# ---- block 1 ----
Block 1, placement density heat map:
The die is cut into 14 by 14 equal tiles; dark blue is low, red is high, 0 to 100% covered.
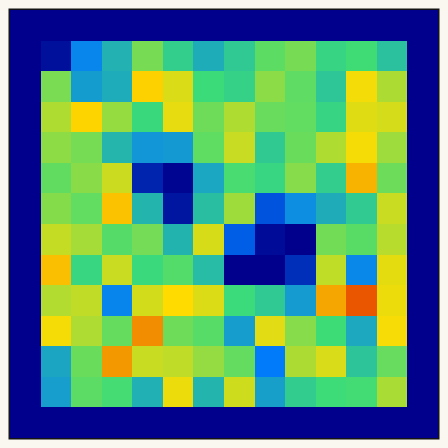

--- config.mk ---
export PLATFORM = sky130hd
export DESIGN_NAME = armleo_axi_native_master
export DESIGN_NICKNAME = d
export VERILOG_FILES = /design/src/rtl/armleo_axi_native_master_pkg.sv /design/src/rtl/armleo_axi_native_master.sv
export SDC_FILE = /design/constraint.sdc
export NUM_CORES = 1
export LEC_CHECK = 0
export CORE_MARGIN = 10
export CORE_UTILIZATION = 35
export DETAILED_ROUTE_END_ITERATION = 8
export HOLD_SLACK_MARGIN = 0.1
export PLACE_DENSITY_LB_ADDON = 0.1
export SYNTH_ARGS = -nofsm -noshare
export SYNTH_HDL_FRONTEND = slang
export SYNTH_SLANG_ARGS = --single-unit
--- constraint.sdc ---
create_clock -name clk -period 4 [get_ports clk]
set_clock_uncertainty 0.2 [all_clocks]
set_input_delay 0.4 -clock clk [delete_from_list [all_inputs] [get_ports clk]]
set_output_delay 0.4 -clock clk [all_outputs]
set_load 0.02 [all_outputs]
--- src/rtl/armleo_axi_native_master_pkg.sv ---
// Shared definitions for armleo_axi_native_master: AXI burst/response
// constants, the bridge FSM state encoding and a response-merge helper.
package armleo_axi_native_master_pkg;

    localparam logic [1:0] AXI_BURST_FIXED = 2'b00;
    localparam logic [1:0] AXI_BURST_INCR  = 2'b01;
    localparam logic [1:0] AXI_BURST_WRAP  = 2'b10;

    localparam logic [1:0] AXI_RESP_OKAY   = 2'b00;
    localparam logic [1:0] AXI_RESP_EXOKAY = 2'b01;
    localparam logic [1:0] AXI_RESP_SLVERR = 2'b10;
    localparam logic [1:0] AXI_RESP_DECERR = 2'b11;

    typedef logic [2:0] state_t;

    localparam state_t STATE_IDLE      = 3'd0;
    localparam state_t STATE_WRITE     = 3'd1;
    localparam state_t STATE_WRESP     = 3'd2;
    localparam state_t STATE_READ_ADDR = 3'd3;
    localparam state_t STATE_READ_DATA = 3'd4;
    localparam state_t STATE_RESPOND   = 3'd5;

    // A wrong ID or a missing last beat is a protocol fault of the slave;
    // report it as SLVERR regardless of what the slave claimed.
    function automatic logic [1:0] axi_resp_merge(
        input logic [1:0] resp,
        input logic       id_ok,
        input logic       last_ok
    );
        return (id_ok && last_ok) ? resp : AXI_RESP_SLVERR;
    endfunction

endpackage

--- src/rtl/armleo_axi_native_master.sv ---
// Native request/response bus to AXI4 master bridge, one transaction in
// flight. Each command becomes a single-beat write (AW+W -> B) or read
// (AR -> R); the result is held on rsp_* until rsp_ready.
// Optional feature: ARMLEO_AXI_NATIVE_MASTER_ALIGN_CHECK_EN rejects
// commands whose address is not aligned to the data width with SLVERR
// and issues no AXI transaction.
module armleo_axi_native_master
    import armleo_axi_native_master_pkg::*;
#(
    parameter int                  ADDR_WIDTH      = 32,
    parameter int                  ID_WIDTH        = 4,
    parameter int                  DATA_WIDTH_ENUM = 5,
    parameter logic [ID_WIDTH-1:0] AXI_ID          = '0,
    localparam int                 DATA_WIDTH      = 1 << DATA_WIDTH_ENUM,
    localparam int                 STRB_WIDTH      = DATA_WIDTH / 8
) (
    input  logic                  clk,
    input  logic                  rst_n,

    // Native command/response side
    input  logic                  cmd_valid,
    output logic                  cmd_ready,
    input  logic                  cmd_write,
    input  logic [ADDR_WIDTH-1:0] cmd_addr,
    input  logic [DATA_WIDTH-1:0] cmd_wdata,
    input  logic [STRB_WIDTH-1:0] cmd_wstrb,
    output logic                  rsp_valid,
    input  logic                  rsp_ready,
    output logic [DATA_WIDTH-1:0] rsp_rdata,
    output logic [1:0]            rsp_resp,

    // AXI4 write address
    output logic                  awvalid,
    input  logic                  awready,
    output logic [ADDR_WIDTH-1:0] awaddr,
    output logic [7:0]            awlen,
    output logic [2:0]            awsize,
    output logic [1:0]            awburst,
    output logic [ID_WIDTH-1:0]   awid,

    // AXI4 write data
    output logic                  wvalid,
    input  logic                  wready,
    output logic [DATA_WIDTH-1:0] wdata,
    output logic [STRB_WIDTH-1:0] wstrb,
    output logic                  wlast,

    // AXI4 write response
    input  logic                  bvalid,
    output logic                  bready,
    input  logic [1:0]            bresp,
    input  logic [ID_WIDTH-1:0]   bid,

    // AXI4 read address
    output logic                  arvalid,
    input  logic                  arready,
    output logic [ADDR_WIDTH-1:0] araddr,
    output logic [7:0]            arlen,
    output logic [2:0]            arsize,
    output logic [1:0]            arburst,
    output logic [ID_WIDTH-1:0]   arid,

    // AXI4 read data
    input  logic                  rvalid,
    output logic                  rready,
    input  logic [DATA_WIDTH-1:0] rdata,
    input  logic [1:0]            rresp,
    input  logic                  rlast,
    input  logic [ID_WIDTH-1:0]   rid
);

    localparam logic [2:0] AXI_SIZE = 3'(DATA_WIDTH_ENUM - 3);

    state_t                state;
    state_t                state_next;

    logic [ADDR_WIDTH-1:0] addr_q;
    logic [DATA_WIDTH-1:0] wdata_q;
    logic [STRB_WIDTH-1:0] wstrb_q;

    logic                  cmd_accept;
    logic                  misaligned;
    logic                  aw_done;
    logic                  w_done;

`ifdef ARMLEO_AXI_NATIVE_MASTER_ALIGN_CHECK_EN
    localparam int              ADDR_LSB   = DATA_WIDTH_ENUM - 3;
    localparam logic [ADDR_WIDTH-1:0] ALIGN_MASK =
        ADDR_WIDTH'((64'd1 << ADDR_LSB) - 64'd1);
    assign misaligned = |(cmd_addr & ALIGN_MASK);
`else
    assign misaligned = 1'b0;
`endif

    // Ready outputs are pure decodes of the state.
    assign cmd_ready  = (state == STATE_IDLE);
    assign bready     = (state == STATE_WRESP);
    assign rready     = (state == STATE_READ_DATA);
    assign cmd_accept = cmd_valid && cmd_ready;

    // A channel counts as done once its valid is gone or handshakes now;
    // AW and W may complete in any order or together.
    assign aw_done = !awvalid || awready;
    assign w_done  = !wvalid  || wready;

    // Captured command drives both address channels and the W payload.
    assign awaddr  = addr_q;
    assign araddr  = addr_q;
    assign wdata   = wdata_q;
    assign wstrb   = wstrb_q;

    // Single-beat INCR transfers with the fixed ID.
    assign awlen   = 8'd0;
    assign arlen   = 8'd0;
    assign awsize  = AXI_SIZE;
    assign arsize  = AXI_SIZE;
    assign awburst = AXI_BURST_INCR;
    assign arburst = AXI_BURST_INCR;
    assign awid    = AXI_ID;
    assign arid    = AXI_ID;
    assign wlast   = 1'b1;

    // Next-state decode for the transaction sequencer.
    always_comb begin
        state_next = state;
        case (state)
            STATE_IDLE: begin
                if (cmd_valid) begin
                    if (misaligned)     state_next = STATE_RESPOND;
                    else if (cmd_write) state_next = STATE_WRITE;
                    else                state_next = STATE_READ_ADDR;
                end
            end
            STATE_WRITE:     if (aw_done && w_done) state_next = STATE_WRESP;
            STATE_WRESP:     if (bvalid)            state_next = STATE_RESPOND;
            STATE_READ_ADDR: if (arready)           state_next = STATE_READ_DATA;
            STATE_READ_DATA: if (rvalid)            state_next = STATE_RESPOND;
            STATE_RESPOND:   if (rsp_ready)         state_next = STATE_IDLE;
            default:                                state_next = STATE_IDLE;
        endcase
    end

    // State register.
    always_ff @(posedge clk) begin
        if (!rst_n) state <= STATE_IDLE;
        else        state <= state_next;
    end

    // Capture the command payload when it is accepted; held for the
    // whole transaction so AXI outputs stay stable under backpressure.
    always_ff @(posedge clk) begin
        if (!rst_n) begin
            addr_q  <= '0;
            wdata_q <= '0;
            wstrb_q <= '0;
        end else if (cmd_accept) begin
            addr_q  <= cmd_addr;
            wdata_q <= cmd_wdata;
            wstrb_q <= cmd_wstrb;
        end
    end

    // AXI request valids: raised on accept, each dropped by its own ready.
    always_ff @(posedge clk) begin
        if (!rst_n) begin
            awvalid <= 1'b0;
            wvalid  <= 1'b0;
            arvalid <= 1'b0;
        end else begin
            if (cmd_accept && !misaligned && cmd_write) begin
                awvalid <= 1'b1;
                wvalid  <= 1'b1;
            end else begin
                if (awvalid && awready) awvalid <= 1'b0;
                if (wvalid && wready)   wvalid  <= 1'b0;
            end

            if (cmd_accept && !misaligned && !cmd_write)
                arvalid <= 1'b1;
            else if (arvalid && arready)
                arvalid <= 1'b0;
        end
    end

    // Response register: loaded from B, R or the alignment check and held
    // until the native side takes it.
    always_ff @(posedge clk) begin
        if (!rst_n) begin
            rsp_valid <= 1'b0;
            rsp_rdata <= '0;
            rsp_resp  <= AXI_RESP_OKAY;
        end else begin
            case (state)
                STATE_IDLE: begin
                    if (cmd_valid && misaligned) begin
                        rsp_valid <= 1'b1;
                        rsp_rdata <= '0;
                        rsp_resp  <= AXI_RESP_SLVERR;
                    end
                end
                STATE_WRESP: begin
                    if (bvalid) begin
                        rsp_valid <= 1'b1;
                        rsp_rdata <= '0;
                        rsp_resp  <= axi_resp_merge(bresp, bid == AXI_ID, 1'b1);
                    end
                end
                STATE_READ_DATA: begin
                    if (rvalid) begin
                        rsp_valid <= 1'b1;
                        rsp_rdata <= rdata;
                        rsp_resp  <= axi_resp_merge(rresp, rid == AXI_ID, rlast);
                    end
                end
                STATE_RESPOND: begin
                    if (rsp_ready) rsp_valid <= 1'b0;
                end
                default: ;
            endcase
        end
    end

endmodule

# ---- block 2 ----
--- config.mk ---
export PLATFORM = sky130hd
export DESIGN_NAME = seg_scanner
export DESIGN_NICKNAME = d
export VERILOG_FILES = /design/src/rtl/seg_pkg.sv /design/src/rtl/edge_sync.sv /design/src/rtl/seg_scanner.sv
export SDC_FILE = /design/constraint.sdc
export NUM_CORES = 1
export LEC_CHECK = 0
export CORE_MARGIN = 4
export CORE_UTILIZATION = 58
export DETAILED_ROUTE_END_ITERATION = 6
export GPL_TIMING_DRIVEN = 0
export PLACE_DENSITY_LB_ADDON = 0.2
export SLEW_MARGIN = 5
export SYNTH_ARGS = -nofsm -noshare
export SYNTH_HDL_FRONTEND = slang
export SYNTH_SLANG_ARGS = --single-unit
--- constraint.sdc ---
create_clock -name clk12Mhz -period 7.5 [get_ports clk12Mhz]
set_input_delay 1.5 -clock clk12Mhz [delete_from_list [all_inputs] [get_ports clk12Mhz]]
set_output_delay 1.5 -clock clk12Mhz [all_outputs]
set_load 0.02 [all_outputs]
--- src/rtl/seg_pkg.sv ---
// Shared constants and the hex-to-segment decode for the multiplexed display scanner.
// Segment vectors are {g,f,e,d,c,b,a}, active-low.
package seg_pkg;

    localparam int unsigned NUM_DIGITS = 8;
    localparam logic [6:0]  SEG_OFF    = 7'b1111111;

    function automatic logic [6:0] hex_to_seg(input logic [3:0] nib);
        logic [6:0] s;
        case (nib)
            4'h0:    s = 7'b1000000;
            4'h1:    s = 7'b1111001;
            4'h2:    s = 7'b0100100;
            4'h3:    s = 7'b0110000;
            4'h4:    s = 7'b0011001;
            4'h5:    s = 7'b0010010;
            4'h6:    s = 7'b0000010;
            4'h7:    s = 7'b1111000;
            4'h8:    s = 7'b0000000;
            4'h9:    s = 7'b0010000;
            4'hA:    s = 7'b0001000;
            4'hB:    s = 7'b0000011;
            4'hC:    s = 7'b1000110;
            4'hD:    s = 7'b0100001;
            4'hE:    s = 7'b0000110;
            default: s = 7'b0001110;
        endcase
        return s;
    endfunction

endpackage

--- src/rtl/edge_sync.sv ---
// Two-flop synchronizer followed by a registered rising-edge detector.
// An input rising edge yields one 1-cycle pulse three clocks later.
module edge_sync (
    input  logic clk_i,
    input  logic rst_ni,
    input  logic d_i,
    output logic pulse_o
);

    logic s1_q;
    logic s2_q;
    logic prev_q;
    logic pulse_q;

    always_ff @(posedge clk_i or negedge rst_ni) begin
        if (!rst_ni) begin
            s1_q    <= 1'b0;
            s2_q    <= 1'b0;
            prev_q  <= 1'b0;
            pulse_q <= 1'b0;
        end else begin
            s1_q    <= d_i;
            s2_q    <= s1_q;
            prev_q  <= s2_q;
            pulse_q <= s2_q & ~prev_q;
        end
    end

    assign pulse_o = pulse_q;

endmodule

--- src/rtl/seg_scanner.sv ---
// Time-multiplexed seven-segment scanner: one digit per scan tick, with per-frame
// input shadowing, blink, and leading-zero blanking. All outputs are registered.
module seg_scanner #(
    parameter int unsigned NUM_DIGITS  = seg_pkg::NUM_DIGITS,
    parameter int unsigned BLINK_TICKS = 250
) (
    input  logic                    clk12Mhz,
    input  logic                    rst_n,
    input  logic                    clk1000hz,
    input  logic [4*NUM_DIGITS-1:0] value,
    input  logic [NUM_DIGITS-1:0]   dp,
    input  logic [NUM_DIGITS-1:0]   digit_en,
    input  logic [NUM_DIGITS-1:0]   blink,
    input  logic                    lz_blank,
    output logic [NUM_DIGITS-1:0]   an,
    output logic [6:0]              seg,
    output logic                    seg_dp,
    output logic                    frame_start
);

    import seg_pkg::*;

    localparam int unsigned IW = (NUM_DIGITS > 1) ? $clog2(NUM_DIGITS) : 1;
    localparam int unsigned BW = (BLINK_TICKS > 1) ? $clog2(BLINK_TICKS) : 1;

    logic                    tick;
    logic [IW-1:0]           idx_q, idx_d;
    logic                    running_q;
    logic [BW-1:0]           blink_cnt_q;
    logic                    phase_off_q;
    logic [4*NUM_DIGITS-1:0] val_q;
    logic [NUM_DIGITS-1:0]   dp_q, en_q, blk_q;
    logic                    lz_q;
    logic [NUM_DIGITS-1:0]   an_q, an_d;
    logic [6:0]              seg_q, seg_d;
    logic                    seg_dp_q, seg_dp_d;
    logic                    frame_start_q;

    logic                    wrap;
    logic [4*NUM_DIGITS-1:0] eff_val;
    logic [NUM_DIGITS-1:0]   eff_dp, eff_en, eff_blk;
    logic                    eff_lz;
    logic [3:0]              nib;
    logic                    upper_zero;
    logic                    lead_zero;
    logic                    blank;

    edge_sync u_edge_sync (
        .clk_i   (clk12Mhz),
        .rst_ni  (rst_n),
        .d_i     (clk1000hz),
        .pulse_o (tick)
    );

    // The first tick after reset always starts a fresh frame at digit 0.
    assign wrap  = !running_q || (idx_q == IW'(NUM_DIGITS - 1));
    assign idx_d = wrap ? '0 : idx_q + IW'(1);

    // On a wrap tick the shadows are being loaded this edge, so decode from the live inputs.
    assign eff_val = wrap ? value    : val_q;
    assign eff_dp  = wrap ? dp       : dp_q;
    assign eff_en  = wrap ? digit_en : en_q;
    assign eff_blk = wrap ? blink    : blk_q;
    assign eff_lz  = wrap ? lz_blank : lz_q;

    assign nib = eff_val[4*idx_d +: 4];

    always_comb begin
        upper_zero = 1'b1;
        for (int i = 0; i < int'(NUM_DIGITS); i++) begin
            if (i >= int'(idx_d) && eff_val[4*i +: 4] != 4'h0) begin
                upper_zero = 1'b0;
            end
        end
    end

    assign lead_zero = eff_lz && (idx_d != '0) && upper_zero;
    assign blank     = !eff_en[idx_d] || (eff_blk[idx_d] && phase_off_q) || lead_zero;

    assign an_d     = ~(NUM_DIGITS'(1) << idx_d);
    assign seg_d    = blank ? SEG_OFF : hex_to_seg(nib);
    assign seg_dp_d = blank | ~eff_dp[idx_d];

    always_ff @(posedge clk12Mhz or negedge rst_n) begin
        if (!rst_n) begin
            idx_q         <= '0;
            running_q     <= 1'b0;
            blink_cnt_q   <= '0;
            phase_off_q   <= 1'b0;
            val_q         <= '0;
            dp_q          <= '0;
            en_q          <= '0;
            blk_q         <= '0;
            lz_q          <= 1'b0;
            an_q          <= '1;
            seg_q         <= SEG_OFF;
            seg_dp_q      <= 1'b1;
            frame_start_q <= 1'b0;
        end else begin
            frame_start_q <= tick && wrap;
            if (tick) begin
                idx_q     <= idx_d;
                running_q <= 1'b1;
                an_q      <= an_d;
                seg_q     <= seg_d;
                seg_dp_q  <= seg_dp_d;
                if (wrap) begin
                    val_q <= value;
                    dp_q  <= dp;
                    en_q  <= digit_en;
                    blk_q <= blink;
                    lz_q  <= lz_blank;
                end
                // Phase used for this tick is the pre-update one, so the first window shows.
                if (blink_cnt_q == BW'(BLINK_TICKS - 1)) begin
                    blink_cnt_q <= '0;
                    phase_off_q <= ~phase_off_q;
                end else begin
                    blink_cnt_q <= blink_cnt_q + BW'(1);
                end
            end
        end
    end

    assign an          = an_q;
    assign seg         = seg_q;
    assign seg_dp      = seg_dp_q;
    assign frame_start = frame_start_q;

endmodule

# ---- block 3 ----
$ cat src/rtl/digit_serial_addsub_pkg.sv
// rtl/digit_serial_addsub_pkg.sv - shared FSM encodings and parameter legality check
package digit_serial_addsub_pkg;

  typedef enum logic [1:0] {
    IDLE = 2'd0,
    BUSY = 2'd1,
    DONE = 2'd2
  } state_t;

  function automatic bit legal_params(input int width, input int digit);
    return (digit > 0) && (width >= digit) && ((width % digit) == 0);
  endfunction

endpackage

$ cat src/rtl/fulladder.sv
// rtl/fulladder.sv - single-bit full adder cell
module fulladder (
  input  logic a,
  input  logic b,
  input  logic cin,
  output logic s,
  output logic cout
);

  assign s    = a ^ b ^ cin;
  assign cout = (a & b) | (cin & (a ^ b));

endmodule

$ cat src/rtl/ripple_digit_adder.sv
// rtl/ripple_digit_adder.sv - combinational DIGIT-bit ripple adder with carry into MSB exposed
module ripple_digit_adder #(
  parameter int DIGIT = 4
) (
  input  logic [DIGIT-1:0] a,
  input  logic [DIGIT-1:0] b,
  input  logic             cin,
  output logic [DIGIT-1:0] sum,
  output logic             cout,
  output logic             c_msb
);

  logic [DIGIT:0] c;

  assign c[0] = cin;

  for (genvar i = 0; i < DIGIT; i++) begin : g_fa
    fulladder u_fa (
      .a    (a[i]),
      .b    (b[i]),
      .cin  (c[i]),
      .s    (sum[i]),
      .cout (c[i+1])
    );
  end

  assign cout  = c[DIGIT];
  // carry into the top bit; on the final digit this feeds signed overflow
  assign c_msb = c[DIGIT-1];

endmodule

$ cat src/rtl/digit_serial_addsub.sv
// rtl/digit_serial_addsub.sv - digit-serial two's-complement add/sub with start/done handshake
module digit_serial_addsub
  import digit_serial_addsub_pkg::*;
#(
  parameter int WIDTH = 16,
  parameter int DIGIT = 4
) (
  input  logic             clk,
  input  logic             reset,
  input  logic             start,
  input  logic             sub,
  input  logic [WIDTH-1:0] A,
  input  logic [WIDTH-1:0] B,
  output logic             busy,
  output logic             done,
  output logic [WIDTH-1:0] S,
  output logic             Cout,
  output logic             OVR,
  output logic             Z
);

  localparam int N  = WIDTH / DIGIT;
  localparam int CW = (N > 1) ? $clog2(N) : 1;

  if (!legal_params(WIDTH, DIGIT)) begin : g_param_check
    $error("digit_serial_addsub: WIDTH must be a positive multiple of DIGIT");
  end

  state_t           state, state_nxt;
  logic [CW-1:0]    cnt;
  logic             carry;
  logic [WIDTH-1:0] a_sh, b_sh;
  logic [WIDTH-1:0] work, work_nxt;
  logic [DIGIT-1:0] dsum;
  logic             dcout, dcmsb;
  logic             accept, last;

  ripple_digit_adder #(.DIGIT(DIGIT)) u_adder (
    .a     (a_sh[DIGIT-1:0]),
    .b     (b_sh[DIGIT-1:0]),
    .cin   (carry),
    .sum   (dsum),
    .cout  (dcout),
    .c_msb (dcmsb)
  );

  // sum digits enter at the MSB end so the LSB digit lands in place after N shifts
  if (N == 1) begin : g_single
    assign work_nxt = dsum;
  end else begin : g_multi
    assign work_nxt = {dsum, work[WIDTH-1:DIGIT]};
  end

  assign accept = start && ((state == IDLE) || (state == DONE));
  assign last   = (cnt == CW'(N - 1));
  assign busy   = (state == BUSY);
  assign done   = (state == DONE);

  always_comb begin
    state_nxt = state;
    case (state)
      IDLE:    if (start) state_nxt = BUSY;
      BUSY:    if (last) state_nxt = DONE;
      DONE:    state_nxt = start ? BUSY : IDLE;
      default: state_nxt = IDLE;
    endcase
  end

  always_ff @(posedge clk) begin
    if (reset) begin
      state <= IDLE;
      cnt   <= '0;
      carry <= 1'b0;
      a_sh  <= '0;
      b_sh  <= '0;
      work  <= '0;
      S     <= '0;
      Cout  <= 1'b0;
      OVR   <= 1'b0;
      Z     <= 1'b1;
    end else begin
      state <= state_nxt;
      if (accept) begin
        a_sh  <= A;
        b_sh  <= B ^ {WIDTH{sub}};
        carry <= sub;
        cnt   <= '0;
      end else if (state == BUSY) begin
        a_sh  <= a_sh >> DIGIT;
        b_sh  <= b_sh >> DIGIT;
        carry <= dcout;
        cnt   <= cnt + 1'b1;
        work  <= work_nxt;
        if (last) begin
          S    <= work_nxt;
          Cout <= dcout;
          OVR  <= dcmsb ^ dcout;
          Z    <= (work_nxt == '0);
        end
      end
    end
  end

endmodule

$ cat config.mk
export PLATFORM = sky130hd
export DESIGN_NAME = digit_serial_addsub
export DESIGN_NICKNAME = d
export VERILOG_FILES = /design/src/rtl/digit_serial_addsub_pkg.sv /design/src/rtl/fulladder.sv /design/src/rtl/ripple_digit_adder.sv /design/src/rtl/digit_serial_addsub.sv
export SDC_FILE = /design/constraint.sdc
export NUM_CORES = 1
export LEC_CHECK = 0
export ABC_AREA = 1
export CAP_MARGIN = 20
export CORE_MARGIN = 2
export CORE_UTILIZATION = 47
export DETAILED_ROUTE_END_ITERATION = 8
export PLACE_DENSITY = 0.76
export SYNTH_ARGS = -nofsm -noshare
export SYNTH_HDL_FRONTEND = slang
export SYNTH_HIERARCHICAL = 1
export SYNTH_SLANG_ARGS = --single-unit
$ cat constraint.sdc
create_clock -name clk -period 2.7 [get_ports clk]
set_clock_uncertainty 0.2 [all_clocks]
set_input_delay 0.54 -clock clk [delete_from_list [all_inputs] [get_ports clk]]
set_output_delay 0.54 -clock clk [all_outputs]
set_load 0.02 [all_outputs]
Block 1, gate-type map:
Bar = 50 um.
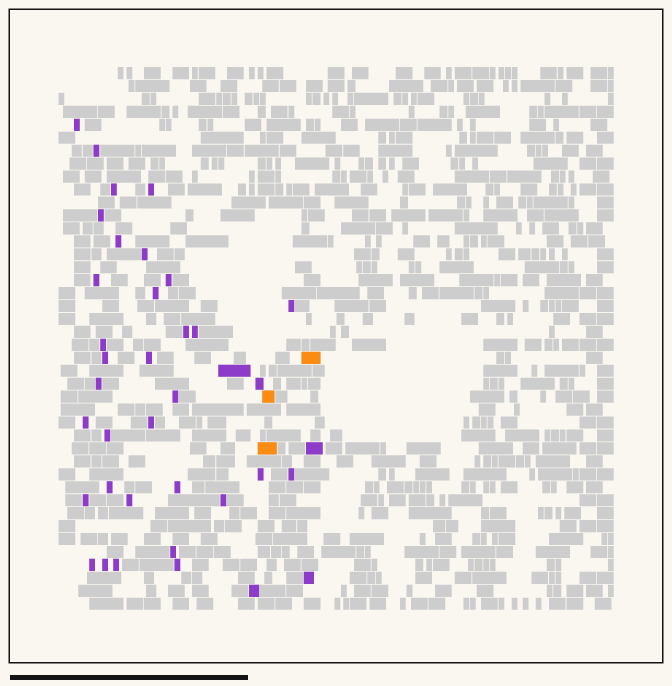
[non-inverting ao/oa cells] orange | cells: 3
[nor cells] purple | cells: 38

Notes on 'placement density heat map' of block 1 above:
tiles over 75% full: 5.1%
emptiest ninth of the die: north-west
fullest tile: 90%
nearly empty tiles: 29%
mean over tiles: 38%

==> summary.txt, block 1 <==
Results of the flow run.

The final-stage net count stands at 898. For reference, the placement row count at floorplan is 42. The number of clock sinks stands at 109. The detailed placer reported the number of placed instances as 940. The number of vias per cell after detailed routing stands at 4.50. The post-synthesis instance area stands at 4790 um^2. The run finished with clean final reports. For met2 alone, demand over resource in global routing was 0.274. The design received a total of 176 well taps at floorplan. The pre-CTS setup check shows a worst slack of 1.28 ns. By count the netlist is led by nand2_1, dfxtp_1, a21oi_1, buf_4. Per the post-CTS timing run, clock transition at the registers of the reported paths is 0.07 ns. The global router reports that the layer with the highest usage is met2.

The main area contributors are dfxtp_1, buf_4, nand2_1. The detailed-route wire length on metal 1 stands at 6.04 mm.
block 1: worst max-delay path, cell delays in order (launching register included):
cell and delay, ns:
dfxtp_1 0.63, or3b_4 0.47, inv_1 0.07, clkdlybuf4s50_1 0.64
block 1: report_power, final:
| group | total, mW | leakage, nW | switching [mW] | internal [mW] |
|---|---|---|---|---|
| logic | 1.63 | 1.66 | 0.895 | 0.733 |
| registers | 1.40 | 0.888 | 0.142 | 1.26 |
| clock network | 0.943 | 0.147 | 0.394 | 0.549 |
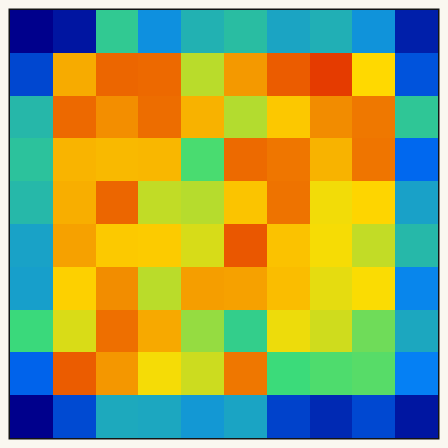
Block 2: placement density heat map
The die is cut into 10 by 10 equal tiles; dark blue is low, red is high, 0 to 100% covered.
densest ninth of the die: center
tiles over 75% full: 41%
nearly empty tiles: 2.0%
fullest tile: 93%
mean over tiles: 59%
emptiest ninth of the die: south-east

==> summary.txt, block 2 <==
Results of the flow run.

By area the synthesized netlist is led by dfrtp_1, mux2_2, dfstp_2. Global routing put the most usage on met2. The cell family contributing the most delay on the critical path is AND-OR/OR-AND gates. The floorplan has 32 rows. Input and output buffers added on the ports amount to 76. The flop count stands at 91. The total iterations of the first detailed-routing run stands at 4.

The post-synthesis instance area stands at 4640 um^2. After detailed routing, the average wire length per cell comes to 18.3 um. The post-layout utilization of the core stands at 0.737.

The required time at the endpoint of the critical path stands at 7.77 ns. The timing report gives the worst reg2reg path a setup slack of 3.85 ns. For the worst reg-to-reg path, the endpoint reported by OpenROAD is seg[6]. The clock reaches the later pin of the worst-skew pair after 0.36 ns. The remaining global-route overflow stands at 0. Among the stages of the critical path, the cell type that occurs most often is ha_1. The post-route worst setup slack stands at 3.85 ns. The run finished with clean final reports. The floorplan utilization stands at 0.597. After clock tree synthesis, the setup repair step added 0 buffers. The depth of the most critical reg-to-reg path stands at 11. Yosys instantiated no cell more often than dfrtp_1. Looking at the critical path, the single cell with the biggest stage delay is a31oi_1.

The highest net fanout along the worst path stands at 10. The pin closest to its max-slew limit shows a slew of 0.883 ns. The number of flip-flops under the largest register name stands at 32. By area, the class that comes first in the final layout consists of sequential cells. The registers of the reported paths see a clock transition of 0.10 ns. The first routing iteration left 115 violations. The clock drives 91 sinks. The top achievable clock speed stands at 274 MHz. The first global-routing pass estimated 17.5 mm of wire.

The final power report lists total power as 2.44 mW. The post-cts hold buffer count stands at 0. The buffering stage count on the worst path with inverters included stands at 2. val_q holds more flip-flops than any other register.

The fraction of area in clock buffers and inverters stands at 0.0306. The biggest area contributor in the post-synthesis netlist is dfrtp_1. Post-CTS repair changed the size of 0 cells. The largest single stage delay on the critical path is 0.68 ns. The clock H-tree reported by CTS has 3 levels.
[block 2: power breakdown]
group,internal (mW),switching [mW],leakage (nW)
clock network,0.122,0.177,0.0860
registers,0.727,0.151,1.06
logic,0.637,0.628,1.24
total,1.49,0.957,2.38
[block 2: cell families after synthesis]
family          count (synthesis)  synth area share
compound gates                 57            0.0955
xor+xnor                        4           0.00755
fa+ha+maj                      10            0.0270
buf+inv                        29            0.0397
flops                          91             0.495
mux                            89             0.218
simple gates                   98             0.117
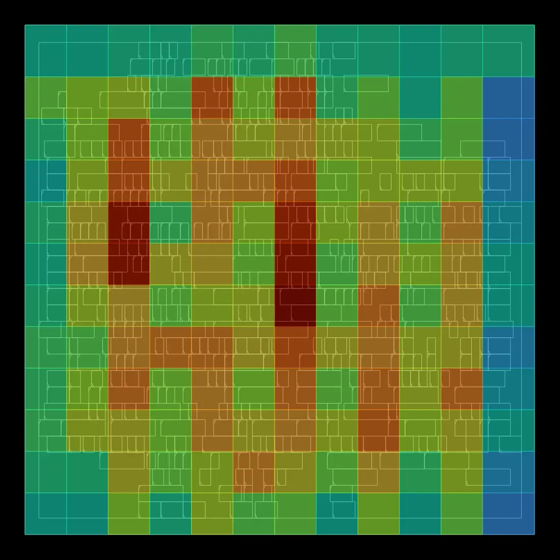
Block 3: congestion heat map
Layout Utilization: 0.607
Global Route met2 Usage: 0.352
met1 Usage GRT: 0.240
Global Route Usage Sum: 0.200
busiest layer in global routing: met2

==> summary.txt, block 3 <==
Results of the flow run.

Looking at the cell usage after synthesis, the top flip-flop cell is dfxtp_1. In the final design database the tool counted 532 nets. The remaining global-route overflow stands at 0. Note that the worst hold path type here is reg -> reg. The arrival time at the worst endpoint stands at 2.65 ns.

By instance count after routing, the leading logic cell types are nand2_1, dfxtp_1, clkdlybuf4s50_1, nor2_1, inv_1. TritonCTS built the clock tree. The tree is rooted in a clkbuf_8. The flow ran to the end, and the final reports show no timing, DRC or antenna violations. The clock latency at the later pin of the worst-skew pair stands at 0.34 ns.

The worst setup path is captured at a register. Grouping non-sequential cells by family puts the most area in simple AND/OR/NAND/NOR gates. The synthesized netlist net count stands at 480. For the worst min-delay path, the startpoint reported by OpenROAD is a_sh[8]. The half-perimeter wire length of the detailed placement result stands at 4.71 mm. For reference, the critical path cell chain is fa_2 > fa_2 > fa_2 > fa_1 > nor2_1 > nand2_1 > nor2_1 > nand3_1 > nand2_1. The startpoint identified for the worst register-to-register timing path is a_sh[0]. The final critical delay including setup and external delays stands at 2.57 ns. Measured along the x axis, the die boundary spans 84.5 um. Together, buffers and inverters on the worst path number 0. The aggregate routed wire length stands at 6.77 mm. The via count of the first global-routing pass stands at 2627. In this run the standard cell core region covers 6310 um^2.

The largest net degree at the start of global routing stands at 33. The most critical setup path has its endpoint at Z. STA lists the maximum fanout along the critical path as 3. After detailed routing, the number of vias per cell comes to 4.95. The maximum level of the CTS H-tree stands at 3. The post-synthesis instance area stands at 3050 um^2. Power comes to 2.16 mW. STA classifies the critical path startpoint as a register. Per the cell usage report, the commonest logic cell in the layout is nand2_1. The power density over the cells stands at 563 nW/um^2.

The placement-stage worst setup slack stands at 0.0132 ns. The tool warning count for the run is 26. The transition time of the tightest slew-check pin stands at 0.369 ns. In the Yosys report the total cell count is 439.

Counting every sink on the clock net gives 68. The number of endpoints with negative hold slack in the final report stands at 0. The count of buffers inserted at the top-level ports stands at 56.
[block 3: where the power goes]
part | internal [mW] | switching, mW
registers | 1.06 | 0.0403
clock network | 0.357 | 0.353
logic | 0.149 | 0.194
[block 3: area by class of cell]
cell class | instances | area [um^2]
inverters | 44 | 165
repair buffers | 65 | 641
clock buffers | 14 | 153
fillers | 590 | 2480
multi-input cells | 303 | 1400
flip-flops and latches | 68 | 1360
clock inverters | 2 | 10.0
well taps | 77 | 96.3
[block 3: registers in the layout (all words and copies together), names as in the netlist]
register and flops:
S 16, a_sh 16, Cout 1, cnt 2
state 2, OVR 1, work 12, carry 1
b_sh 16, Z 1

# ---- block 4 ----
### config.mk
export PLATFORM = sky130hd
export DESIGN_NAME = sddt_rdata_packetizer
export DESIGN_NICKNAME = d
export VERILOG_FILES = /design/src/rtl/sddt_rdata_packetizer.sv
export SDC_FILE = /design/constraint.sdc
export NUM_CORES = 2
export LEC_CHECK = 0
export CAP_MARGIN = 20
export CORE_AREA = 5 5 431 433
export DETAILED_ROUTE_END_ITERATION = 6
export DIE_AREA = 0 0 436 438
export GPL_TIMING_DRIVEN = 1
export PLACE_DENSITY_LB_ADDON = 0.05
export SLEW_MARGIN = 20
export SYNTH_ARGS = -nofsm -noshare
export SYNTH_HDL_FRONTEND = slang
export SYNTH_SLANG_ARGS = --single-unit
### constraint.sdc
create_clock -name c0_ddr4_clk -period 2.6 [get_ports c0_ddr4_clk]
set_input_delay 0.78 -clock c0_ddr4_clk [delete_from_list [all_inputs] [get_ports c0_ddr4_clk]]
set_output_delay 0.78 -clock c0_ddr4_clk [all_outputs]
set_load 0.05 [all_outputs]
### src/rtl/sddt_rdata_packetizer.sv
// Read-data framer: groups SDDT read beats into PKT_BEATS-beat AXI-Stream packets, closing partial packets on flush.
// Optional idle-timeout close is built in when RDATA_TIMEOUT_EN is defined.
module sddt_rdata_packetizer #(
    parameter int DATA_W         = 512,
    parameter int PKT_BEATS      = 8,
    parameter int TIMEOUT_CYCLES = 256,
    parameter int CNT_W          = 16
) (
    input  logic                  c0_ddr4_clk,
    input  logic                  c0_ddr4_rst,
    input  logic [DATA_W-1:0]     s_axis_rdata_tdata,
    input  logic                  s_axis_rdata_tvalid,
    output logic                  s_axis_rdata_tready,
    output logic [DATA_W-1:0]     m_axis_rdata_tdata,
    output logic [DATA_W/8-1:0]   m_axis_rdata_tkeep,
    output logic                  m_axis_rdata_tlast,
    output logic                  m_axis_rdata_tvalid,
    input  logic                  m_axis_rdata_tready,
    input  logic                  flush,
    output logic [CNT_W-1:0]      beat_count,
    output logic [CNT_W-1:0]      pkt_count
);

    localparam int IDX_W = (PKT_BEATS > 1) ? $clog2(PKT_BEATS) : 1;
    localparam logic [IDX_W-1:0] LAST_IDX = IDX_W'(PKT_BEATS - 1);

    // Hold register H
    logic                 h_valid_reg, h_valid_next;
    logic [DATA_W-1:0]    h_data_reg, h_data_next;
    logic                 h_final_reg, h_final_next;

    // Output register O
    logic                 o_valid_reg, o_valid_next;
    logic [DATA_W-1:0]    o_data_reg, o_data_next;
    logic                 o_last_reg, o_last_next;

    logic [IDX_W-1:0]     beat_idx_reg, beat_idx_next;
    logic                 flush_pending_reg, flush_pending_next;
    logic [CNT_W-1:0]     beat_count_reg, beat_count_next;
    logic [CNT_W-1:0]     pkt_count_reg, pkt_count_next;

    logic                 o_free;
    logic                 s_ready;
    logic                 s_fire;
    logic                 timeout_hit;
    logic                 pkt_close;
    logic                 close_fire;
    logic                 move;
    logic                 pkt_done;
    logic [IDX_W-1:0]     idx_base;
    logic                 beat_is_final;

    assign o_free     = !o_valid_reg || m_axis_rdata_tready;
    assign s_ready    = !c0_ddr4_rst && !flush_pending_reg && (!h_valid_reg || o_free);
    assign s_fire     = s_axis_rdata_tvalid && s_ready;
    assign pkt_close  = h_valid_reg && !h_final_reg && (flush_pending_reg || timeout_hit);
    // A close only takes effect once O can accept the closing beat; until then the request persists.
    assign close_fire = pkt_close && o_free;
    assign move       = h_valid_reg && o_free && (h_final_reg || pkt_close || s_fire);
    assign pkt_done   = o_valid_reg && m_axis_rdata_tready && o_last_reg;

    // A beat accepted alongside a close starts the next packet at index 0.
    assign idx_base      = close_fire ? '0 : beat_idx_reg;
    assign beat_is_final = (idx_base == LAST_IDX);

`ifdef RDATA_TIMEOUT_EN
    localparam int TO_W = $clog2(TIMEOUT_CYCLES + 1);
    localparam logic [TO_W-1:0] TO_LIMIT = TO_W'(TIMEOUT_CYCLES);

    logic [TO_W-1:0] idle_cnt_reg, idle_cnt_next;

    assign timeout_hit = (idle_cnt_reg == TO_LIMIT);

    // Once hit, the count holds until the close actually moves the beat out of H.
    always_comb begin
        idle_cnt_next = '0;
        if (close_fire) begin
            idle_cnt_next = '0;
        end else if (timeout_hit) begin
            idle_cnt_next = idle_cnt_reg;
        end else if (h_valid_reg && !h_final_reg && !s_axis_rdata_tvalid) begin
            idle_cnt_next = idle_cnt_reg + TO_W'(1);
        end
    end

    always_ff @(posedge c0_ddr4_clk) begin
        if (c0_ddr4_rst) begin
            idle_cnt_reg <= '0;
        end else begin
            idle_cnt_reg <= idle_cnt_next;
        end
    end
`else
    // Without the idle timer, partial packets close only on flush.
    assign timeout_hit = (TIMEOUT_CYCLES < 0);
`endif

    always_comb begin
        h_valid_next = h_valid_reg;
        h_data_next  = h_data_reg;
        h_final_next = h_final_reg;
        if (s_fire) begin
            h_valid_next = 1'b1;
            h_data_next  = s_axis_rdata_tdata;
            h_final_next = beat_is_final;
        end else if (move) begin
            h_valid_next = 1'b0;
            h_final_next = 1'b0;
        end
    end

    always_comb begin
        o_valid_next = o_valid_reg;
        o_data_next  = o_data_reg;
        o_last_next  = o_last_reg;
        if (move) begin
            o_valid_next = 1'b1;
            o_data_next  = h_data_reg;
            o_last_next  = h_final_reg || pkt_close;
        end else if (o_free) begin
            o_valid_next = 1'b0;
        end
    end

    always_comb begin
        beat_idx_next = idx_base;
        if (s_fire) begin
            beat_idx_next = beat_is_final ? '0 : idx_base + IDX_W'(1);
        end
    end

    // The pending flush blocks the input, so no new beat can slip into the closing packet.
    always_comb begin
        flush_pending_next = flush_pending_reg;
        if (flush && h_valid_reg && !h_final_reg) begin
            flush_pending_next = 1'b1;
        end else if (!h_valid_reg) begin
            flush_pending_next = 1'b0;
        end
    end

    always_comb begin
        beat_count_next = beat_count_reg;
        pkt_count_next  = pkt_count_reg;
        if (s_fire) begin
            beat_count_next = beat_count_reg + CNT_W'(1);
        end
        if (pkt_done) begin
            pkt_count_next = pkt_count_reg + CNT_W'(1);
        end
    end

    always_ff @(posedge c0_ddr4_clk) begin
        if (c0_ddr4_rst) begin
            h_valid_reg       <= 1'b0;
            h_data_reg        <= '0;
            h_final_reg       <= 1'b0;
            o_valid_reg       <= 1'b0;
            o_data_reg        <= '0;
            o_last_reg        <= 1'b0;
            beat_idx_reg      <= '0;
            flush_pending_reg <= 1'b0;
            beat_count_reg    <= '0;
            pkt_count_reg     <= '0;
        end else begin
            h_valid_reg       <= h_valid_next;
            h_data_reg        <= h_data_next;
            h_final_reg       <= h_final_next;
            o_valid_reg       <= o_valid_next;
            o_data_reg        <= o_data_next;
            o_last_reg        <= o_last_next;
            beat_idx_reg      <= beat_idx_next;
            flush_pending_reg <= flush_pending_next;
            beat_count_reg    <= beat_count_next;
            pkt_count_reg     <= pkt_count_next;
        end
    end

    genvar gi;
    generate
        for (gi = 0; gi < DATA_W / 8; gi++) begin : g_keep
            assign m_axis_rdata_tkeep[gi] = 1'b1;
        end
    endgenerate

    assign s_axis_rdata_tready = s_ready;
    assign m_axis_rdata_tvalid = o_valid_reg;
    assign m_axis_rdata_tdata  = o_data_reg;
    assign m_axis_rdata_tlast  = o_last_reg;
    assign beat_count          = beat_count_reg;
    assign pkt_count           = pkt_count_reg;

endmodule

# ---- block 5 ----
### src/rtl/led_frame_ctrl.sv
// led_frame_ctrl: double-buffered frame scanner that serialises CH grayscale channels to daisy-chained LED drivers.
// Optional macro LED_TEST_PATTERN_EN adds input i_test, which replaces memory data with a fixed stripe pattern.
module led_frame_ctrl #(
  parameter int C_BOARDS       = 1,
  parameter int C_FRAME_PERIOD = 16666,
  parameter int C_BPS          = 12
) (
  input  logic                            i_clk,
  input  logic                            i_rst,
  input  logic                            i_commit,
`ifdef LED_TEST_PATTERN_EN
  input  logic                            i_test,
`endif
  output logic                            o_commit_ack,
  output logic                            o_rd_en,
  output logic                            o_rd_bank,
  output logic [$clog2(C_BOARDS*32)-1:0]  o_rd_addr,
  input  logic [C_BPS-1:0]                i_rd_data,
  output logic                            o_clk,
  output logic                            o_dai,
  output logic                            o_lat,
  output logic                            o_busy,
  output logic                            o_overrun
);

  localparam int CH = C_BOARDS * 32;
  localparam int AW = $clog2(CH);
  localparam int CW = $clog2(C_FRAME_PERIOD);
  localparam int BW = $clog2(C_BPS + 1);

  typedef enum logic [2:0] {
    ST_IDLE  = 3'd0,
    ST_FETCH = 3'd1,
    ST_LOAD  = 3'd2,
    ST_SHIFT = 3'd3,
    ST_LATCH = 3'd4
  } state_t;

  state_t            state;
  state_t            state_nx;
  logic [CW-1:0]     frame_cnt;
  logic [AW-1:0]     addr;
  logic [AW-1:0]     addr_nx;
  logic [C_BPS-1:0]  shreg;
  logic [C_BPS-1:0]  shreg_nx;
  logic [C_BPS-1:0]  load_val;
  logic [BW-1:0]     bit_cnt;
  logic [BW-1:0]     bit_cnt_nx;
  logic              phase;
  logic              phase_nx;
  logic              bank;
  logic              bank_nx;
  logic              pending;
  logic              pending_nx;
  logic              overrun;
  logic              overrun_nx;
  logic              ack_nx;
  logic              frame_start;
  logic              commit_req;

  assign frame_start = (frame_cnt == {CW{1'b0}});
  assign commit_req  = pending | i_commit;
  assign o_rd_addr   = addr;
  assign o_rd_bank   = bank;
  assign o_overrun   = overrun;

`ifdef LED_TEST_PATTERN_EN
  // Test stripes: every fourth channel full on, the rest off.
  always_comb begin
    if (i_test) begin
      if (addr[1:0] == 2'b00) begin
        load_val = {C_BPS{1'b1}};
      end else begin
        load_val = {C_BPS{1'b0}};
      end
    end else begin
      load_val = i_rd_data;
    end
  end
`else
  assign load_val = i_rd_data;
`endif

  always_ff @(posedge i_clk) begin
    if (i_rst) begin
      frame_cnt <= {CW{1'b0}};
    end else if (frame_cnt == CW'(C_FRAME_PERIOD - 1)) begin
      frame_cnt <= {CW{1'b0}};
    end else begin
      frame_cnt <= frame_cnt + CW'(1);
    end
  end

  // Next-state logic; a frame start outside IDLE only raises the overrun flag.
  always_comb begin
    state_nx   = state;
    addr_nx    = addr;
    shreg_nx   = shreg;
    bit_cnt_nx = bit_cnt;
    phase_nx   = phase;
    bank_nx    = bank;
    pending_nx = commit_req;
    overrun_nx = overrun;
    ack_nx     = 1'b0;
    if (frame_start && (state != ST_IDLE)) begin
      overrun_nx = 1'b1;
    end else begin
      overrun_nx = overrun;
    end
    case (state)
      ST_IDLE: begin
        if (frame_start) begin
          state_nx = ST_FETCH;
          addr_nx  = AW'(CH - 1);
          if (commit_req) begin
            bank_nx    = ~bank;
            pending_nx = 1'b0;
            ack_nx     = 1'b1;
          end else begin
            bank_nx = bank;
          end
        end else begin
          state_nx = ST_IDLE;
        end
      end
      ST_FETCH: begin
        state_nx = ST_LOAD;
      end
      ST_LOAD: begin
        shreg_nx   = load_val;
        bit_cnt_nx = {BW{1'b0}};
        phase_nx   = 1'b0;
        state_nx   = ST_SHIFT;
      end
      ST_SHIFT: begin
        if (!phase) begin
          phase_nx = 1'b1;
        end else begin
          phase_nx = 1'b0;
          shreg_nx = {shreg[C_BPS-2:0], 1'b0};
          if (bit_cnt == BW'(C_BPS - 1)) begin
            if (addr != {AW{1'b0}}) begin
              addr_nx  = addr - AW'(1);
              state_nx = ST_FETCH;
            end else begin
              state_nx = ST_LATCH;
            end
          end else begin
            bit_cnt_nx = bit_cnt + BW'(1);
          end
        end
      end
      ST_LATCH: begin
        state_nx = ST_IDLE;
      end
      default: begin
        state_nx = ST_IDLE;
      end
    endcase
  end

  // Outputs are decoded from the next state so they register in step with it.
  always_ff @(posedge i_clk) begin
    if (i_rst) begin
      state        <= ST_IDLE;
      addr         <= {AW{1'b0}};
      shreg        <= {C_BPS{1'b0}};
      bit_cnt      <= {BW{1'b0}};
      phase        <= 1'b0;
      bank         <= 1'b0;
      pending      <= 1'b0;
      overrun      <= 1'b0;
      o_commit_ack <= 1'b0;
      o_rd_en      <= 1'b0;
      o_clk        <= 1'b0;
      o_dai        <= 1'b0;
      o_lat        <= 1'b0;
      o_busy       <= 1'b0;
    end else begin
      state        <= state_nx;
      addr         <= addr_nx;
      shreg        <= shreg_nx;
      bit_cnt      <= bit_cnt_nx;
      phase        <= phase_nx;
      bank         <= bank_nx;
      pending      <= pending_nx;
      overrun      <= overrun_nx;
      o_commit_ack <= ack_nx;
      o_rd_en      <= (state_nx == ST_FETCH);
      o_clk        <= (state_nx == ST_SHIFT) && phase_nx;
      o_dai        <= (state_nx == ST_SHIFT) && shreg_nx[C_BPS-1];
      o_lat        <= (state_nx == ST_LATCH);
      o_busy       <= (state_nx != ST_IDLE);
    end
  end

endmodule

### config.mk
export PLATFORM = sky130hd
export DESIGN_NAME = led_frame_ctrl
export DESIGN_NICKNAME = d
export VERILOG_FILES = /design/src/rtl/led_frame_ctrl.sv
export SDC_FILE = /design/constraint.sdc
export NUM_CORES = 1
export LEC_CHECK = 0
export ABC_AREA = 1
export CORE_MARGIN = 3
export CORE_UTILIZATION = 51
export CTS_BUF_LIST = sky130_fd_sc_hd__clkbuf_8
export DETAILED_ROUTE_END_ITERATION = 10
export PLACE_DENSITY = 0.82
export SETUP_SLACK_MARGIN = 0.5
export SYNTH_ARGS = -nofsm -noshare
export SYNTH_HDL_FRONTEND = slang
export SYNTH_SLANG_ARGS = --single-unit
### constraint.sdc
create_clock -name i_clk -period 1.3 [get_ports i_clk]
set_input_delay 0.26 -clock i_clk [delete_from_list [all_inputs] [get_ports i_clk]]
set_output_delay 0.26 -clock i_clk [all_outputs]
set_load 0.03 [all_outputs]

==> notes/layouts.md <==
Pictures saved along the way, in no particular order.

Congestion heat map.
picture 1
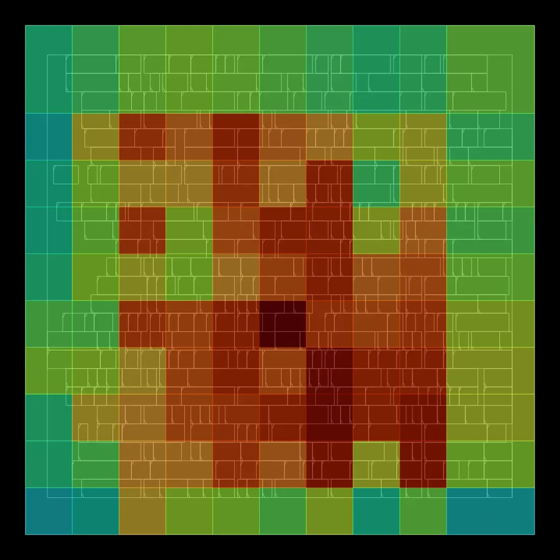
picture 2
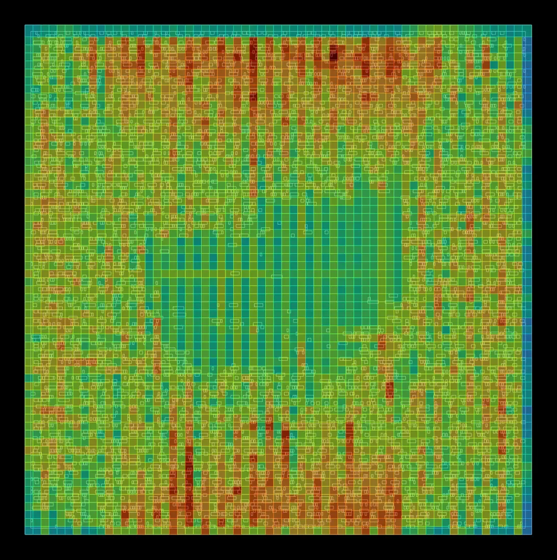
- highest track usage: picture 1
block 5: picture 1
block 4: picture 2

Block 4, placement density heat map:
The die is cut into 22 by 22 equal tiles; dark blue is low, red is high, 0 to 100% covered.
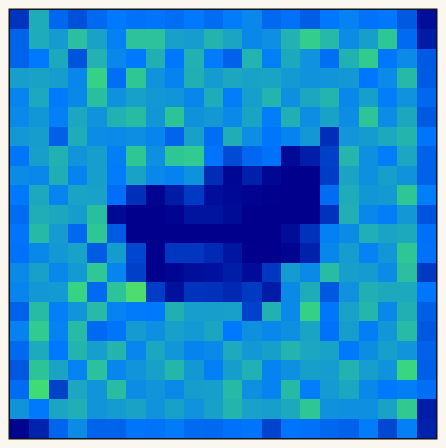
nearly empty tiles: 6.8%
mean over tiles: 27%
fullest tile: 52%
emptiest ninth of the die: center
pre-placement core utilization: 0.204
Layout Utilization: 0.304
Core Region: 182000 um^2

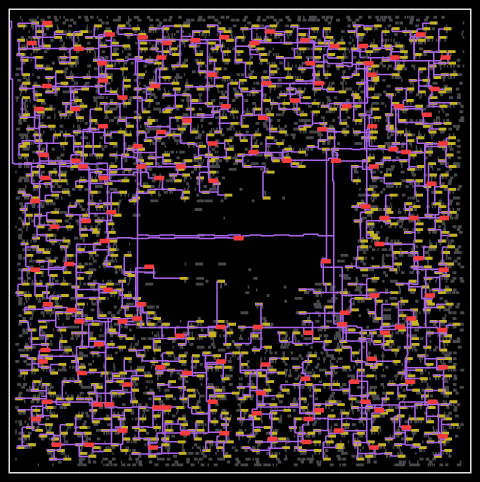
Block 4: routed clock nets over the placement
[clock-net drivers] red | count: 137
[flip-flops] yellow | count: 1064
[clock wires] purple | length: 18000 um
routed clock nets: 138
flops lie: all over the die

==> summary.txt, block 4 <==
Results of the flow run.

Of the total power, the share spent switching nets is 0.256. The number of buffers inserted to repair setup after CTS stands at 3. The global placement routability congestion stands at 0.776. Per the timing report, the most critical flop-to-flop path originates at beat_count[4]. The most common logic cell in the final layout is nand2_1.

On the reported timing paths, the clock transition at the registers reads 0.06 ns. The critical path is of the in -> out type. The detailed-route wire length on metal 1 stands at 66.8 mm. The routed design shows a via density per instance of 4.14.

The count of library flops with an enable pin stands at 0. The flow ran to the end, and the final reports show no timing, DRC or antenna violations. The total global-route track usage stands at 0.168. The flip-flop and latch share of the layout cell area stands at 0.386. The combined flip-flop and latch cell area stands at 21300 um^2.

The number of flip-flops and latches in the synthesized netlist stands at 1064. The most common logic cells in the final layout are nand2_1, dfxtp_1, a21oi_1, clkdlybuf4s50_1, dlygate4sd2_1. The final critical delay including setup and external delays stands at 2.55 ns. In this run the full chip footprint comes out at 191000 um^2. According to the floorplan log, the row count is 157.

The via count of the first global-routing pass came to 33.3k. The total negative slack for setup checks stands at 0 ns. After layout, the inverter instance count without clock inverters stands at 6. Per the skew report, the later register of the worst-skew pair sees a clock latency of 0.79 ns. The count of tool warnings stands at 41. The path with the worst hold slack has its endpoint at beat_idx_reg[2].

The maximum ir drop on the vdd rail stands at 0.515 mV. Sorting the synthesis cell report by count puts at the top nand2_1. Derived from the worst setup path, the maximum achievable clock frequency is 393 MHz. The worst hold slack stands at 0.288 ns. The mean cell area of the mapped netlist stands at 7.84 um^2.

The synthesis-to-finish area growth stands at 48.7%. The power consumed by combinational cells stands at 3.80 mW. The script extracted a total leakage power of 21.1 nW. STA classifies the critical path endpoint as an output pin. Looking at the group totals, the largest power group turns out to be clock. Among all stages on the critical path, the largest delay is contributed by dlygate4sd2_1.
[block 4: kinds of logic (layout without fill, tap and decap cells)]
family | Yosys count | after routing | share of synthesized area
AOI/OAI and AO/OA | 1060 | 1060 | 0.144
xor gates and xnor gates | 18 | 18 | 0.00425
adders and majority gates | 4 | 4 | 0.00135
buffers and inverters | 422 | 1492 | 0.0531
DFF | 1064 | 1064 | 0.574
muxes | 1 | 1 | 0.000270
other | 1 | 83 | 0.000101
and+or+nand+nor | 2157 | 2157 | 0.223
[block 4: critical path, delay by kind of cell]
kind | cells | cell delay [ns]
AND/OR/NAND/NOR | 2 | 0.48
buffers and inverters | 2 | 0.50
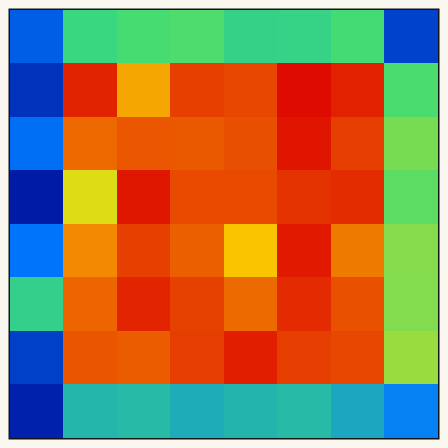
Block 5: placement density heat map
The die is cut into 8 by 8 equal tiles; dark blue is low, red is high, 0 to 100% covered.
mean over tiles: 68%
tiles over 75% full: 55%
densest ninth of the die: center

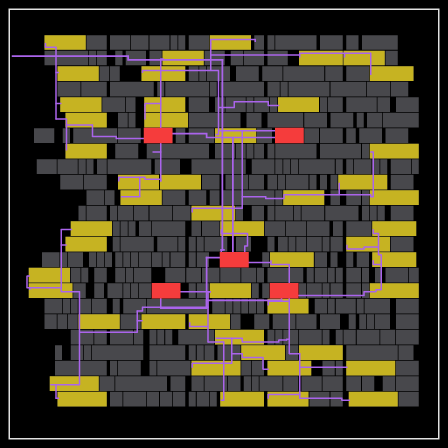
Block 5: routed clock nets over the placement
[flip-flops] yellow | count: 49
[clock-net drivers] red | count: 5
[clock wires] purple | length: 671 um
routed clock nets: 6
flops lie: all over the die

==> summary.txt, block 5 <==
Results of the flow run.

The run finished, with violations left. The final reports fail on setup timing. After synthesis, the most frequently instantiated cells are nand2_1, dfxtp_1, nor2_1, nand3_1, inv_1. Setup repair after global routing could not meet its margin everywhere. Once layout is complete, the utilization of the core stands at 0.871. The DRC violation total left in the routed layout is recorded as 0. The worst-case IR drop observed on VDD is 0.752 mV.

The fraction of power consumed by combinational cells stands at 0.323. For hold timing, the worst endpoint is frame_cnt[13]. Per the layout report, the design carries 37 non-clock inverters. The timing report attributes the biggest portion of critical-path delay to flip-flops.

In this run the post-CTS setup repair buffer count came out at 12. After synthesis the cells add up to 2430 um^2. The via count of the first global-routing pass stands at 2303. The largest net degree at the start of global routing stands at 16. The cell-mix breakdown from Yosys lists the simple-gate area share as 0.378. The arrival time of data at the worst endpoint is listed as 1.70 ns. For reference, the post-synthesis area per instance comes to 7.55 um^2. STA classifies the critical path startpoint as a register. The aggregate routed wire length stands at 8.24 mm. Routing resource usage on met1 recorded by global route was 0.284.

For this configuration, the core starts out at a cell density of 0.544. For this run, the number of standard cells in the final layout without fillers is 447. The horizontal die dimension reported for this design is 75.1 um.

The total of endpoints with negative setup slack in the final report stands at 20. The number of flip-flops and latches in the synthesized netlist stands at 49. The post-route worst setup slack stands at -0.208 ns.

The static leakage stands at 1.54 nW.
block 5: worst max path at each step:
| stage | from | endpoint | slack, ns | depth (start not counted) |
|---|---|---|---|---|
| 3_5_place_dp | frame_cnt[1] | frame_cnt[12] | -0.10 | 8 |
| 5_1_grt | frame_cnt[1] | frame_cnt[8] | -0.24 | 6 |
| 2_1_floorplan | o_rd_addr[0] | o_rd_addr[2] | -0.05 | 10 |
| 3_3_place_gp | i_rst | frame_cnt[12] | -0.03 | 4 |
| 6_report | frame_cnt[1] | frame_cnt[8] | -0.21 | 6 |
| 4_1_cts | o_rd_addr[1] | o_rd_addr[3] | -0.001 | 10 |

# ---- block 6 ----
Block 6, wiring by layer:
Bar = 50 um.
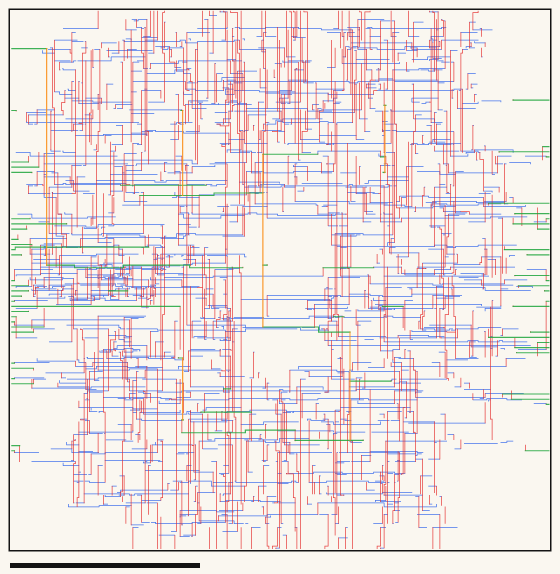

## src/rtl/anc_sample_ingress.sv

```systemverilog
// anc_sample_ingress
//
// Input stage for the ANC datapath. Each front-end strobe delivers one (x, e, a) sample
// triple, which goes into a small synchronous FIFO. The FIFO presents the head sample to
// the ANC top level under a valid/ready handshake. This rides out controller busy periods
// without losing samples. A sample that arrives while the FIFO is full and nothing pops is
// dropped, and the drop is recorded in a sticky flag.
//
// Optional feature (compile-time macro ANC_INGRESS_EGAIN_EN):
//   When defined, the stored e is s_e <<< e_shift, saturated to the 16-bit signed range.
//   When undefined, s_e is stored as-is and e_shift is ignored.
//
// Ports:
//   clk, rst_n          clock, asynchronous active-low reset
//   s_valid/s_ready     front-end strobe; s_ready is advisory (FIFO not full)
//   s_x, s_e, s_a       incoming signed samples
//   e_shift             e gain shift (only with ANC_INGRESS_EGAIN_EN)
//   flush               synchronous empty; has priority over push and pop
//   m_valid/m_ready     head-sample handshake towards the controller
//   m_x, m_e, m_a       head sample, zero when m_valid is low
//   level               occupancy, 0..DEPTH
//   overflow, ovf_clr   sticky dropped-sample flag and its clear
module anc_sample_ingress #(
    parameter int unsigned DEPTH = 4,
    parameter int unsigned AW    = 2
) (
    input  logic          clk,
    input  logic          rst_n,
    input  logic          s_valid,
    output logic          s_ready,
    input  logic [15:0]   s_x,
    input  logic [15:0]   s_e,
    input  logic [15:0]   s_a,
    input  logic [1:0]    e_shift,
    input  logic          flush,
    output logic          m_valid,
    input  logic          m_ready,
    output logic [15:0]   m_x,
    output logic [15:0]   m_e,
    output logic [15:0]   m_a,
    output logic [AW:0]   level,
    output logic          overflow,
    input  logic          ovf_clr
);

    localparam int unsigned LW = AW + 1;
    localparam logic [LW-1:0] FULL_LEVEL = LW'(DEPTH);

    logic [47:0]   mem_q [DEPTH];
    logic [AW-1:0] wp_q, wp_d;
    logic [AW-1:0] rp_q, rp_d;
    logic [LW-1:0] level_q, level_d;
    logic          overflow_q, overflow_d;

    logic          full;
    logic          pop;
    logic          push;
    logic          drop;
    logic [15:0]   e_store;
    logic [47:0]   head;

    assign full = (level_q == FULL_LEVEL);
    assign pop  = (level_q != '0) && m_ready;
    // A pop in the same cycle frees the slot, so a full FIFO can still accept.
    assign push = s_valid && !flush && (!full || pop);
    assign drop = s_valid && !flush && full && !pop;

`ifdef ANC_INGRESS_EGAIN_EN
    logic [18:0] e_wide;

    always_comb begin
        e_wide = {{3{s_e[15]}}, s_e} << e_shift;
        // The value fits in 16 bits only if the top four bits all agree in sign.
        if (e_wide[18:15] == 4'b0000 || e_wide[18:15] == 4'b1111) begin
            e_store = e_wide[15:0];
        end else if (e_wide[18]) begin
            e_store = 16'h8000;
        end else begin
            e_store = 16'h7FFF;
        end
    end
`else
    logic unused_e_shift;
    assign unused_e_shift = ^e_shift;
    assign e_store        = s_e;
`endif

    // Storage is not reset; level_q gates everything visible at the outputs.
    always_ff @(posedge clk) begin
        if (push) begin
            mem_q[wp_q] <= {s_x, e_store, s_a};
        end
    end

    always_comb begin
        wp_d       = wp_q;
        rp_d       = rp_q;
        level_d    = level_q;
        overflow_d = overflow_q;
        if (ovf_clr) begin
            overflow_d = 1'b0;
        end
        if (drop) begin
            overflow_d = 1'b1;
        end
        if (flush) begin
            wp_d    = '0;
            rp_d    = '0;
            level_d = '0;
        end else begin
            if (push) begin
                wp_d = wp_q + AW'(1);
            end
            if (pop) begin
                rp_d = rp_q + AW'(1);
            end
            if (push && !pop) begin
                level_d = level_q + LW'(1);
            end else if (pop && !push) begin
                level_d = level_q - LW'(1);
            end
        end
    end

    always_ff @(posedge clk or negedge rst_n) begin
        if (!rst_n) begin
            wp_q       <= '0;
            rp_q       <= '0;
            level_q    <= '0;
            overflow_q <= 1'b0;
        end else begin
            wp_q       <= wp_d;
            rp_q       <= rp_d;
            level_q    <= level_d;
            overflow_q <= overflow_d;
        end
    end

    assign head     = mem_q[rp_q];
    assign m_valid  = (level_q != '0);
    assign m_x      = m_valid ? head[47:32] : '0;
    assign m_e      = m_valid ? head[31:16] : '0;
    assign m_a      = m_valid ? head[15:0]  : '0;
    assign s_ready  = !full;
    assign level    = level_q;
    assign overflow = overflow_q;

endmodule
```

## config.mk

```make
export PLATFORM = sky130hd
export DESIGN_NAME = anc_sample_ingress
export DESIGN_NICKNAME = d
export VERILOG_FILES = /design/src/rtl/anc_sample_ingress.sv
export SDC_FILE = /design/constraint.sdc
export NUM_CORES = 1
export LEC_CHECK = 0
export ABC_CLOCK_PERIOD_IN_PS = 5700
export CORE_UTILIZATION = 40
export CTS_CLUSTER_SIZE = 12
export DETAILED_ROUTE_END_ITERATION = 16
export SLEW_MARGIN = 20
export SYNTH_ARGS = -nofsm -noshare
export SYNTH_HDL_FRONTEND = slang
export SYNTH_SLANG_ARGS = --single-unit
```

## constraint.sdc

```tcl
create_clock -name clk -period 5.7 [get_ports clk]
set_input_delay 0.57 -clock clk [delete_from_list [all_inputs] [get_ports clk]]
set_output_delay 0.57 -clock clk [all_outputs]
set_load 0.02 [all_outputs]
```

# ---- block 7 ----
File: config.mk
export PLATFORM = sky130hd
export DESIGN_NAME = mc_rtype_cpu
export DESIGN_NICKNAME = d
export VERILOG_FILES = /design/src/rtl/mc_rtype_cpu.sv
export SDC_FILE = /design/constraint.sdc
export NUM_CORES = 2
export LEC_CHECK = 0
export CORE_UTILIZATION = 37
export CTS_CLUSTER_DIAMETER = 100
export DETAILED_ROUTE_END_ITERATION = 8
export PLACE_DENSITY = 0.59
export SKIP_CTS_REPAIR_TIMING = 1
export SYNTH_ARGS = -nofsm -noshare
export SYNTH_HDL_FRONTEND = slang
export SYNTH_SLANG_ARGS = --single-unit
File: constraint.sdc
create_clock -name clock -period 3.8 [get_ports clock]
set_input_delay 0.38 -clock clock [delete_from_list [all_inputs] [get_ports clock]]
set_output_delay 0.38 -clock clock [all_outputs]
set_load 0.005 [all_outputs]
File: src/rtl/mc_rtype_cpu.sv
// mc_rtype_cpu: multi-cycle MIPS R-type core (IF/WAIT/ID/EX/WB FSM, shared ALU, 32x32 GPR).
// Define MCPU_OVF_TRAP_EN to halt on signed overflow of add/sub instead of wrapping.
module mc_rtype_cpu #(
  parameter logic [31:0] RESET_PC = 32'h0000_3000,
  parameter int IMEM_AW = 10,
  parameter int IMEM_LAT = 1
) (
  input  logic               clock,
  input  logic               reset,
  input  logic               run,
  output logic               imem_en,
  output logic [IMEM_AW-1:0] imem_addr,
  input  logic [31:0]        imem_rdata,
  output logic               wb_valid,
  output logic [4:0]         wb_num,
  output logic [31:0]        wb_data,
  output logic [31:0]        pc_o,
  output logic               halted,
  output logic [1:0]         halt_cause
);
  typedef enum logic [2:0] {S_IF, S_WAIT, S_ID, S_EX, S_WB, S_HALT} state_t;
  state_t state_q, state_d;
  logic [31:0] pc_q, pc_d, a_q, a_d, b_q, b_d, alu_q, alu_d;
  logic [15:0] ir_q, ir_d;
  logic [1:0] cause_q, cause_d, wcnt_q, wcnt_d;
  logic [31:0] gpr_q [32];
  logic [31:0] gpr_d [32];
  logic [31:0] sum, diff, alu_res;
  logic legal_id, ovf;
  assign legal_id = imem_rdata[31:26] == 6'd0 && (imem_rdata[5:0] inside
    {6'h20, 6'h21, 6'h22, 6'h23, 6'h24, 6'h25, 6'h26, 6'h27, 6'h2a, 6'h2b, 6'h00, 6'h02, 6'h03});
  assign sum  = a_q + b_q;
  assign diff = a_q - b_q;
`ifdef MCPU_OVF_TRAP_EN
  assign ovf = (ir_q[5:0] == 6'h20 && a_q[31] == b_q[31] && sum[31] != a_q[31]) ||
               (ir_q[5:0] == 6'h22 && a_q[31] != b_q[31] && diff[31] != a_q[31]);
`else
  assign ovf = 1'b0;
`endif
  always_comb begin
    alu_res = '0;
    case (ir_q[5:0])
      6'h20, 6'h21: alu_res = sum;
      6'h22, 6'h23: alu_res = diff;
      6'h24: alu_res = a_q & b_q;
      6'h25: alu_res = a_q | b_q;
      6'h26: alu_res = a_q ^ b_q;
      6'h27: alu_res = ~(a_q | b_q);
      6'h2a: alu_res = {31'd0, $signed(a_q) < $signed(b_q)};
      6'h2b: alu_res = {31'd0, a_q < b_q};
      6'h00: alu_res = b_q << ir_q[10:6];
      6'h02: alu_res = b_q >> ir_q[10:6];
      6'h03: alu_res = $signed(b_q) >>> ir_q[10:6];
      default: alu_res = '0;
    endcase
  end
  always_comb begin
    state_d = state_q;
    pc_d = pc_q;
    ir_d = ir_q;
    a_d = a_q;
    b_d = b_q;
    alu_d = alu_q;
    cause_d = cause_q;
    wcnt_d = wcnt_q;
    gpr_d = gpr_q;
    case (state_q)
      S_IF: if (run) begin
        state_d = IMEM_LAT > 1 ? S_WAIT : S_ID;
        wcnt_d = 2'(IMEM_LAT - 2);
      end
      S_WAIT: begin
        wcnt_d = wcnt_q - 2'd1;
        state_d = wcnt_q == 2'd0 ? S_ID : S_WAIT;
      end
      S_ID: begin
        ir_d = imem_rdata[15:0];
        a_d = imem_rdata[25:21] == 5'd0 ? '0 : gpr_q[imem_rdata[25:21]];
        b_d = imem_rdata[20:16] == 5'd0 ? '0 : gpr_q[imem_rdata[20:16]];
        state_d = legal_id ? S_EX : S_HALT;
        cause_d = legal_id ? cause_q : 2'b01;
      end
      S_EX: begin
        alu_d = alu_res;
        state_d = ovf ? S_HALT : S_WB;
        cause_d = ovf ? 2'b10 : cause_q;
      end
      S_WB: begin
        if (ir_q[15:11] != 5'd0) gpr_d[ir_q[15:11]] = alu_q;
        pc_d = pc_q + 32'd4;
        state_d = S_IF;
      end
      default: state_d = state_q;
    endcase
  end
  always_ff @(posedge clock or negedge reset) begin
    if (!reset) begin
      state_q <= S_IF;
      pc_q <= RESET_PC;
      ir_q <= '0;
      a_q <= '0;
      b_q <= '0;
      alu_q <= '0;
      cause_q <= '0;
      wcnt_q <= '0;
      gpr_q <= '{default: '0};
    end else begin
      state_q <= state_d;
      pc_q <= pc_d;
      ir_q <= ir_d;
      a_q <= a_d;
      b_q <= b_d;
      alu_q <= alu_d;
      cause_q <= cause_d;
      wcnt_q <= wcnt_d;
      gpr_q <= gpr_d;
    end
  end
  // fetch strobe is gated by reset so no fetch escapes while reset is held
  assign imem_en = reset && run && state_q == S_IF;
  assign imem_addr = pc_q[IMEM_AW+1:2];
  assign wb_valid = state_q == S_WB;
  assign wb_num = ir_q[15:11];
  assign wb_data = alu_q;
  assign pc_o = pc_q;
  assign halted = state_q == S_HALT;
  assign halt_cause = cause_q;
endmodule

# ---- block 8 ----
--- src/rtl/traffic_pkg.sv ---
// rtl/traffic_pkg.sv - shared state enum, default timing and phase-index width for the traffic sequencer
package traffic_pkg;

  typedef enum logic [1:0] {
    ALLRED = 2'd0,
    GREEN  = 2'd1,
    YELLOW = 2'd2
  } tlc_state_t;

  localparam int DEF_NPHASE   = 4;
  localparam int DEF_WL       = 4;
  localparam int DEF_GREEN_T  = 8;
  localparam int DEF_YELLOW_T = 3;
  localparam int DEF_ALLRED_T = 1;

  function automatic int phase_w(input int n);
    return (n > 1) ? $clog2(n) : 1;
  endfunction

endpackage

--- src/rtl/tlc_rr_picker.sv ---
// rtl/tlc_rr_picker.sv - combinational round-robin search over pending demand, starting after the current phase
module tlc_rr_picker
  import traffic_pkg::*;
#(
  parameter int NPHASE = DEF_NPHASE,
  localparam int PW = phase_w(NPHASE)
) (
  input  logic [NPHASE-1:0] pending,
  input  logic [PW-1:0]     phase,
  output logic [PW-1:0]     pick,
  output logic              valid
);

  logic [PW-1:0] idx;

  // Walk from the farthest candidate back to the nearest so the nearest hit wins;
  // the current phase itself is offset NPHASE, i.e. searched last.
  always_comb begin
    pick  = phase;
    valid = 1'b0;
    idx   = phase;
    for (int k = NPHASE; k >= 1; k--) begin
      idx = PW'((int'(phase) + k) % NPHASE);
      if (pending[idx]) begin
        pick  = idx;
        valid = 1'b1;
      end
    end
  end

endmodule

--- src/rtl/traffic_phase_sequencer.sv ---
// rtl/traffic_phase_sequencer.sv - N-phase demand-actuated signal sequencer; all-red clearance enabled by TLC_ALLRED_EN
module traffic_phase_sequencer
  import traffic_pkg::*;
#(
  parameter int NPHASE   = DEF_NPHASE,
  parameter int WL       = DEF_WL,
  parameter int GREEN_T  = DEF_GREEN_T,
  parameter int YELLOW_T = DEF_YELLOW_T,
  parameter int ALLRED_T = DEF_ALLRED_T,
  localparam int PW = phase_w(NPHASE)
) (
  input  logic              CLK,
  input  logic              RST,
  input  logic [NPHASE-1:0] Car,
  output logic [NPHASE-1:0] Green,
  output logic [NPHASE-1:0] Yellow,
  output logic [NPHASE-1:0] Red,
  output logic [PW-1:0]     Phase
);

`ifdef TLC_ALLRED_EN
  localparam bit AR_EN = 1'b1;
`else
  localparam bit AR_EN = 1'b0;
`endif

  localparam logic [WL-1:0] GREEN_LD  = WL'(GREEN_T - 1);
  localparam logic [WL-1:0] YELLOW_LD = WL'(YELLOW_T - 1);
  // Without clearance, all-red is only an idle/reset rest state and needs no dwell.
  localparam logic [WL-1:0] ALLRED_LD = AR_EN ? WL'(ALLRED_T - 1) : '0;
  localparam logic [PW-1:0] PHASE_RST = PW'(NPHASE - 1);
  localparam logic [NPHASE-1:0] ONE   = {{(NPHASE-1){1'b0}}, 1'b1};

  tlc_state_t        state, state_nxt;
  logic [WL-1:0]     cnt, cnt_nxt;
  logic [NPHASE-1:0] pending, pending_nxt;
  logic [PW-1:0]     phase_nxt;
  logic [PW-1:0]     pick;
  logic              pick_valid;
  logic              cnt_done;
  logic              other_pending;
  logic              enter_green;
  logic [NPHASE-1:0] phase_bit;
  logic [NPHASE-1:0] car_mask;

  tlc_rr_picker #(.NPHASE(NPHASE)) u_picker (
    .pending (pending),
    .phase   (Phase),
    .pick    (pick),
    .valid   (pick_valid)
  );

  assign cnt_done      = (cnt == '0);
  assign phase_bit     = ONE << Phase;
  assign other_pending = |(pending & ~phase_bit);

  always_ff @(posedge CLK) begin
    if (RST) begin
      state   <= ALLRED;
      cnt     <= ALLRED_LD;
      pending <= '0;
      Phase   <= PHASE_RST;
    end else begin
      state   <= state_nxt;
      cnt     <= cnt_nxt;
      pending <= pending_nxt;
      Phase   <= phase_nxt;
    end
  end

  always_comb begin
    state_nxt   = state;
    phase_nxt   = Phase;
    cnt_nxt     = cnt_done ? cnt : cnt - WL'(1);
    enter_green = 1'b0;
    case (state)
      ALLRED: begin
        if (cnt_done && pick_valid) begin
          state_nxt   = GREEN;
          phase_nxt   = pick;
          cnt_nxt     = GREEN_LD;
          enter_green = 1'b1;
        end
      end
      GREEN: begin
        if (cnt_done && other_pending) begin
          state_nxt = YELLOW;
          cnt_nxt   = YELLOW_LD;
        end
      end
      YELLOW: begin
        if (cnt_done) begin
`ifdef TLC_ALLRED_EN
          state_nxt = ALLRED;
          cnt_nxt   = ALLRED_LD;
`else
          if (pick_valid) begin
            state_nxt   = GREEN;
            phase_nxt   = pick;
            cnt_nxt     = GREEN_LD;
            enter_green = 1'b1;
          end else begin
            state_nxt = ALLRED;
            cnt_nxt   = ALLRED_LD;
          end
`endif
        end
      end
      default: begin
        state_nxt = ALLRED;
        cnt_nxt   = ALLRED_LD;
      end
    endcase

    // The served phase cannot re-request itself while green; entry clear beats a same-edge set.
    car_mask    = (state == GREEN) ? ~phase_bit : '1;
    pending_nxt = pending | (Car & car_mask);
    if (enter_green) pending_nxt = pending_nxt & ~(ONE << phase_nxt);
  end

  always_comb begin
    Green  = '0;
    Yellow = '0;
    Red    = '1;
    if (state == GREEN) begin
      Green = phase_bit;
      Red   = ~phase_bit;
    end else if (state == YELLOW) begin
      Yellow = phase_bit;
      Red    = ~phase_bit;
    end
  end

endmodule
--- config.mk ---
export PLATFORM = sky130hd
export DESIGN_NAME = traffic_phase_sequencer
export DESIGN_NICKNAME = d
export VERILOG_FILES = /design/src/rtl/traffic_pkg.sv /design/src/rtl/tlc_rr_picker.sv /design/src/rtl/traffic_phase_sequencer.sv
export SDC_FILE = /design/constraint.sdc
export NUM_CORES = 1
export LEC_CHECK = 0
export CAP_MARGIN = 25
export CORE_MARGIN = 2
export CORE_UTILIZATION = 52
export DETAILED_ROUTE_END_ITERATION = 6
export PLACE_DENSITY = 0.88
export SLEW_MARGIN = 20
export SYNTH_ARGS = -nofsm -noshare
export SYNTH_HDL_FRONTEND = slang
export SYNTH_SLANG_ARGS = --single-unit
export TNS_END_PERCENT = 10
--- constraint.sdc ---
create_clock -name CLK -period 6.7 [get_ports CLK]
set_clock_uncertainty 0.2 [all_clocks]
set_input_delay 0.67 -clock CLK [delete_from_list [all_inputs] [get_ports CLK]]
set_output_delay 0.67 -clock CLK [all_outputs]
set_load 0.01 [all_outputs]
Block 8, gate-type map:
Bar = 10 um.
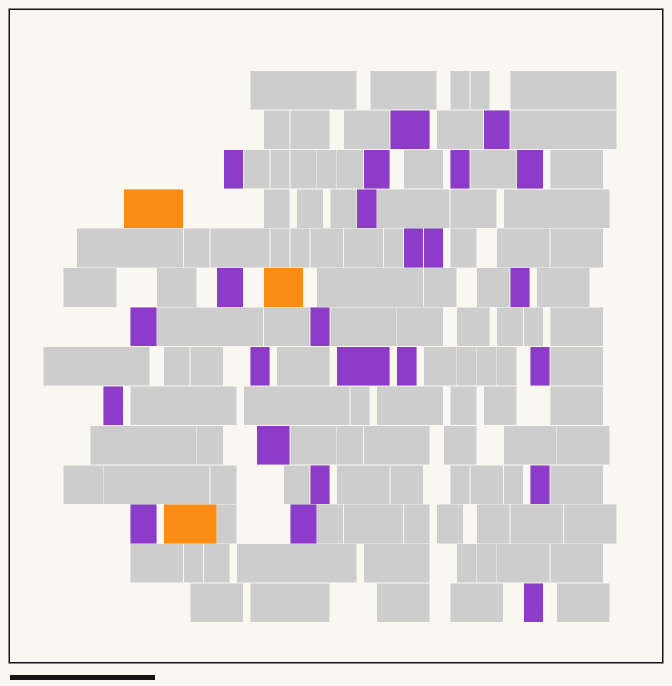
[nor cells] purple | cells: 24
[non-inverting ao/oa cells] orange | cells: 3
most common cell after layout, fill and taps aside: clkdlybuf4s50_1
proportion of cell area occupied by multi-input gates: 0.513

==> summary.txt, block 8 <==
Results of the flow run.

The flow ran to the end, and the final reports show no timing, DRC or antenna violations. The placed cell count stands at 144. In this run, the synthesized area fraction spent on AND-OR/OR-AND gates is recorded as 0.201.

The worst path needs 2.92 ns of the cycle, external delays included. The count of buffers added on input and output ports is 19. The cell-mix breakdown from Yosys lists the adder-cell area share as 0.0716. The layout buffer count excluding clock buffers stands at 19. The number of remaining DRC errors stands at 0. Per the synth stats, the proportion of register bits with asynchronous set or reset is 0.

Per the CTS log, the maximum H-tree level is 1. The number of endpoints with negative hold slack in the final report stands at 0. Across the placement rows, the number of tap cells is 16. The power consumed by combinational cells stands at 0.261 mW. The design draws 0.458 mW. The non-filler instance count after layout stands at 148. The total die size stands at 2020 um^2. The longest incremental delay of any stage on the critical path is reported as 0.54 ns. The clock group power stands at 0.0578 mW. Before CTS, the worst setup slack after placement is 4.07 ns. The data arrival time reported for the critical path is 2.05 ns. Counting the warning lines in the Yosys log gives 0. The global-route wire length before repair stands at 3.47 mm.

The number of clock sinks came to 12. In the final layout, the registers with the most flip-flops are cnt x4, pending x4. The count of library flops with an enable pin stands at 0. The required time at the worst endpoint is listed as 5.83 ns. The area taken by multi-input combinational cells is reported as 561 um^2.

The top cell type's share of synthesized area stands at 0.275. The post-cts hold buffer count stands at 0. Summed over all instances, the cell type with the most area after synthesis is dfxtp_1.

The placed cell area stands at 1060 um^2. STA classifies the critical path endpoint as an output pin. Per the layout area report, the register area comes to 240 um^2. Among the non-sequential cells, simple AND/OR/NAND/NOR gates take the most area. The power report attributes to the clock group a share of 0.126.
## block 8: per-layer routing
metal / share of wire / vias to the layer above
li1: - / 438
met1: 0.45 / 413
met2: 0.46 / 36
met3: 0.080 / 2
met4: 0.0029 / 0
met5: 0 / -
## block 8: final timing paths
| kind | start | end | slack, ns | depth (start not counted) |
|---|---|---|---|---|
| setup / recovery | state[0] | Green[3] | 3.78 | 5 |
| hold / removal | cnt[3] | cnt[3] | 0.37 | 2 |
| hold reg to reg | cnt[3] | cnt[3] | 0.37 | 2 |
| setup reg to reg | Phase[0] | pending[1] | 4.18 | 7 |
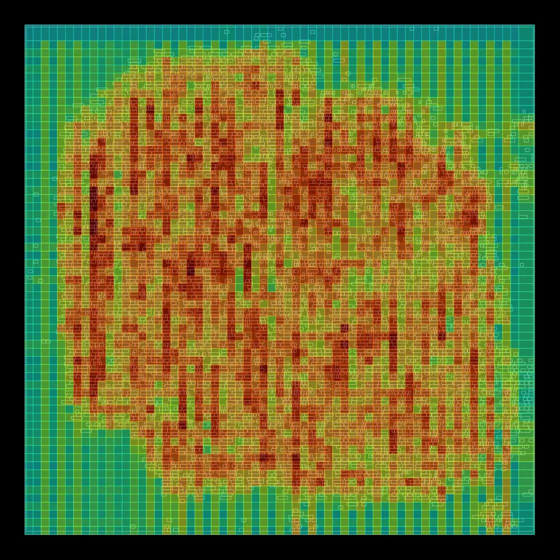
Block 7: congestion heat map
Layout Utilization: 0.427
met1 Usage GRT: 0.356

==> summary.txt, block 7 <==
Results of the flow run.

The flow ran to the end, and the final reports show no timing, DRC or antenna violations. The data required time reported for the critical path is 4.53 ns. The worst setup path is launched from a register. The transition time of the tightest slew-check pin stands at 1.27 ns. The via count of the first global-routing pass is 52.6k. Averaged over all synthesized cells, the footprint is 11.7 um^2. The repair_antennas step left the layout with diodes totalling 3. Per the CTS log, the root buffer master is clkbuf_16. Grouping stages by cell kind, the critical path spends the most delay in AND-OR/OR-AND gates.

STA classifies the critical path endpoint as a register. In the final layout, excluding clock buffers the buffer count is 433. The capture point of the worst register-to-register path is recorded as wb_data[19]. The buffering stage count on the worst path with inverters included stands at 3. Ranked by power, first place goes to clock.

The logic depth of the worst setup path including buffers stands at 14. The share of post-route cells with drive strength above 1 stands at 0.341. The fraction of power consumed by combinational cells stands at 0.060.

After synthesis, the most frequently instantiated cells are dfrtp_1, mux2_2, a21oi_1, mux2i_1, clkbuf_1. The final timing report lists a max-slew violation count of 0. The inverter count of the layout excluding clock inverters stands at 111. The count of tool warnings stands at 103. The register share after synthesis stands at 0.424. At the end of the flow, the number of nets in the layout was 6032.

The synthesized instance count stands at 5924. Synthesis instantiated 85 different standard cells from the library. The combined flip-flop and latch cell area stands at 29300 um^2. The clock arrives with 0.0290 ns of skew. The die boundary width stands at 434 um. The number of vias per cell after detailed routing stands at 6.15.

After clock tree synthesis, the clock-pin slew on the worst setup and hold paths is 0.06 ns. The clock latency at the later pin of the worst-skew pair stands at 0.81 ns. The tightest hold path in the finished design has a slack of 0.0997 ns. The number of violations reported at the end of detailed-routing iteration 0 stands at 5216. Sequential cells placed in the final layout were counted as 1172. Per the final report, the share of cell area in non-clock buffers is 0.0540. The number of well taps stands at 2480. Among all cell classes, the greatest summed area belongs to combinational gates. The final critical delay including setup and external delays stands at 3.68 ns. Between the synthesized netlist and the finished layout, the area growth was recorded as 14.6%. Summed over all nets, the half-perimeter wirelength after detailed placement is 162 mm. After detailed routing, the average wire length per cell comes to 29.7 um.
[block 7: cell families after synthesis]
kind of cell	count (synthesis)	synth area share
muxes	1892	0.346
AOI/OAI and AO/OA	1284	0.114
DFF	1172	0.424
buffers and inverters	717	0.0424
and+or+nand+nor	668	0.0436
adders and majority gates	100	0.0183
xor gates and xnor gates	90	0.0114
other	1	0.0000542
[block 7: per-layer routing]
metal  vias to the layer above  part of all wire  global-route usage
met5                         -           0.00032                   0
met4                         8             0.049               0.127
met3                       588             0.074              0.0517
met2                      2199              0.46               0.419
met1                     27300              0.42               0.356
li1                      22200                 -                   -
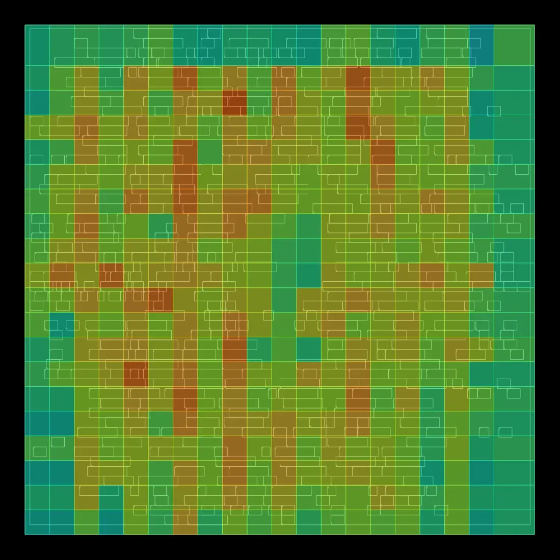
Block 6: congestion heat map
drt wl/cell: 18.5 um
met3 demand-to-capacity share in global routing: 0.0410
met1 Usage GRT: 0.196
Global Route met2 Usage: 0.236

Notes on 'wiring by layer' of block 6 above:
[M4] orange | wire length: 188 um
[M1] blue | wire length: 6410 um
[M2] red | wire length: 6860 um
[M3] green | wire length: 623 um

==> summary.txt, block 6 <==
Results of the flow run.

Per the synthesis report, the dominant area consumer among library cells is edfxtp_1. Per the synth stats, the flop cell with the highest instance count is edfxtp_1. The number of buffers inserted during clock tree synthesis stands at 17.

At the end of the flow, the number of nets in the layout was 545. The post-route antenna net violation count stands at 0. The flow ran to the end, and the final reports show no timing, DRC or antenna violations.

Looking at the reg2reg group, the worst path starts from level[2]. The total die size stands at 20300 um^2. The share of total power dissipated in sequential elements is 0.427. The power density over the cells stands at 424 nW/um^2. More flip-flops sit in one register than any other, and that register is mem_q.

The register share after synthesis stands at 0.756. The flip-flop and latch share of the layout cell area stands at 0.607. STA classifies the critical path endpoint as an output pin. The multi-input gate count stands at 144. The synthesized netlist handed to floorplanning was reported with a cell count of 371.

Looking at the clock tree report, the maximum root-to-sink buffer count equals 2. The layout has 115 buffers outside the clock class. The total iterations of the first detailed-routing run stands at 4. Per the Yosys statistics, synthesis produced 371 cells.

The count of tool warnings stands at 31. The number of different library cells used by synthesis comes to 41. The final weighted congestion recorded by global placement is 0.683. The layout summary lists the proportion of cells stronger than drive strength 1 as 0.201. The headroom to the max-slew limit stands at 0.542. The main area contributors are edfxtp_1, mux4_2, nor2b_1. The number of top-level pins stands at 110.

Summed over all nets, wire length on met2 after detailed routing comes to 6.86 mm. For this run the aggregate overflow at the end of global routing stands at 0. The number of cells on the worst reg-to-reg path is 4.

The total of endpoints with negative setup slack in the final report stands at 0.
## block 6: per-stage QoR
step | instance area, um^2 | util | cells | setup WS (ns) | power [mW]
after floorplan | 7890 | - | 371 | 3.40 | 2.53
after global placement | 9230 | 0.476 | 729 | 2.53 | 3.04
after detailed placement | 9230 | 0.476 | 729 | 2.50 | 3.05
after CTS | 9810 | 0.506 | 761 | 2.11 | 4.21
after global routing | 9840 | 0.507 | 762 | 2.15 | 4.36
final | 9840 | 0.507 | 762 | 2.32 | 4.17

# ---- block 9 ----
**config.mk**
```make
export PLATFORM = sky130hd
export DESIGN_NAME = qspi_pad_arbiter
export DESIGN_NICKNAME = d
export VERILOG_FILES = /design/src/rtl/qspi_pad_arbiter.sv
export SDC_FILE = /design/constraint.sdc
export NUM_CORES = 1
export LEC_CHECK = 0
export CAP_MARGIN = 20
export CORE_UTILIZATION = 35
export CTS_BUF_LIST = sky130_fd_sc_hd__clkbuf_16
export DETAILED_ROUTE_END_ITERATION = 10
export GPL_TIMING_DRIVEN = 0
export PLACE_DENSITY = 0.85
export SKIP_CTS_REPAIR_TIMING = 1
export SLEW_MARGIN = 20
export SYNTH_ARGS = -nofsm -noshare
export SYNTH_HDL_FRONTEND = slang
export SYNTH_SLANG_ARGS = --single-unit
```
**constraint.sdc**
```tcl
create_clock -name clk -period 2.9 [get_ports clk]
set_input_delay 0.435 -clock clk [delete_from_list [all_inputs] [get_ports clk]]
set_output_delay 0.435 -clock clk [all_outputs]
set_load 0.005 [all_outputs]
```
**src/rtl/qspi_pad_arbiter.sv**
```systemverilog
// ============================================================================
// Module   : qspi_pad_arbiter
// Brief    : Shares the QSPI0 pad group between two masters with idle gaps.
// Revision : 1.0 - initial release
// ============================================================================
`default_nettype none

module qspi_pad_arbiter #(
  parameter int GAP_CYCLES = 4
) (
  input  logic       clk,
  input  logic       rst_n,
  input  logic       req0,
  input  logic       req1,
  output logic       gnt0,
  output logic       gnt1,
  input  logic       sck0,
  input  logic       sck1,
  input  logic       cs0,
  input  logic       cs1,
  input  logic [3:0] dq_o0,
  input  logic [3:0] dq_o1,
  input  logic [3:0] dq_oe0,
  input  logic [3:0] dq_oe1,
  output logic [3:0] dq_i0,
  output logic [3:0] dq_i1,
  output logic       pad_sck,
  output logic       pad_cs,
  output logic [3:0] pad_dq_o,
  output logic [3:0] pad_dq_oe,
  input  logic [3:0] pad_dq_i,
  output logic       busy
);

  localparam int CW = $clog2(GAP_CYCLES + 1);

  localparam logic [1:0] c_IDLE = 2'd0;
  localparam logic [1:0] c_GNT0 = 2'd1;
  localparam logic [1:0] c_GNT1 = 2'd2;
  localparam logic [1:0] c_GAP  = 2'd3;

  localparam logic [CW-1:0] c_GAP_LOAD = CW'(GAP_CYCLES - 1);

  logic [1:0]    r_state;
  logic          r_last;
  logic [CW-1:0] r_cnt;
  logic [1:0]    w_arb;

  // Tie goes to the port that did not own the pads last.
  always_comb begin
    w_arb = c_IDLE;
    if (req0 && req1) begin
      w_arb = r_last ? c_GNT0 : c_GNT1;
    end else if (req0) begin
      w_arb = c_GNT0;
    end else if (req1) begin
      w_arb = c_GNT1;
    end
  end

  always_ff @(posedge clk) begin
    if (!rst_n) begin
      r_state <= c_IDLE;
      r_last  <= 1'b1;
      r_cnt   <= '0;
    end else begin
      case (r_state)
        c_IDLE: r_state <= w_arb;
        c_GNT0: begin
          if (!req0 && cs0) begin
            r_state <= c_GAP;
            r_cnt   <= c_GAP_LOAD;
            r_last  <= 1'b0;
          end
        end
        c_GNT1: begin
          if (!req1 && cs1) begin
            r_state <= c_GAP;
            r_cnt   <= c_GAP_LOAD;
            r_last  <= 1'b1;
          end
        end
        c_GAP: begin
          if (r_cnt == '0) begin
            r_state <= w_arb;
          end else begin
            r_cnt <= r_cnt - CW'(1);
          end
        end
        default: r_state <= c_IDLE;
      endcase
    end
  end

  assign gnt0 = (r_state == c_GNT0);
  assign gnt1 = (r_state == c_GNT1);
  assign busy = (r_state != c_IDLE);

  // Mux select comes only from registered state; data path is combinational.
  always_comb begin
    pad_sck   = 1'b0;
    pad_cs    = 1'b1;
    pad_dq_o  = 4'h0;
    pad_dq_oe = 4'h0;
    dq_i0     = 4'hF;
    dq_i1     = 4'hF;
    if (gnt0) begin
      pad_sck   = sck0;
      pad_cs    = cs0;
      pad_dq_o  = dq_o0;
      pad_dq_oe = dq_oe0;
      dq_i0     = pad_dq_i;
    end else if (gnt1) begin
      pad_sck   = sck1;
      pad_cs    = cs1;
      pad_dq_o  = dq_o1;
      pad_dq_oe = dq_oe1;
      dq_i1     = pad_dq_i;
    end
  end

endmodule

`default_nettype wire

```
# ---- block 10 ----
[config.mk]
export PLATFORM = sky130hd
export DESIGN_NAME = axi_stream_dw_downsizer
export DESIGN_NICKNAME = d
export VERILOG_FILES = /design/src/rtl/axi_stream_dw_downsizer_pkg.sv /design/src/rtl/axi_stream_dw_downsizer_lzc.sv /design/src/rtl/axi_stream_dw_downsizer.sv
export SDC_FILE = /design/constraint.sdc
export NUM_CORES = 1
export LEC_CHECK = 0
export CAP_MARGIN = 30
export CORE_ASPECT_RATIO = 0.6
export CORE_MARGIN = 1.5
export CORE_UTILIZATION = 49
export DETAILED_ROUTE_END_ITERATION = 10
export HOLD_SLACK_MARGIN = 0.02
export PLACE_DENSITY = 0.87
export SETUP_SLACK_MARGIN = 0.02
export SLEW_MARGIN = 0
export SYNTH_ARGS = -nofsm -noshare
export SYNTH_HDL_FRONTEND = slang
export SYNTH_SLANG_ARGS = --single-unit
[constraint.sdc]
create_clock -name clk_i -period 2.7 [get_ports clk_i]
set_input_delay 0.405 -clock clk_i [delete_from_list [all_inputs] [get_ports clk_i]]
set_output_delay 0.405 -clock clk_i [all_outputs]
set_load 0.02 [all_outputs]
[src/rtl/axi_stream_dw_downsizer_pkg.sv]
// axi_stream_dw_downsizer_pkg: state encoding, helpers and default stream types for the downsizer.
package axi_stream_dw_downsizer_pkg;
  typedef enum logic [1:0] {Idle = 2'd0, Emit = 2'd1} state_e;
  function automatic int unsigned max1(input int unsigned v);
    return v > 0 ? v : 1;
  endfunction
  typedef struct packed {
    logic [63:0] data;
    logic [7:0]  strb;
    logic [7:0]  keep;
    logic        last;
    logic [0:0]  id;
    logic [0:0]  dest;
    logic [0:0]  user;
  } axis_wide_t;
  typedef struct packed {
    logic       tvalid;
    axis_wide_t t;
  } axis_wide_req_t;
  typedef struct packed {
    logic [7:0] data;
    logic [0:0] strb;
    logic [0:0] keep;
    logic       last;
    logic [0:0] id;
    logic [0:0] dest;
    logic [0:0] user;
  } axis_narrow_t;
  typedef struct packed {
    logic         tvalid;
    axis_narrow_t t;
  } axis_narrow_req_t;
  typedef struct packed {
    logic tready;
  } axis_rsp_t;
endpackage

[src/rtl/axi_stream_dw_downsizer_lzc.sv]
// axi_stream_dw_downsizer_lzc: leading-zero count from the MSB; empty_o flags an all-zero input.
module axi_stream_dw_downsizer_lzc #(
  parameter int unsigned Width = 4,
  parameter int unsigned CntW  = 2
) (
  input  logic [Width-1:0] in_i,
  output logic [CntW-1:0]  cnt_o,
  output logic             empty_o
);
  always_comb begin
    cnt_o = '0;
    for (int i = 0; i < Width; i++) cnt_o = in_i[i] ? CntW'(Width - 1 - i) : cnt_o;
  end
  assign empty_o = ~|in_i;
endmodule

[src/rtl/axi_stream_dw_downsizer.sv]
// axi_stream_dw_downsizer: splits each wide AXI Stream beat into narrow sub-beats, LSB slice first,
// optionally skipping the all-null tail of a tlast beat.
module axi_stream_dw_downsizer
  import axi_stream_dw_downsizer_pkg::*;
#(
  parameter int unsigned DataWidthIn  = 64,
  parameter int unsigned DataWidthOut = 8,
  parameter int unsigned IdWidth      = 0,
  parameter int unsigned DestWidth    = 0,
  parameter int unsigned UserWidth    = 0,
  parameter bit          DropNullTail = 1'b1,
  parameter type axi_stream_in_req_t  = axis_wide_req_t,
  parameter type axi_stream_in_rsp_t  = axis_rsp_t,
  parameter type axi_stream_out_req_t = axis_narrow_req_t,
  parameter type axi_stream_out_rsp_t = axis_rsp_t
) (
  input  logic                clk_i,
  input  logic                rst_ni,
  input  axi_stream_in_req_t  in_req_i,
  output axi_stream_in_rsp_t  in_rsp_o,
  output axi_stream_out_req_t out_req_o,
  input  axi_stream_out_rsp_t out_rsp_i
);
  localparam int unsigned N       = DataWidthIn / DataWidthOut;
  localparam int unsigned CntW    = max1($clog2(N));
  localparam int unsigned StrbIn  = DataWidthIn / 8;
  localparam int unsigned StrbOut = DataWidthOut / 8;
  localparam int unsigned IdW     = max1(IdWidth);
  localparam int unsigned DestW   = max1(DestWidth);
  localparam int unsigned UserW   = max1(UserWidth);
  if (DataWidthIn <= DataWidthOut || DataWidthIn % DataWidthOut != 0 || DataWidthOut % 8 != 0) begin : g_bad_cfg
    $fatal(1, "axi_stream_dw_downsizer: invalid data width configuration");
  end
  state_e                 state_q, state_d;
  logic [CntW-1:0]        cnt_q, cnt_d, last_idx_q, last_idx_d, lz;
  logic [DataWidthIn-1:0] data_q, data_d;
  logic [StrbIn-1:0]      strb_q, strb_d, keep_q, keep_d;
  logic                   last_q, last_d;
  logic [IdW-1:0]         id_q, id_d;
  logic [DestW-1:0]       dest_q, dest_d;
  logic [UserW-1:0]       user_q, user_d;
  logic [N-1:0]           nz;
  logic                   empty, fin, out_hs, in_rdy, cap;
  for (genvar k = 0; k < N; k++) begin : g_nz
    assign nz[k] = |in_req_i.t.keep[k*StrbOut +: StrbOut];
  end
  // Leading zeros of the non-null map give the highest sub-beat that still carries bytes.
  axi_stream_dw_downsizer_lzc #(.Width(N), .CntW(CntW)) i_lzc (
    .in_i   (nz),
    .cnt_o  (lz),
    .empty_o(empty)
  );
  assign fin    = cnt_q == last_idx_q;
  assign out_hs = state_q == Emit && out_rsp_i.tready;
  assign in_rdy = state_q == Idle || (out_hs && fin);
  assign cap    = in_rdy && in_req_i.tvalid;
  always_comb begin
    state_d    = cap ? Emit : (state_q == Emit && !(out_hs && fin)) ? Emit : Idle;
    cnt_d      = cap ? '0 : (out_hs && !fin) ? cnt_q + 1'b1 : cnt_q;
    last_idx_d = !cap ? last_idx_q :
                 (DropNullTail && in_req_i.t.last) ? (empty ? '0 : CntW'(N - 1) - lz) : CntW'(N - 1);
    data_d     = cap ? in_req_i.t.data : data_q;
    strb_d     = cap ? in_req_i.t.strb : strb_q;
    keep_d     = cap ? in_req_i.t.keep : keep_q;
    last_d     = cap ? in_req_i.t.last : last_q;
    id_d       = cap ? in_req_i.t.id : id_q;
    dest_d     = cap ? in_req_i.t.dest : dest_q;
    user_d     = cap ? in_req_i.t.user : user_q;
  end
  always_ff @(posedge clk_i or negedge rst_ni) begin
    if (!rst_ni) begin
      state_q    <= Idle;
      cnt_q      <= '0;
      last_idx_q <= '0;
      data_q     <= '0;
      strb_q     <= '0;
      keep_q     <= '0;
      last_q     <= 1'b0;
      id_q       <= '0;
      dest_q     <= '0;
      user_q     <= '0;
    end else begin
      state_q    <= state_d;
      cnt_q      <= cnt_d;
      last_idx_q <= last_idx_d;
      data_q     <= data_d;
      strb_q     <= strb_d;
      keep_q     <= keep_d;
      last_q     <= last_d;
      id_q       <= id_d;
      dest_q     <= dest_d;
      user_q     <= user_d;
    end
  end
  always_comb begin
    out_req_o        = '0;
    out_req_o.tvalid = state_q == Emit;
    out_req_o.t.data = data_q[32'(cnt_q)*DataWidthOut +: DataWidthOut];
    out_req_o.t.strb = strb_q[32'(cnt_q)*StrbOut +: StrbOut];
    out_req_o.t.keep = keep_q[32'(cnt_q)*StrbOut +: StrbOut];
    out_req_o.t.last = last_q && fin;
    out_req_o.t.id   = id_q;
    out_req_o.t.dest = dest_q;
    out_req_o.t.user = user_q;
    in_rsp_o         = '0;
    in_rsp_o.tready  = in_rdy;
  end
endmodule
# ---- block 11 ----
<file path="src/rtl/atable_fetch_if.sv">
// atable_fetch_if: background and debug request/response bundle for the attribute-table fetch controller
interface atable_fetch_if #(
  parameter int ADDR_W = 7,
  parameter int DATA_W = 8
);
  logic              bg_req;
  logic              bg_nt;
  logic [4:0]        bg_tcol;
  logic [4:0]        bg_trow;
  logic              bg_ack;
  logic [1:0]        bg_pal;
  logic              dbg_req;
  logic [ADDR_W-1:0] dbg_addr;
  logic              dbg_ack;
  logic [DATA_W-1:0] dbg_data;
  modport master (
    output bg_req, bg_nt, bg_tcol, bg_trow, dbg_req, dbg_addr,
    input  bg_ack, bg_pal, dbg_ack, dbg_data
  );
  modport slave (
    input  bg_req, bg_nt, bg_tcol, bg_trow, dbg_req, dbg_addr,
    output bg_ack, bg_pal, dbg_ack, dbg_data
  );
endinterface

</file>
<file path="src/rtl/atable_fetch_ctrl.sv">
// atable_fetch_ctrl: round-robin fetch sequencer for the attribute-table ROM; ATABLE_CACHE_EN adds a one-entry bg cache
module atable_fetch_ctrl #(
  parameter int ADDR_W   = 7,
  parameter int DATA_W   = 8,
  parameter int TROW_MAX = 29
) (
  input  logic              clk,
  input  logic              rst_n,
  atable_fetch_if.slave     bus,
  output logic [ADDR_W-1:0] o_rom_addr,
  input  logic [DATA_W-1:0] i_rom_dout,
  output logic              o_busy
);
  typedef enum logic [1:0] {IDLE, RD, CAP, ACK} state_t;
  localparam logic [4:0] TROW_LIM = 5'(TROW_MAX);

  state_t            r_state, w_state;
  logic              r_gnt_dbg, w_gnt_dbg;
  logic              r_last_dbg, w_last_dbg;
  logic [1:0]        r_sel, w_sel;
  logic [ADDR_W-1:0] r_rom_addr, w_rom_addr;
  logic              r_bg_ack, w_bg_ack;
  logic [1:0]        r_bg_pal, w_bg_pal;
  logic              r_dbg_ack, w_dbg_ack;
  logic [DATA_W-1:0] r_dbg_data, w_dbg_data;
  logic              r_busy;
  logic [ADDR_W-1:0] w_bg_addr;
  logic [1:0]        w_bg_sel;
  logic              w_oor;
  logic              w_pick_dbg;
  logic              w_unused;
`ifdef ATABLE_CACHE_EN
  logic              r_c_vld, w_c_vld;
  logic [ADDR_W-1:0] r_c_tag, w_c_tag;
  logic [DATA_W-1:0] r_c_data, w_c_data;
`endif

  function automatic logic [1:0] f_pal(input logic [DATA_W-1:0] b, input logic [1:0] s);
    return b[{s, 1'b0} +: 2];
  endfunction

  assign w_bg_addr  = {bus.bg_nt, bus.bg_trow[4:2], bus.bg_tcol[4:2]};
  assign w_bg_sel   = {bus.bg_trow[1], bus.bg_tcol[1]};
  assign w_oor      = bus.bg_trow > TROW_LIM;
  assign w_pick_dbg = bus.dbg_req && (!bus.bg_req || !r_last_dbg);
  assign w_unused   = bus.bg_trow[0] ^ bus.bg_tcol[0];

  assign o_rom_addr   = r_rom_addr;
  assign o_busy       = r_busy;
  assign bus.bg_ack   = r_bg_ack;
  assign bus.bg_pal   = r_bg_pal;
  assign bus.dbg_ack  = r_dbg_ack;
  assign bus.dbg_data = r_dbg_data;

  // next-state and next-output decode; everything holds unless a transition updates it
  always_comb begin
    w_state    = r_state;
    w_gnt_dbg  = r_gnt_dbg;
    w_last_dbg = r_last_dbg;
    w_sel      = r_sel;
    w_rom_addr = r_rom_addr;
    w_bg_ack   = 1'b0;
    w_bg_pal   = r_bg_pal;
    w_dbg_ack  = 1'b0;
    w_dbg_data = r_dbg_data;
`ifdef ATABLE_CACHE_EN
    w_c_vld    = r_c_vld;
    w_c_tag    = r_c_tag;
    w_c_data   = r_c_data;
`endif
    case (r_state)
      IDLE: if (bus.bg_req || bus.dbg_req) begin
        w_gnt_dbg  = w_pick_dbg;
        w_last_dbg = w_pick_dbg;
        if (w_pick_dbg) begin
          w_rom_addr = bus.dbg_addr;
          w_state    = RD;
        end else if (w_oor) begin
          w_bg_pal = 2'b00;
          w_bg_ack = 1'b1;
          w_state  = ACK;
        end
`ifdef ATABLE_CACHE_EN
        else if (r_c_vld && r_c_tag == w_bg_addr) begin
          w_bg_pal = f_pal(r_c_data, w_bg_sel);
          w_bg_ack = 1'b1;
          w_state  = ACK;
        end
`endif
        else begin
          w_sel      = w_bg_sel;
          w_rom_addr = w_bg_addr;
          w_state    = RD;
        end
      end
      RD: w_state = CAP;
      CAP: begin
        w_state = ACK;
        if (r_gnt_dbg) begin
          w_dbg_data = i_rom_dout;
          w_dbg_ack  = 1'b1;
        end else begin
          w_bg_pal = f_pal(i_rom_dout, r_sel);
          w_bg_ack = 1'b1;
`ifdef ATABLE_CACHE_EN
          w_c_vld  = 1'b1;
          w_c_tag  = r_rom_addr;
          w_c_data = i_rom_dout;
`endif
        end
      end
      default: w_state = IDLE;
    endcase
  end

  // state and registered outputs; last grant starts as debug so bg wins the first tie
  always_ff @(posedge clk or negedge rst_n) begin
    if (!rst_n) begin
      r_state    <= IDLE;
      r_gnt_dbg  <= 1'b0;
      r_last_dbg <= 1'b1;
      r_sel      <= '0;
      r_rom_addr <= '0;
      r_bg_ack   <= 1'b0;
      r_bg_pal   <= '0;
      r_dbg_ack  <= 1'b0;
      r_dbg_data <= '0;
      r_busy     <= 1'b0;
    end else begin
      r_state    <= w_state;
      r_gnt_dbg  <= w_gnt_dbg;
      r_last_dbg <= w_last_dbg;
      r_sel      <= w_sel;
      r_rom_addr <= w_rom_addr;
      r_bg_ack   <= w_bg_ack;
      r_bg_pal   <= w_bg_pal;
      r_dbg_ack  <= w_dbg_ack;
      r_dbg_data <= w_dbg_data;
      r_busy     <= w_state != IDLE;
    end
  end

`ifdef ATABLE_CACHE_EN
  // single-entry cache of the last background ROM byte
  always_ff @(posedge clk or negedge rst_n) begin
    if (!rst_n) begin
      r_c_vld  <= 1'b0;
      r_c_tag  <= '0;
      r_c_data <= '0;
    end else begin
      r_c_vld  <= w_c_vld;
      r_c_tag  <= w_c_tag;
      r_c_data <= w_c_data;
    end
  end
`endif
endmodule

</file>
<file path="src/flat_wrapper.sv">
// flat-port wrapper written by rule: the top's interface ports become plain ports
module atable_fetch_ctrl_flat 
#(
  parameter int ADDR_W   = 7,
  parameter int DATA_W   = 8,
  parameter int TROW_MAX = 29
)
  (clk, rst_n, o_rom_addr, i_rom_dout, o_busy, bus_bg_req, bus_bg_nt, bus_bg_tcol, bus_bg_trow, bus_dbg_req, bus_dbg_addr, bus_bg_ack, bus_bg_pal, bus_dbg_ack, bus_dbg_data);
  atable_fetch_if #(.ADDR_W(ADDR_W), .DATA_W(DATA_W)) bus_i ();
  input  logic clk;
  input  logic rst_n;
  output logic [ADDR_W-1:0] o_rom_addr;
  input  logic [DATA_W-1:0] i_rom_dout;
  output logic o_busy;
  input wire logic [$bits(bus_i.bg_req)-1:0] bus_bg_req;
  input wire logic [$bits(bus_i.bg_nt)-1:0] bus_bg_nt;
  input wire logic [$bits(bus_i.bg_tcol)-1:0] bus_bg_tcol;
  input wire logic [$bits(bus_i.bg_trow)-1:0] bus_bg_trow;
  input wire logic [$bits(bus_i.dbg_req)-1:0] bus_dbg_req;
  input wire logic [$bits(bus_i.dbg_addr)-1:0] bus_dbg_addr;
  output wire logic [$bits(bus_i.bg_ack)-1:0] bus_bg_ack;
  output wire logic [$bits(bus_i.bg_pal)-1:0] bus_bg_pal;
  output wire logic [$bits(bus_i.dbg_ack)-1:0] bus_dbg_ack;
  output wire logic [$bits(bus_i.dbg_data)-1:0] bus_dbg_data;
  assign bus_i.bg_req = bus_bg_req;
  assign bus_i.bg_nt = bus_bg_nt;
  assign bus_i.bg_tcol = bus_bg_tcol;
  assign bus_i.bg_trow = bus_bg_trow;
  assign bus_i.dbg_req = bus_dbg_req;
  assign bus_i.dbg_addr = bus_dbg_addr;
  assign bus_bg_ack = bus_i.bg_ack;
  assign bus_bg_pal = bus_i.bg_pal;
  assign bus_dbg_ack = bus_i.dbg_ack;
  assign bus_dbg_data = bus_i.dbg_data;
  atable_fetch_ctrl #(.ADDR_W(ADDR_W), .DATA_W(DATA_W), .TROW_MAX(TROW_MAX)) u_core (.clk(clk), .rst_n(rst_n), .bus(bus_i), .o_rom_addr(o_rom_addr), .i_rom_dout(i_rom_dout), .o_busy(o_busy));
endmodule
</file>
<file path="config.mk">
export PLATFORM = sky130hd
export DESIGN_NAME = atable_fetch_ctrl_flat
export DESIGN_NICKNAME = d
export VERILOG_FILES = /design/src/rtl/atable_fetch_if.sv /design/src/rtl/atable_fetch_ctrl.sv /design/src/flat_wrapper.sv
export SDC_FILE = /design/constraint.sdc
export NUM_CORES = 1
export LEC_CHECK = 0
export ABC_AREA = 0
export ABC_CLOCK_PERIOD_IN_PS = 2900
export CORE_MARGIN = 5
export CORE_UTILIZATION = 47
export CTS_BUF_LIST = sky130_fd_sc_hd__clkbuf_4
export CTS_CLUSTER_SIZE = 28
export DETAILED_ROUTE_END_ITERATION = 8
export PLACE_DENSITY = 0.95
export SLEW_MARGIN = 20
export SYNTH_ARGS = -nofsm -noshare
export SYNTH_HDL_FRONTEND = slang
export SYNTH_SLANG_ARGS = --single-unit
</file>
<file path="constraint.sdc">
create_clock -name clk -period 2.9 [get_ports clk]
set_input_delay 0.29 -clock clk [delete_from_list [all_inputs] [get_ports clk]]
set_output_delay 0.29 -clock clk [all_outputs]
set_load 0.05 [all_outputs]
</file>

==> layout pictures side by side <==
Placement density heat map.
(a)
The die is cut into 6 by 6 equal tiles; dark blue is low, red is high, 0 to 100% covered.
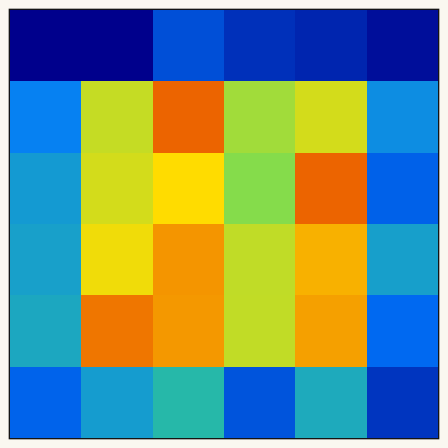
(b)
The die is cut into 9 by 9 equal tiles; dark blue is low, red is high, 0 to 100% covered.
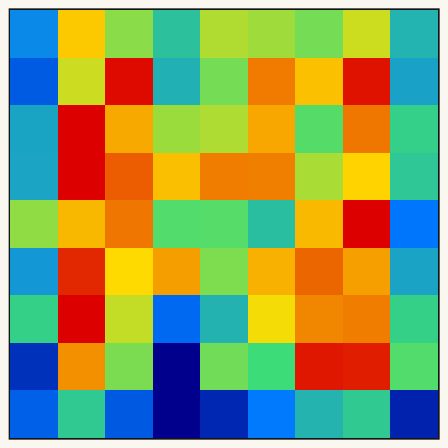
(c)
The die is cut into 12 by 8 equal tiles; dark blue is low, red is high, 0 to 100% covered.
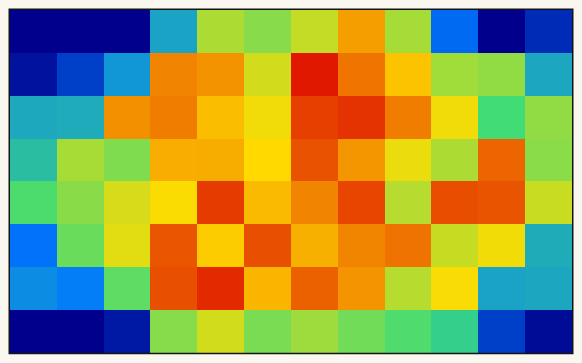
| from | picture |
|---|---|
| block 10 | (c) |
| block 9 | (b) |
| block 11 | (a) |

Block 10, congestion heat map:
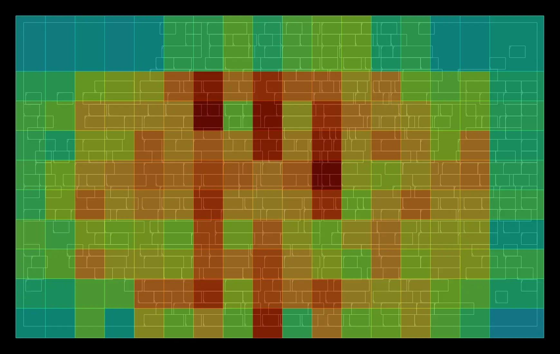
Global Route met2 Usage: 0.315
drt wl/cell: 20.1 um
busiest layer in global routing: met1
met1 Usage GRT: 0.358
Layout Utilization: 0.673

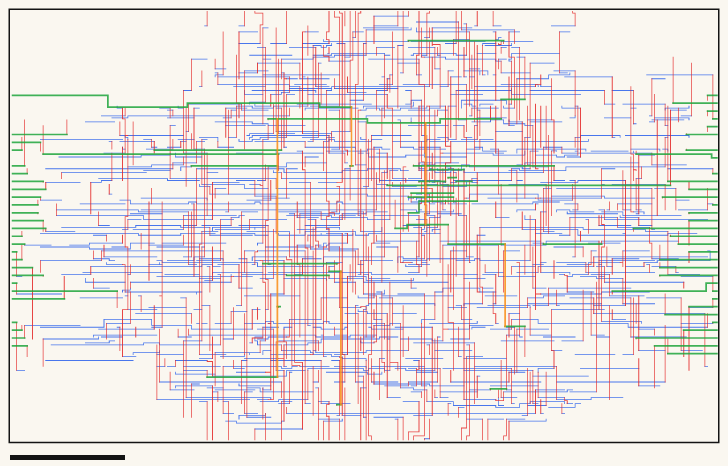
Block 10: wiring by layer
Bar = 20 um.
[M3] green | wire length: 708 um
[M4] orange | wire length: 110 um
[M1] blue | wire length: 4880 um
[M2] red | wire length: 4150 um

==> summary.txt, block 10 <==
Results of the flow run.

Detailed routing placed a total of 4.15 mm of wire on met2. Among the stages of the critical path, the cell type that occurs most often is nand2_1. Of the total power, the share spent switching nets is 0.326. Per report_power, the Combinational row totals 3.10 mW. The routed layout reports a DRC error count of 0. The met3 wirelength from detailed routing stands at 708 um. The run finished with clean final reports.

The worst path needs 2.58 ns of the cycle, external delays included. According to the dpl log, the detail-placed design has an HPWL of 7.21 mm. The synthesis run identifies the leading combinational cell family as multiplexers. Counting instances in the post-synthesis netlist gives the leading cell types as dfrtp_1, mux2_2, mux2_1, mux4_2, buf_6. The global routing report lists combined usage of all routing layers as 0.228. The via count of the first global-routing pass stands at 2743. The most frequently used library cell after synthesis is dfrtp_1. The main area contributors are dfrtp_1, mux2_2, mux4_2.

Per the repair_timing log after CTS, setup buffers inserted total 1. The script reports the combined buffer and inverter count of the critical path as 2. The launch point of the worst register-to-register path is recorded as cnt_q[0]. Internal power comes to 4.64 mW. Between clock sinks in the finished design, the worst skew comes to 0.00475 ns. The repair_antennas step left the layout with diodes totalling 0. The worst setup path is captured at an output pin. The congestion estimate from routability-driven global placement came to 0.803. The initial antenna violation count stands at 0. The placed cell count stands at 472. The highest net fanout along the worst path stands at 10. The share of synthesized registers carrying an async set or reset stands at 1.00. The largest net degree at the start of global routing stands at 57. For this design the total switching power over the nets is 2.24 mW.
block 10: worst min path at each step:
stage,cells past startpoint,slack (ns),end
final,1,0.11,data_q[39]
after global routing,1,0.16,data_q[39]
after CTS,1,0.12,data_q[39]
after detailed placement,1,0.48,data_q[27]
after global placement,1,0.47,dest_q
after floorplan,0,0.11,cnt_q[0]
block 10: layout make-up:
cell class              instances  area (um^2)  area share
clock buffers                  10          239      0.0420
clock inverters                 6         63.8      0.0112
inverters                       2         7.51     0.00132
multi-input cells             154         1790       0.315
flip-flops and latches         91         2280       0.401
well taps                     112          140      0.0246
repair buffers                114         1170       0.205
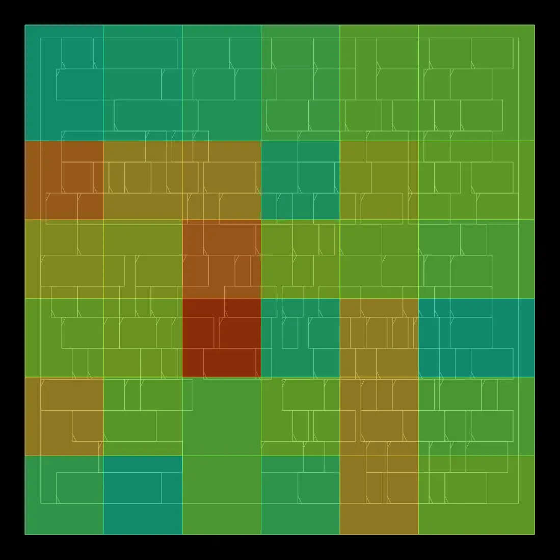
Block 9: congestion heat map
met3 demand-to-capacity share in global routing: 0.0694
busiest layer in global routing: met2
Layout Utilization: 0.716
met1 Usage GRT: 0.239
Global Route met2 Usage: 0.341

==> summary.txt, block 9 <==
Results of the flow run.

After its last routability iteration, the placer logged a weighted congestion of 0.806. In the final layout, the share of cells above drive strength 1 is 0.0896. The count of inserted antenna diode cells stands at 0. The count of tool warnings stands at 30. The non-filler instance count after layout stands at 159. Per the placement report, the placed cell count is 156. Among the non-sequential cells, simple AND/OR/NAND/NOR gates take the most area.

All stages included, the depth of the critical timing path comes to 5. The area fraction of the largest cell type after synthesis is 0.189. The total negative slack for setup checks stands at 0 ns. The timing report shows that the slowest cell on the worst path is clkdlybuf4s50_1. The critical path is of the reg -> out type. The half-perimeter wire length of the detailed placement result stands at 1.69 mm. Counting only logic cells after layout, the most numerous master is clkdlybuf4s50_1. The part of the power in the clock network stands at 0.211.

The flow reports an fmax of 377 MHz. The hold-critical path depth stands at 2. The combined flip-flop and latch cell area stands at 120 um^2. The run finished with clean final reports. The post-route antenna net violation count stands at 0.

The number of buffers inserted during clock tree synthesis stands at 3. The timing report gives the biggest stage delay along the critical path as 0.49 ns. The multiplexer area fraction after synthesis stands at 0.0314. The worst hold path belongs to the class reg -> reg. The mean cell area of the mapped netlist stands at 7.67 um^2.

The synthesized design spends more area on one cell type than any other, namely dfxtp_1. The maximum level of the CTS H-tree stands at 1. The synthesized netlist occupies a cell area of 637 um^2. Dividing the final minimum period by the clock period gives 0.916. According to the timing report, the critical path is launched from r_state[1]. The global routing report lists combined usage of all routing layers as 0.208. The synthesis-to-finish area growth stands at 92.1%. STA classifies the critical path endpoint as an output pin. Detailed routing placed a total of 241 um of wire on met3. Port buffering added 48 buffers.

The register share after synthesis stands at 0.189. Per report_power, the Clock row totals 0.221 mW. The via count of the first global-routing pass stands at 657. For this block, wires on met1 add up to 841 um. The total area inside the core boundary comes to 1710 um^2.

Hold timing on the final database bottoms out at a slack of 0.457 ns.
## block 9: synthesized netlist by cell type (all sizes together)
library cell  number
dfxtp              6
nor2               2
inv                9
buf                3
a22o               3
a2bb2oi            1
ha                 7
a211oi             2
a311oi             1
a21oi              2
nand3b             1
o21a               1
a22oi              1
nand2             16
nor2b              2
or2b               1
mux2i              2
nand2b            10
o21ai              6
a311o              1
or2                1
a31oi              2
and3               1
a21boi             1
a221oi             1
## block 9: sequential cells by signal (all words and copies together) (netlist names)
name / flops
r_state: 2
r_last: 1
r_cnt: 3
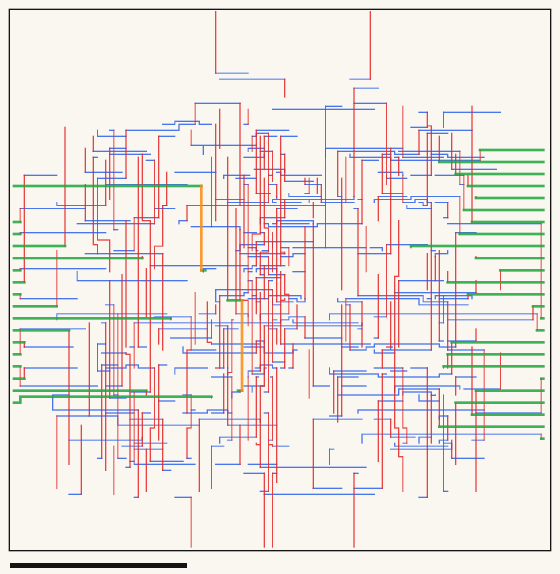
Block 11: wiring by layer
Bar = 20 um.
[M3] green | wire length: 308 um
[M1] blue | wire length: 1150 um
[M2] red | wire length: 1410 um
[M4] orange | wire length: 19.7 um
Global Route Usage Sum: 0.171
vias post-DR: 960
drt wl/cell: 16.1 um
final routed wirelength across all metal layers: 2.89 mm

==> summary.txt, block 11 <==
Results of the flow run.

The run finished with clean final reports. Per the final layout report, the fraction of cells sized above drive strength 1 comes to 0.148. The worst hold slack stands at 0.332 ns. The global placement routability congestion stands at 0.795.

In the final layout, the multi-input gates occupy 518 um^2. The number of flip-flops under the largest register name stands at 8. The synthesized instance count stands at 101. In this run the cell area of the synthesized design comes to 1220 um^2. The layout buffer count excluding clock buffers stands at 48.

The count of clock buffers in the final design stands at 3. The layout contains a multi-input combinational cell count of 65. The count of buffers inserted at the top-level ports stands at 47. After layout, the setup clock skew is reported as 0.0102 ns. The final-layout non-clock buffer area share stands at 0.276. The non-filler instance count after layout stands at 179.

Measured against the total synthesized area, the mux share comes to 0.193. The mean cell area of the mapped netlist stands at 12.1 um^2. The remaining global-route overflow stands at 0.
==> block 11: power by group <==
part | internal, mW | switching [mW] | leakage (nW)
logic | 0.496 | 0.800 | 0.407
registers | 0.549 | 0.114 | 0.304
clock network | 0.0504 | 0.103 | 0.0154
==> block 11: cells by family after synthesis <==
logic type / Yosys count
compound gates: 20
fa+ha+maj: 3
buf+inv: 10
flops: 26
mux: 20
simple gates: 22
==> block 11: worst register-to-register path: stages, from the launching register on <==
cell and delay [ns]:
dfrtp_1 0.41, inv_1 0.08, ha_1 0.25, nand2_1 0.33
o21ai_0 0.15, a21oi_1 0.27, mux2i_1 0.22


==> layout pictures side by side <==
Routed clock nets over the placement.
image #1
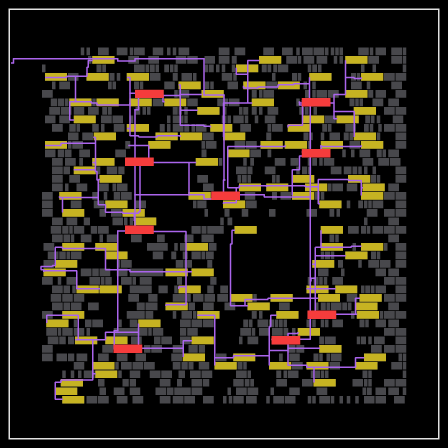
image #2
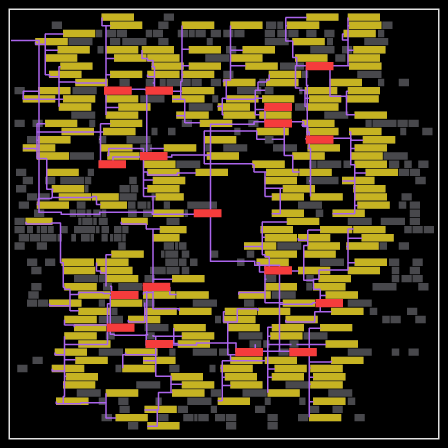
image #3
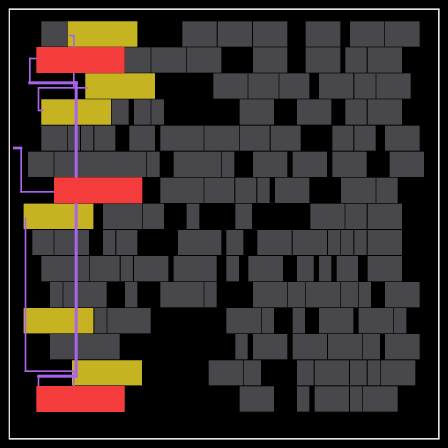
image #4
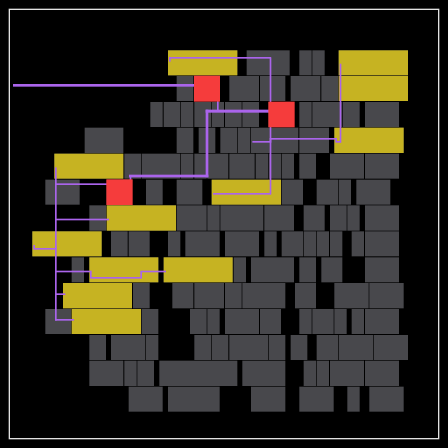
image #5
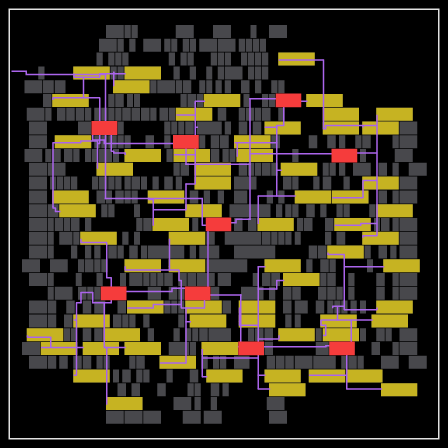
image #6
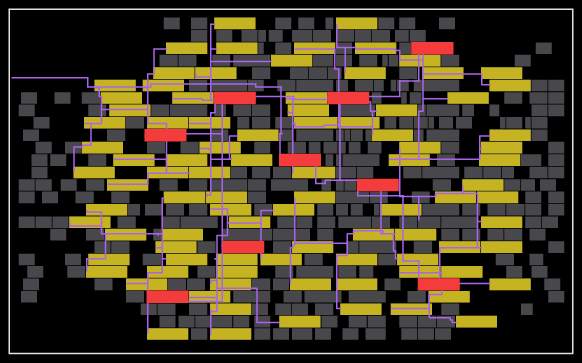
block 1: image #1
block 6: image #2
block 10: image #6
block 8: image #4
block 9: image #3
block 3: image #5
- fewest sequential cells: image #3
- most sequential cells: image #2

Key to image #1:
[clock-net drivers] red | count: 9
[flip-flops] yellow | count: 109
[clock wires] purple | length: 1430 um
flops lie: all over the die


==> layout pictures side by side <==
Wiring by layer.
shot_01.png
Bar = 20 um.
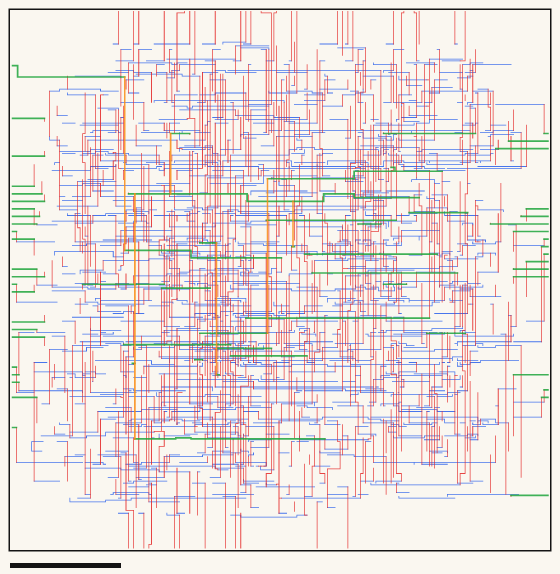
shot_02.png
Bar = 100 um.
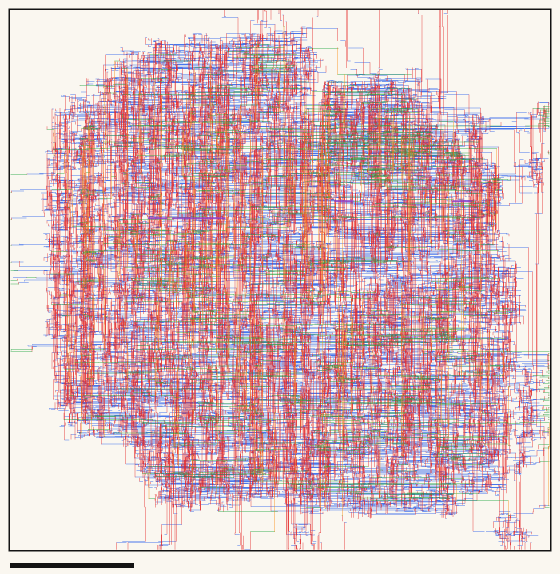
shot_03.png
Bar = 20 um.
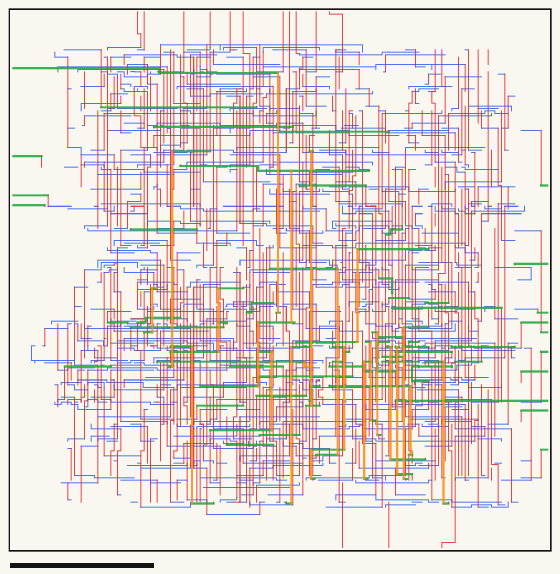
shot_04.png
Bar = 50 um.
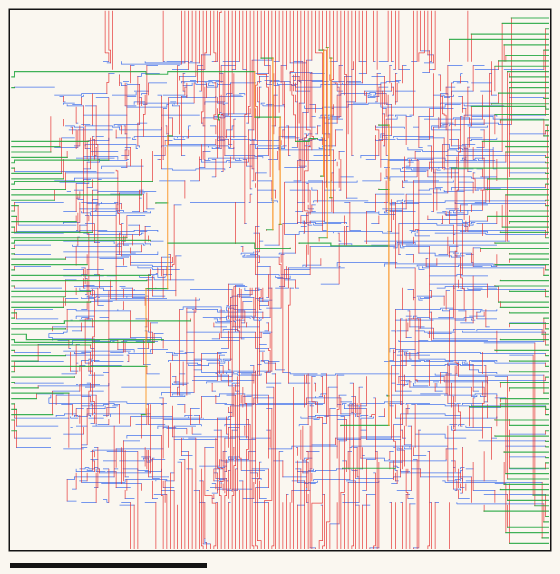
shot_05.png
Bar = 10 um.
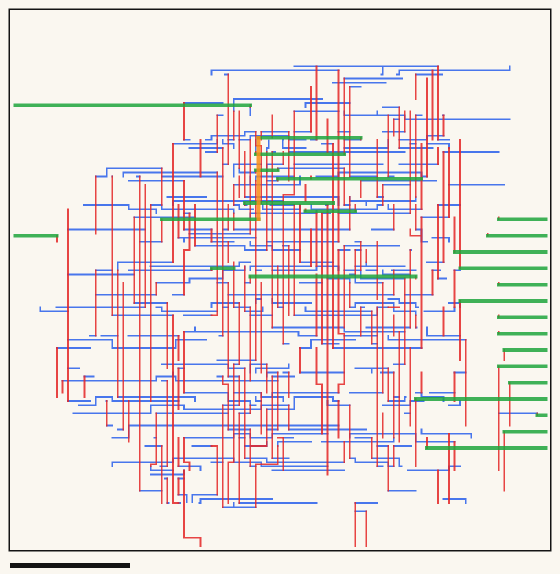
shot_06.png
Bar = 10 um.
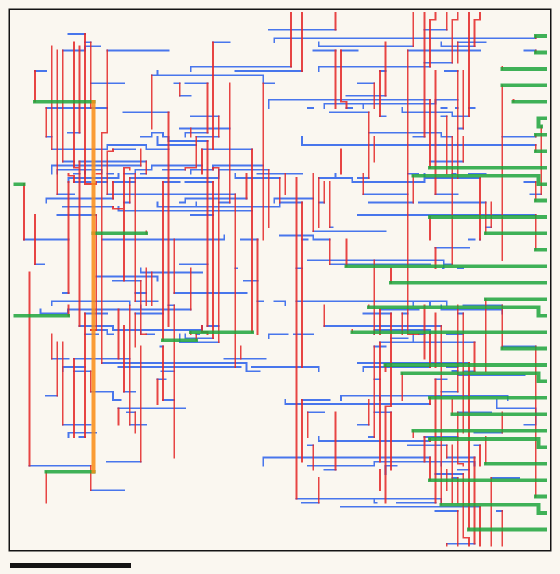
- block 9 = shot_06.png
- block 2 = shot_01.png
- block 1 = shot_04.png
- block 8 = shot_05.png
- block 5 = shot_03.png
- block 7 = shot_02.png
- most wire: shot_02.png
- largest die: shot_02.png

Key to shot_01.png:
[M2] red | wire length: 5260 um
[M4] orange | wire length: 146 um
[M1] blue | wire length: 4510 um
[M3] green | wire length: 572 um

Power figures rest on the tool's default switching activity, not on a simulated workload.
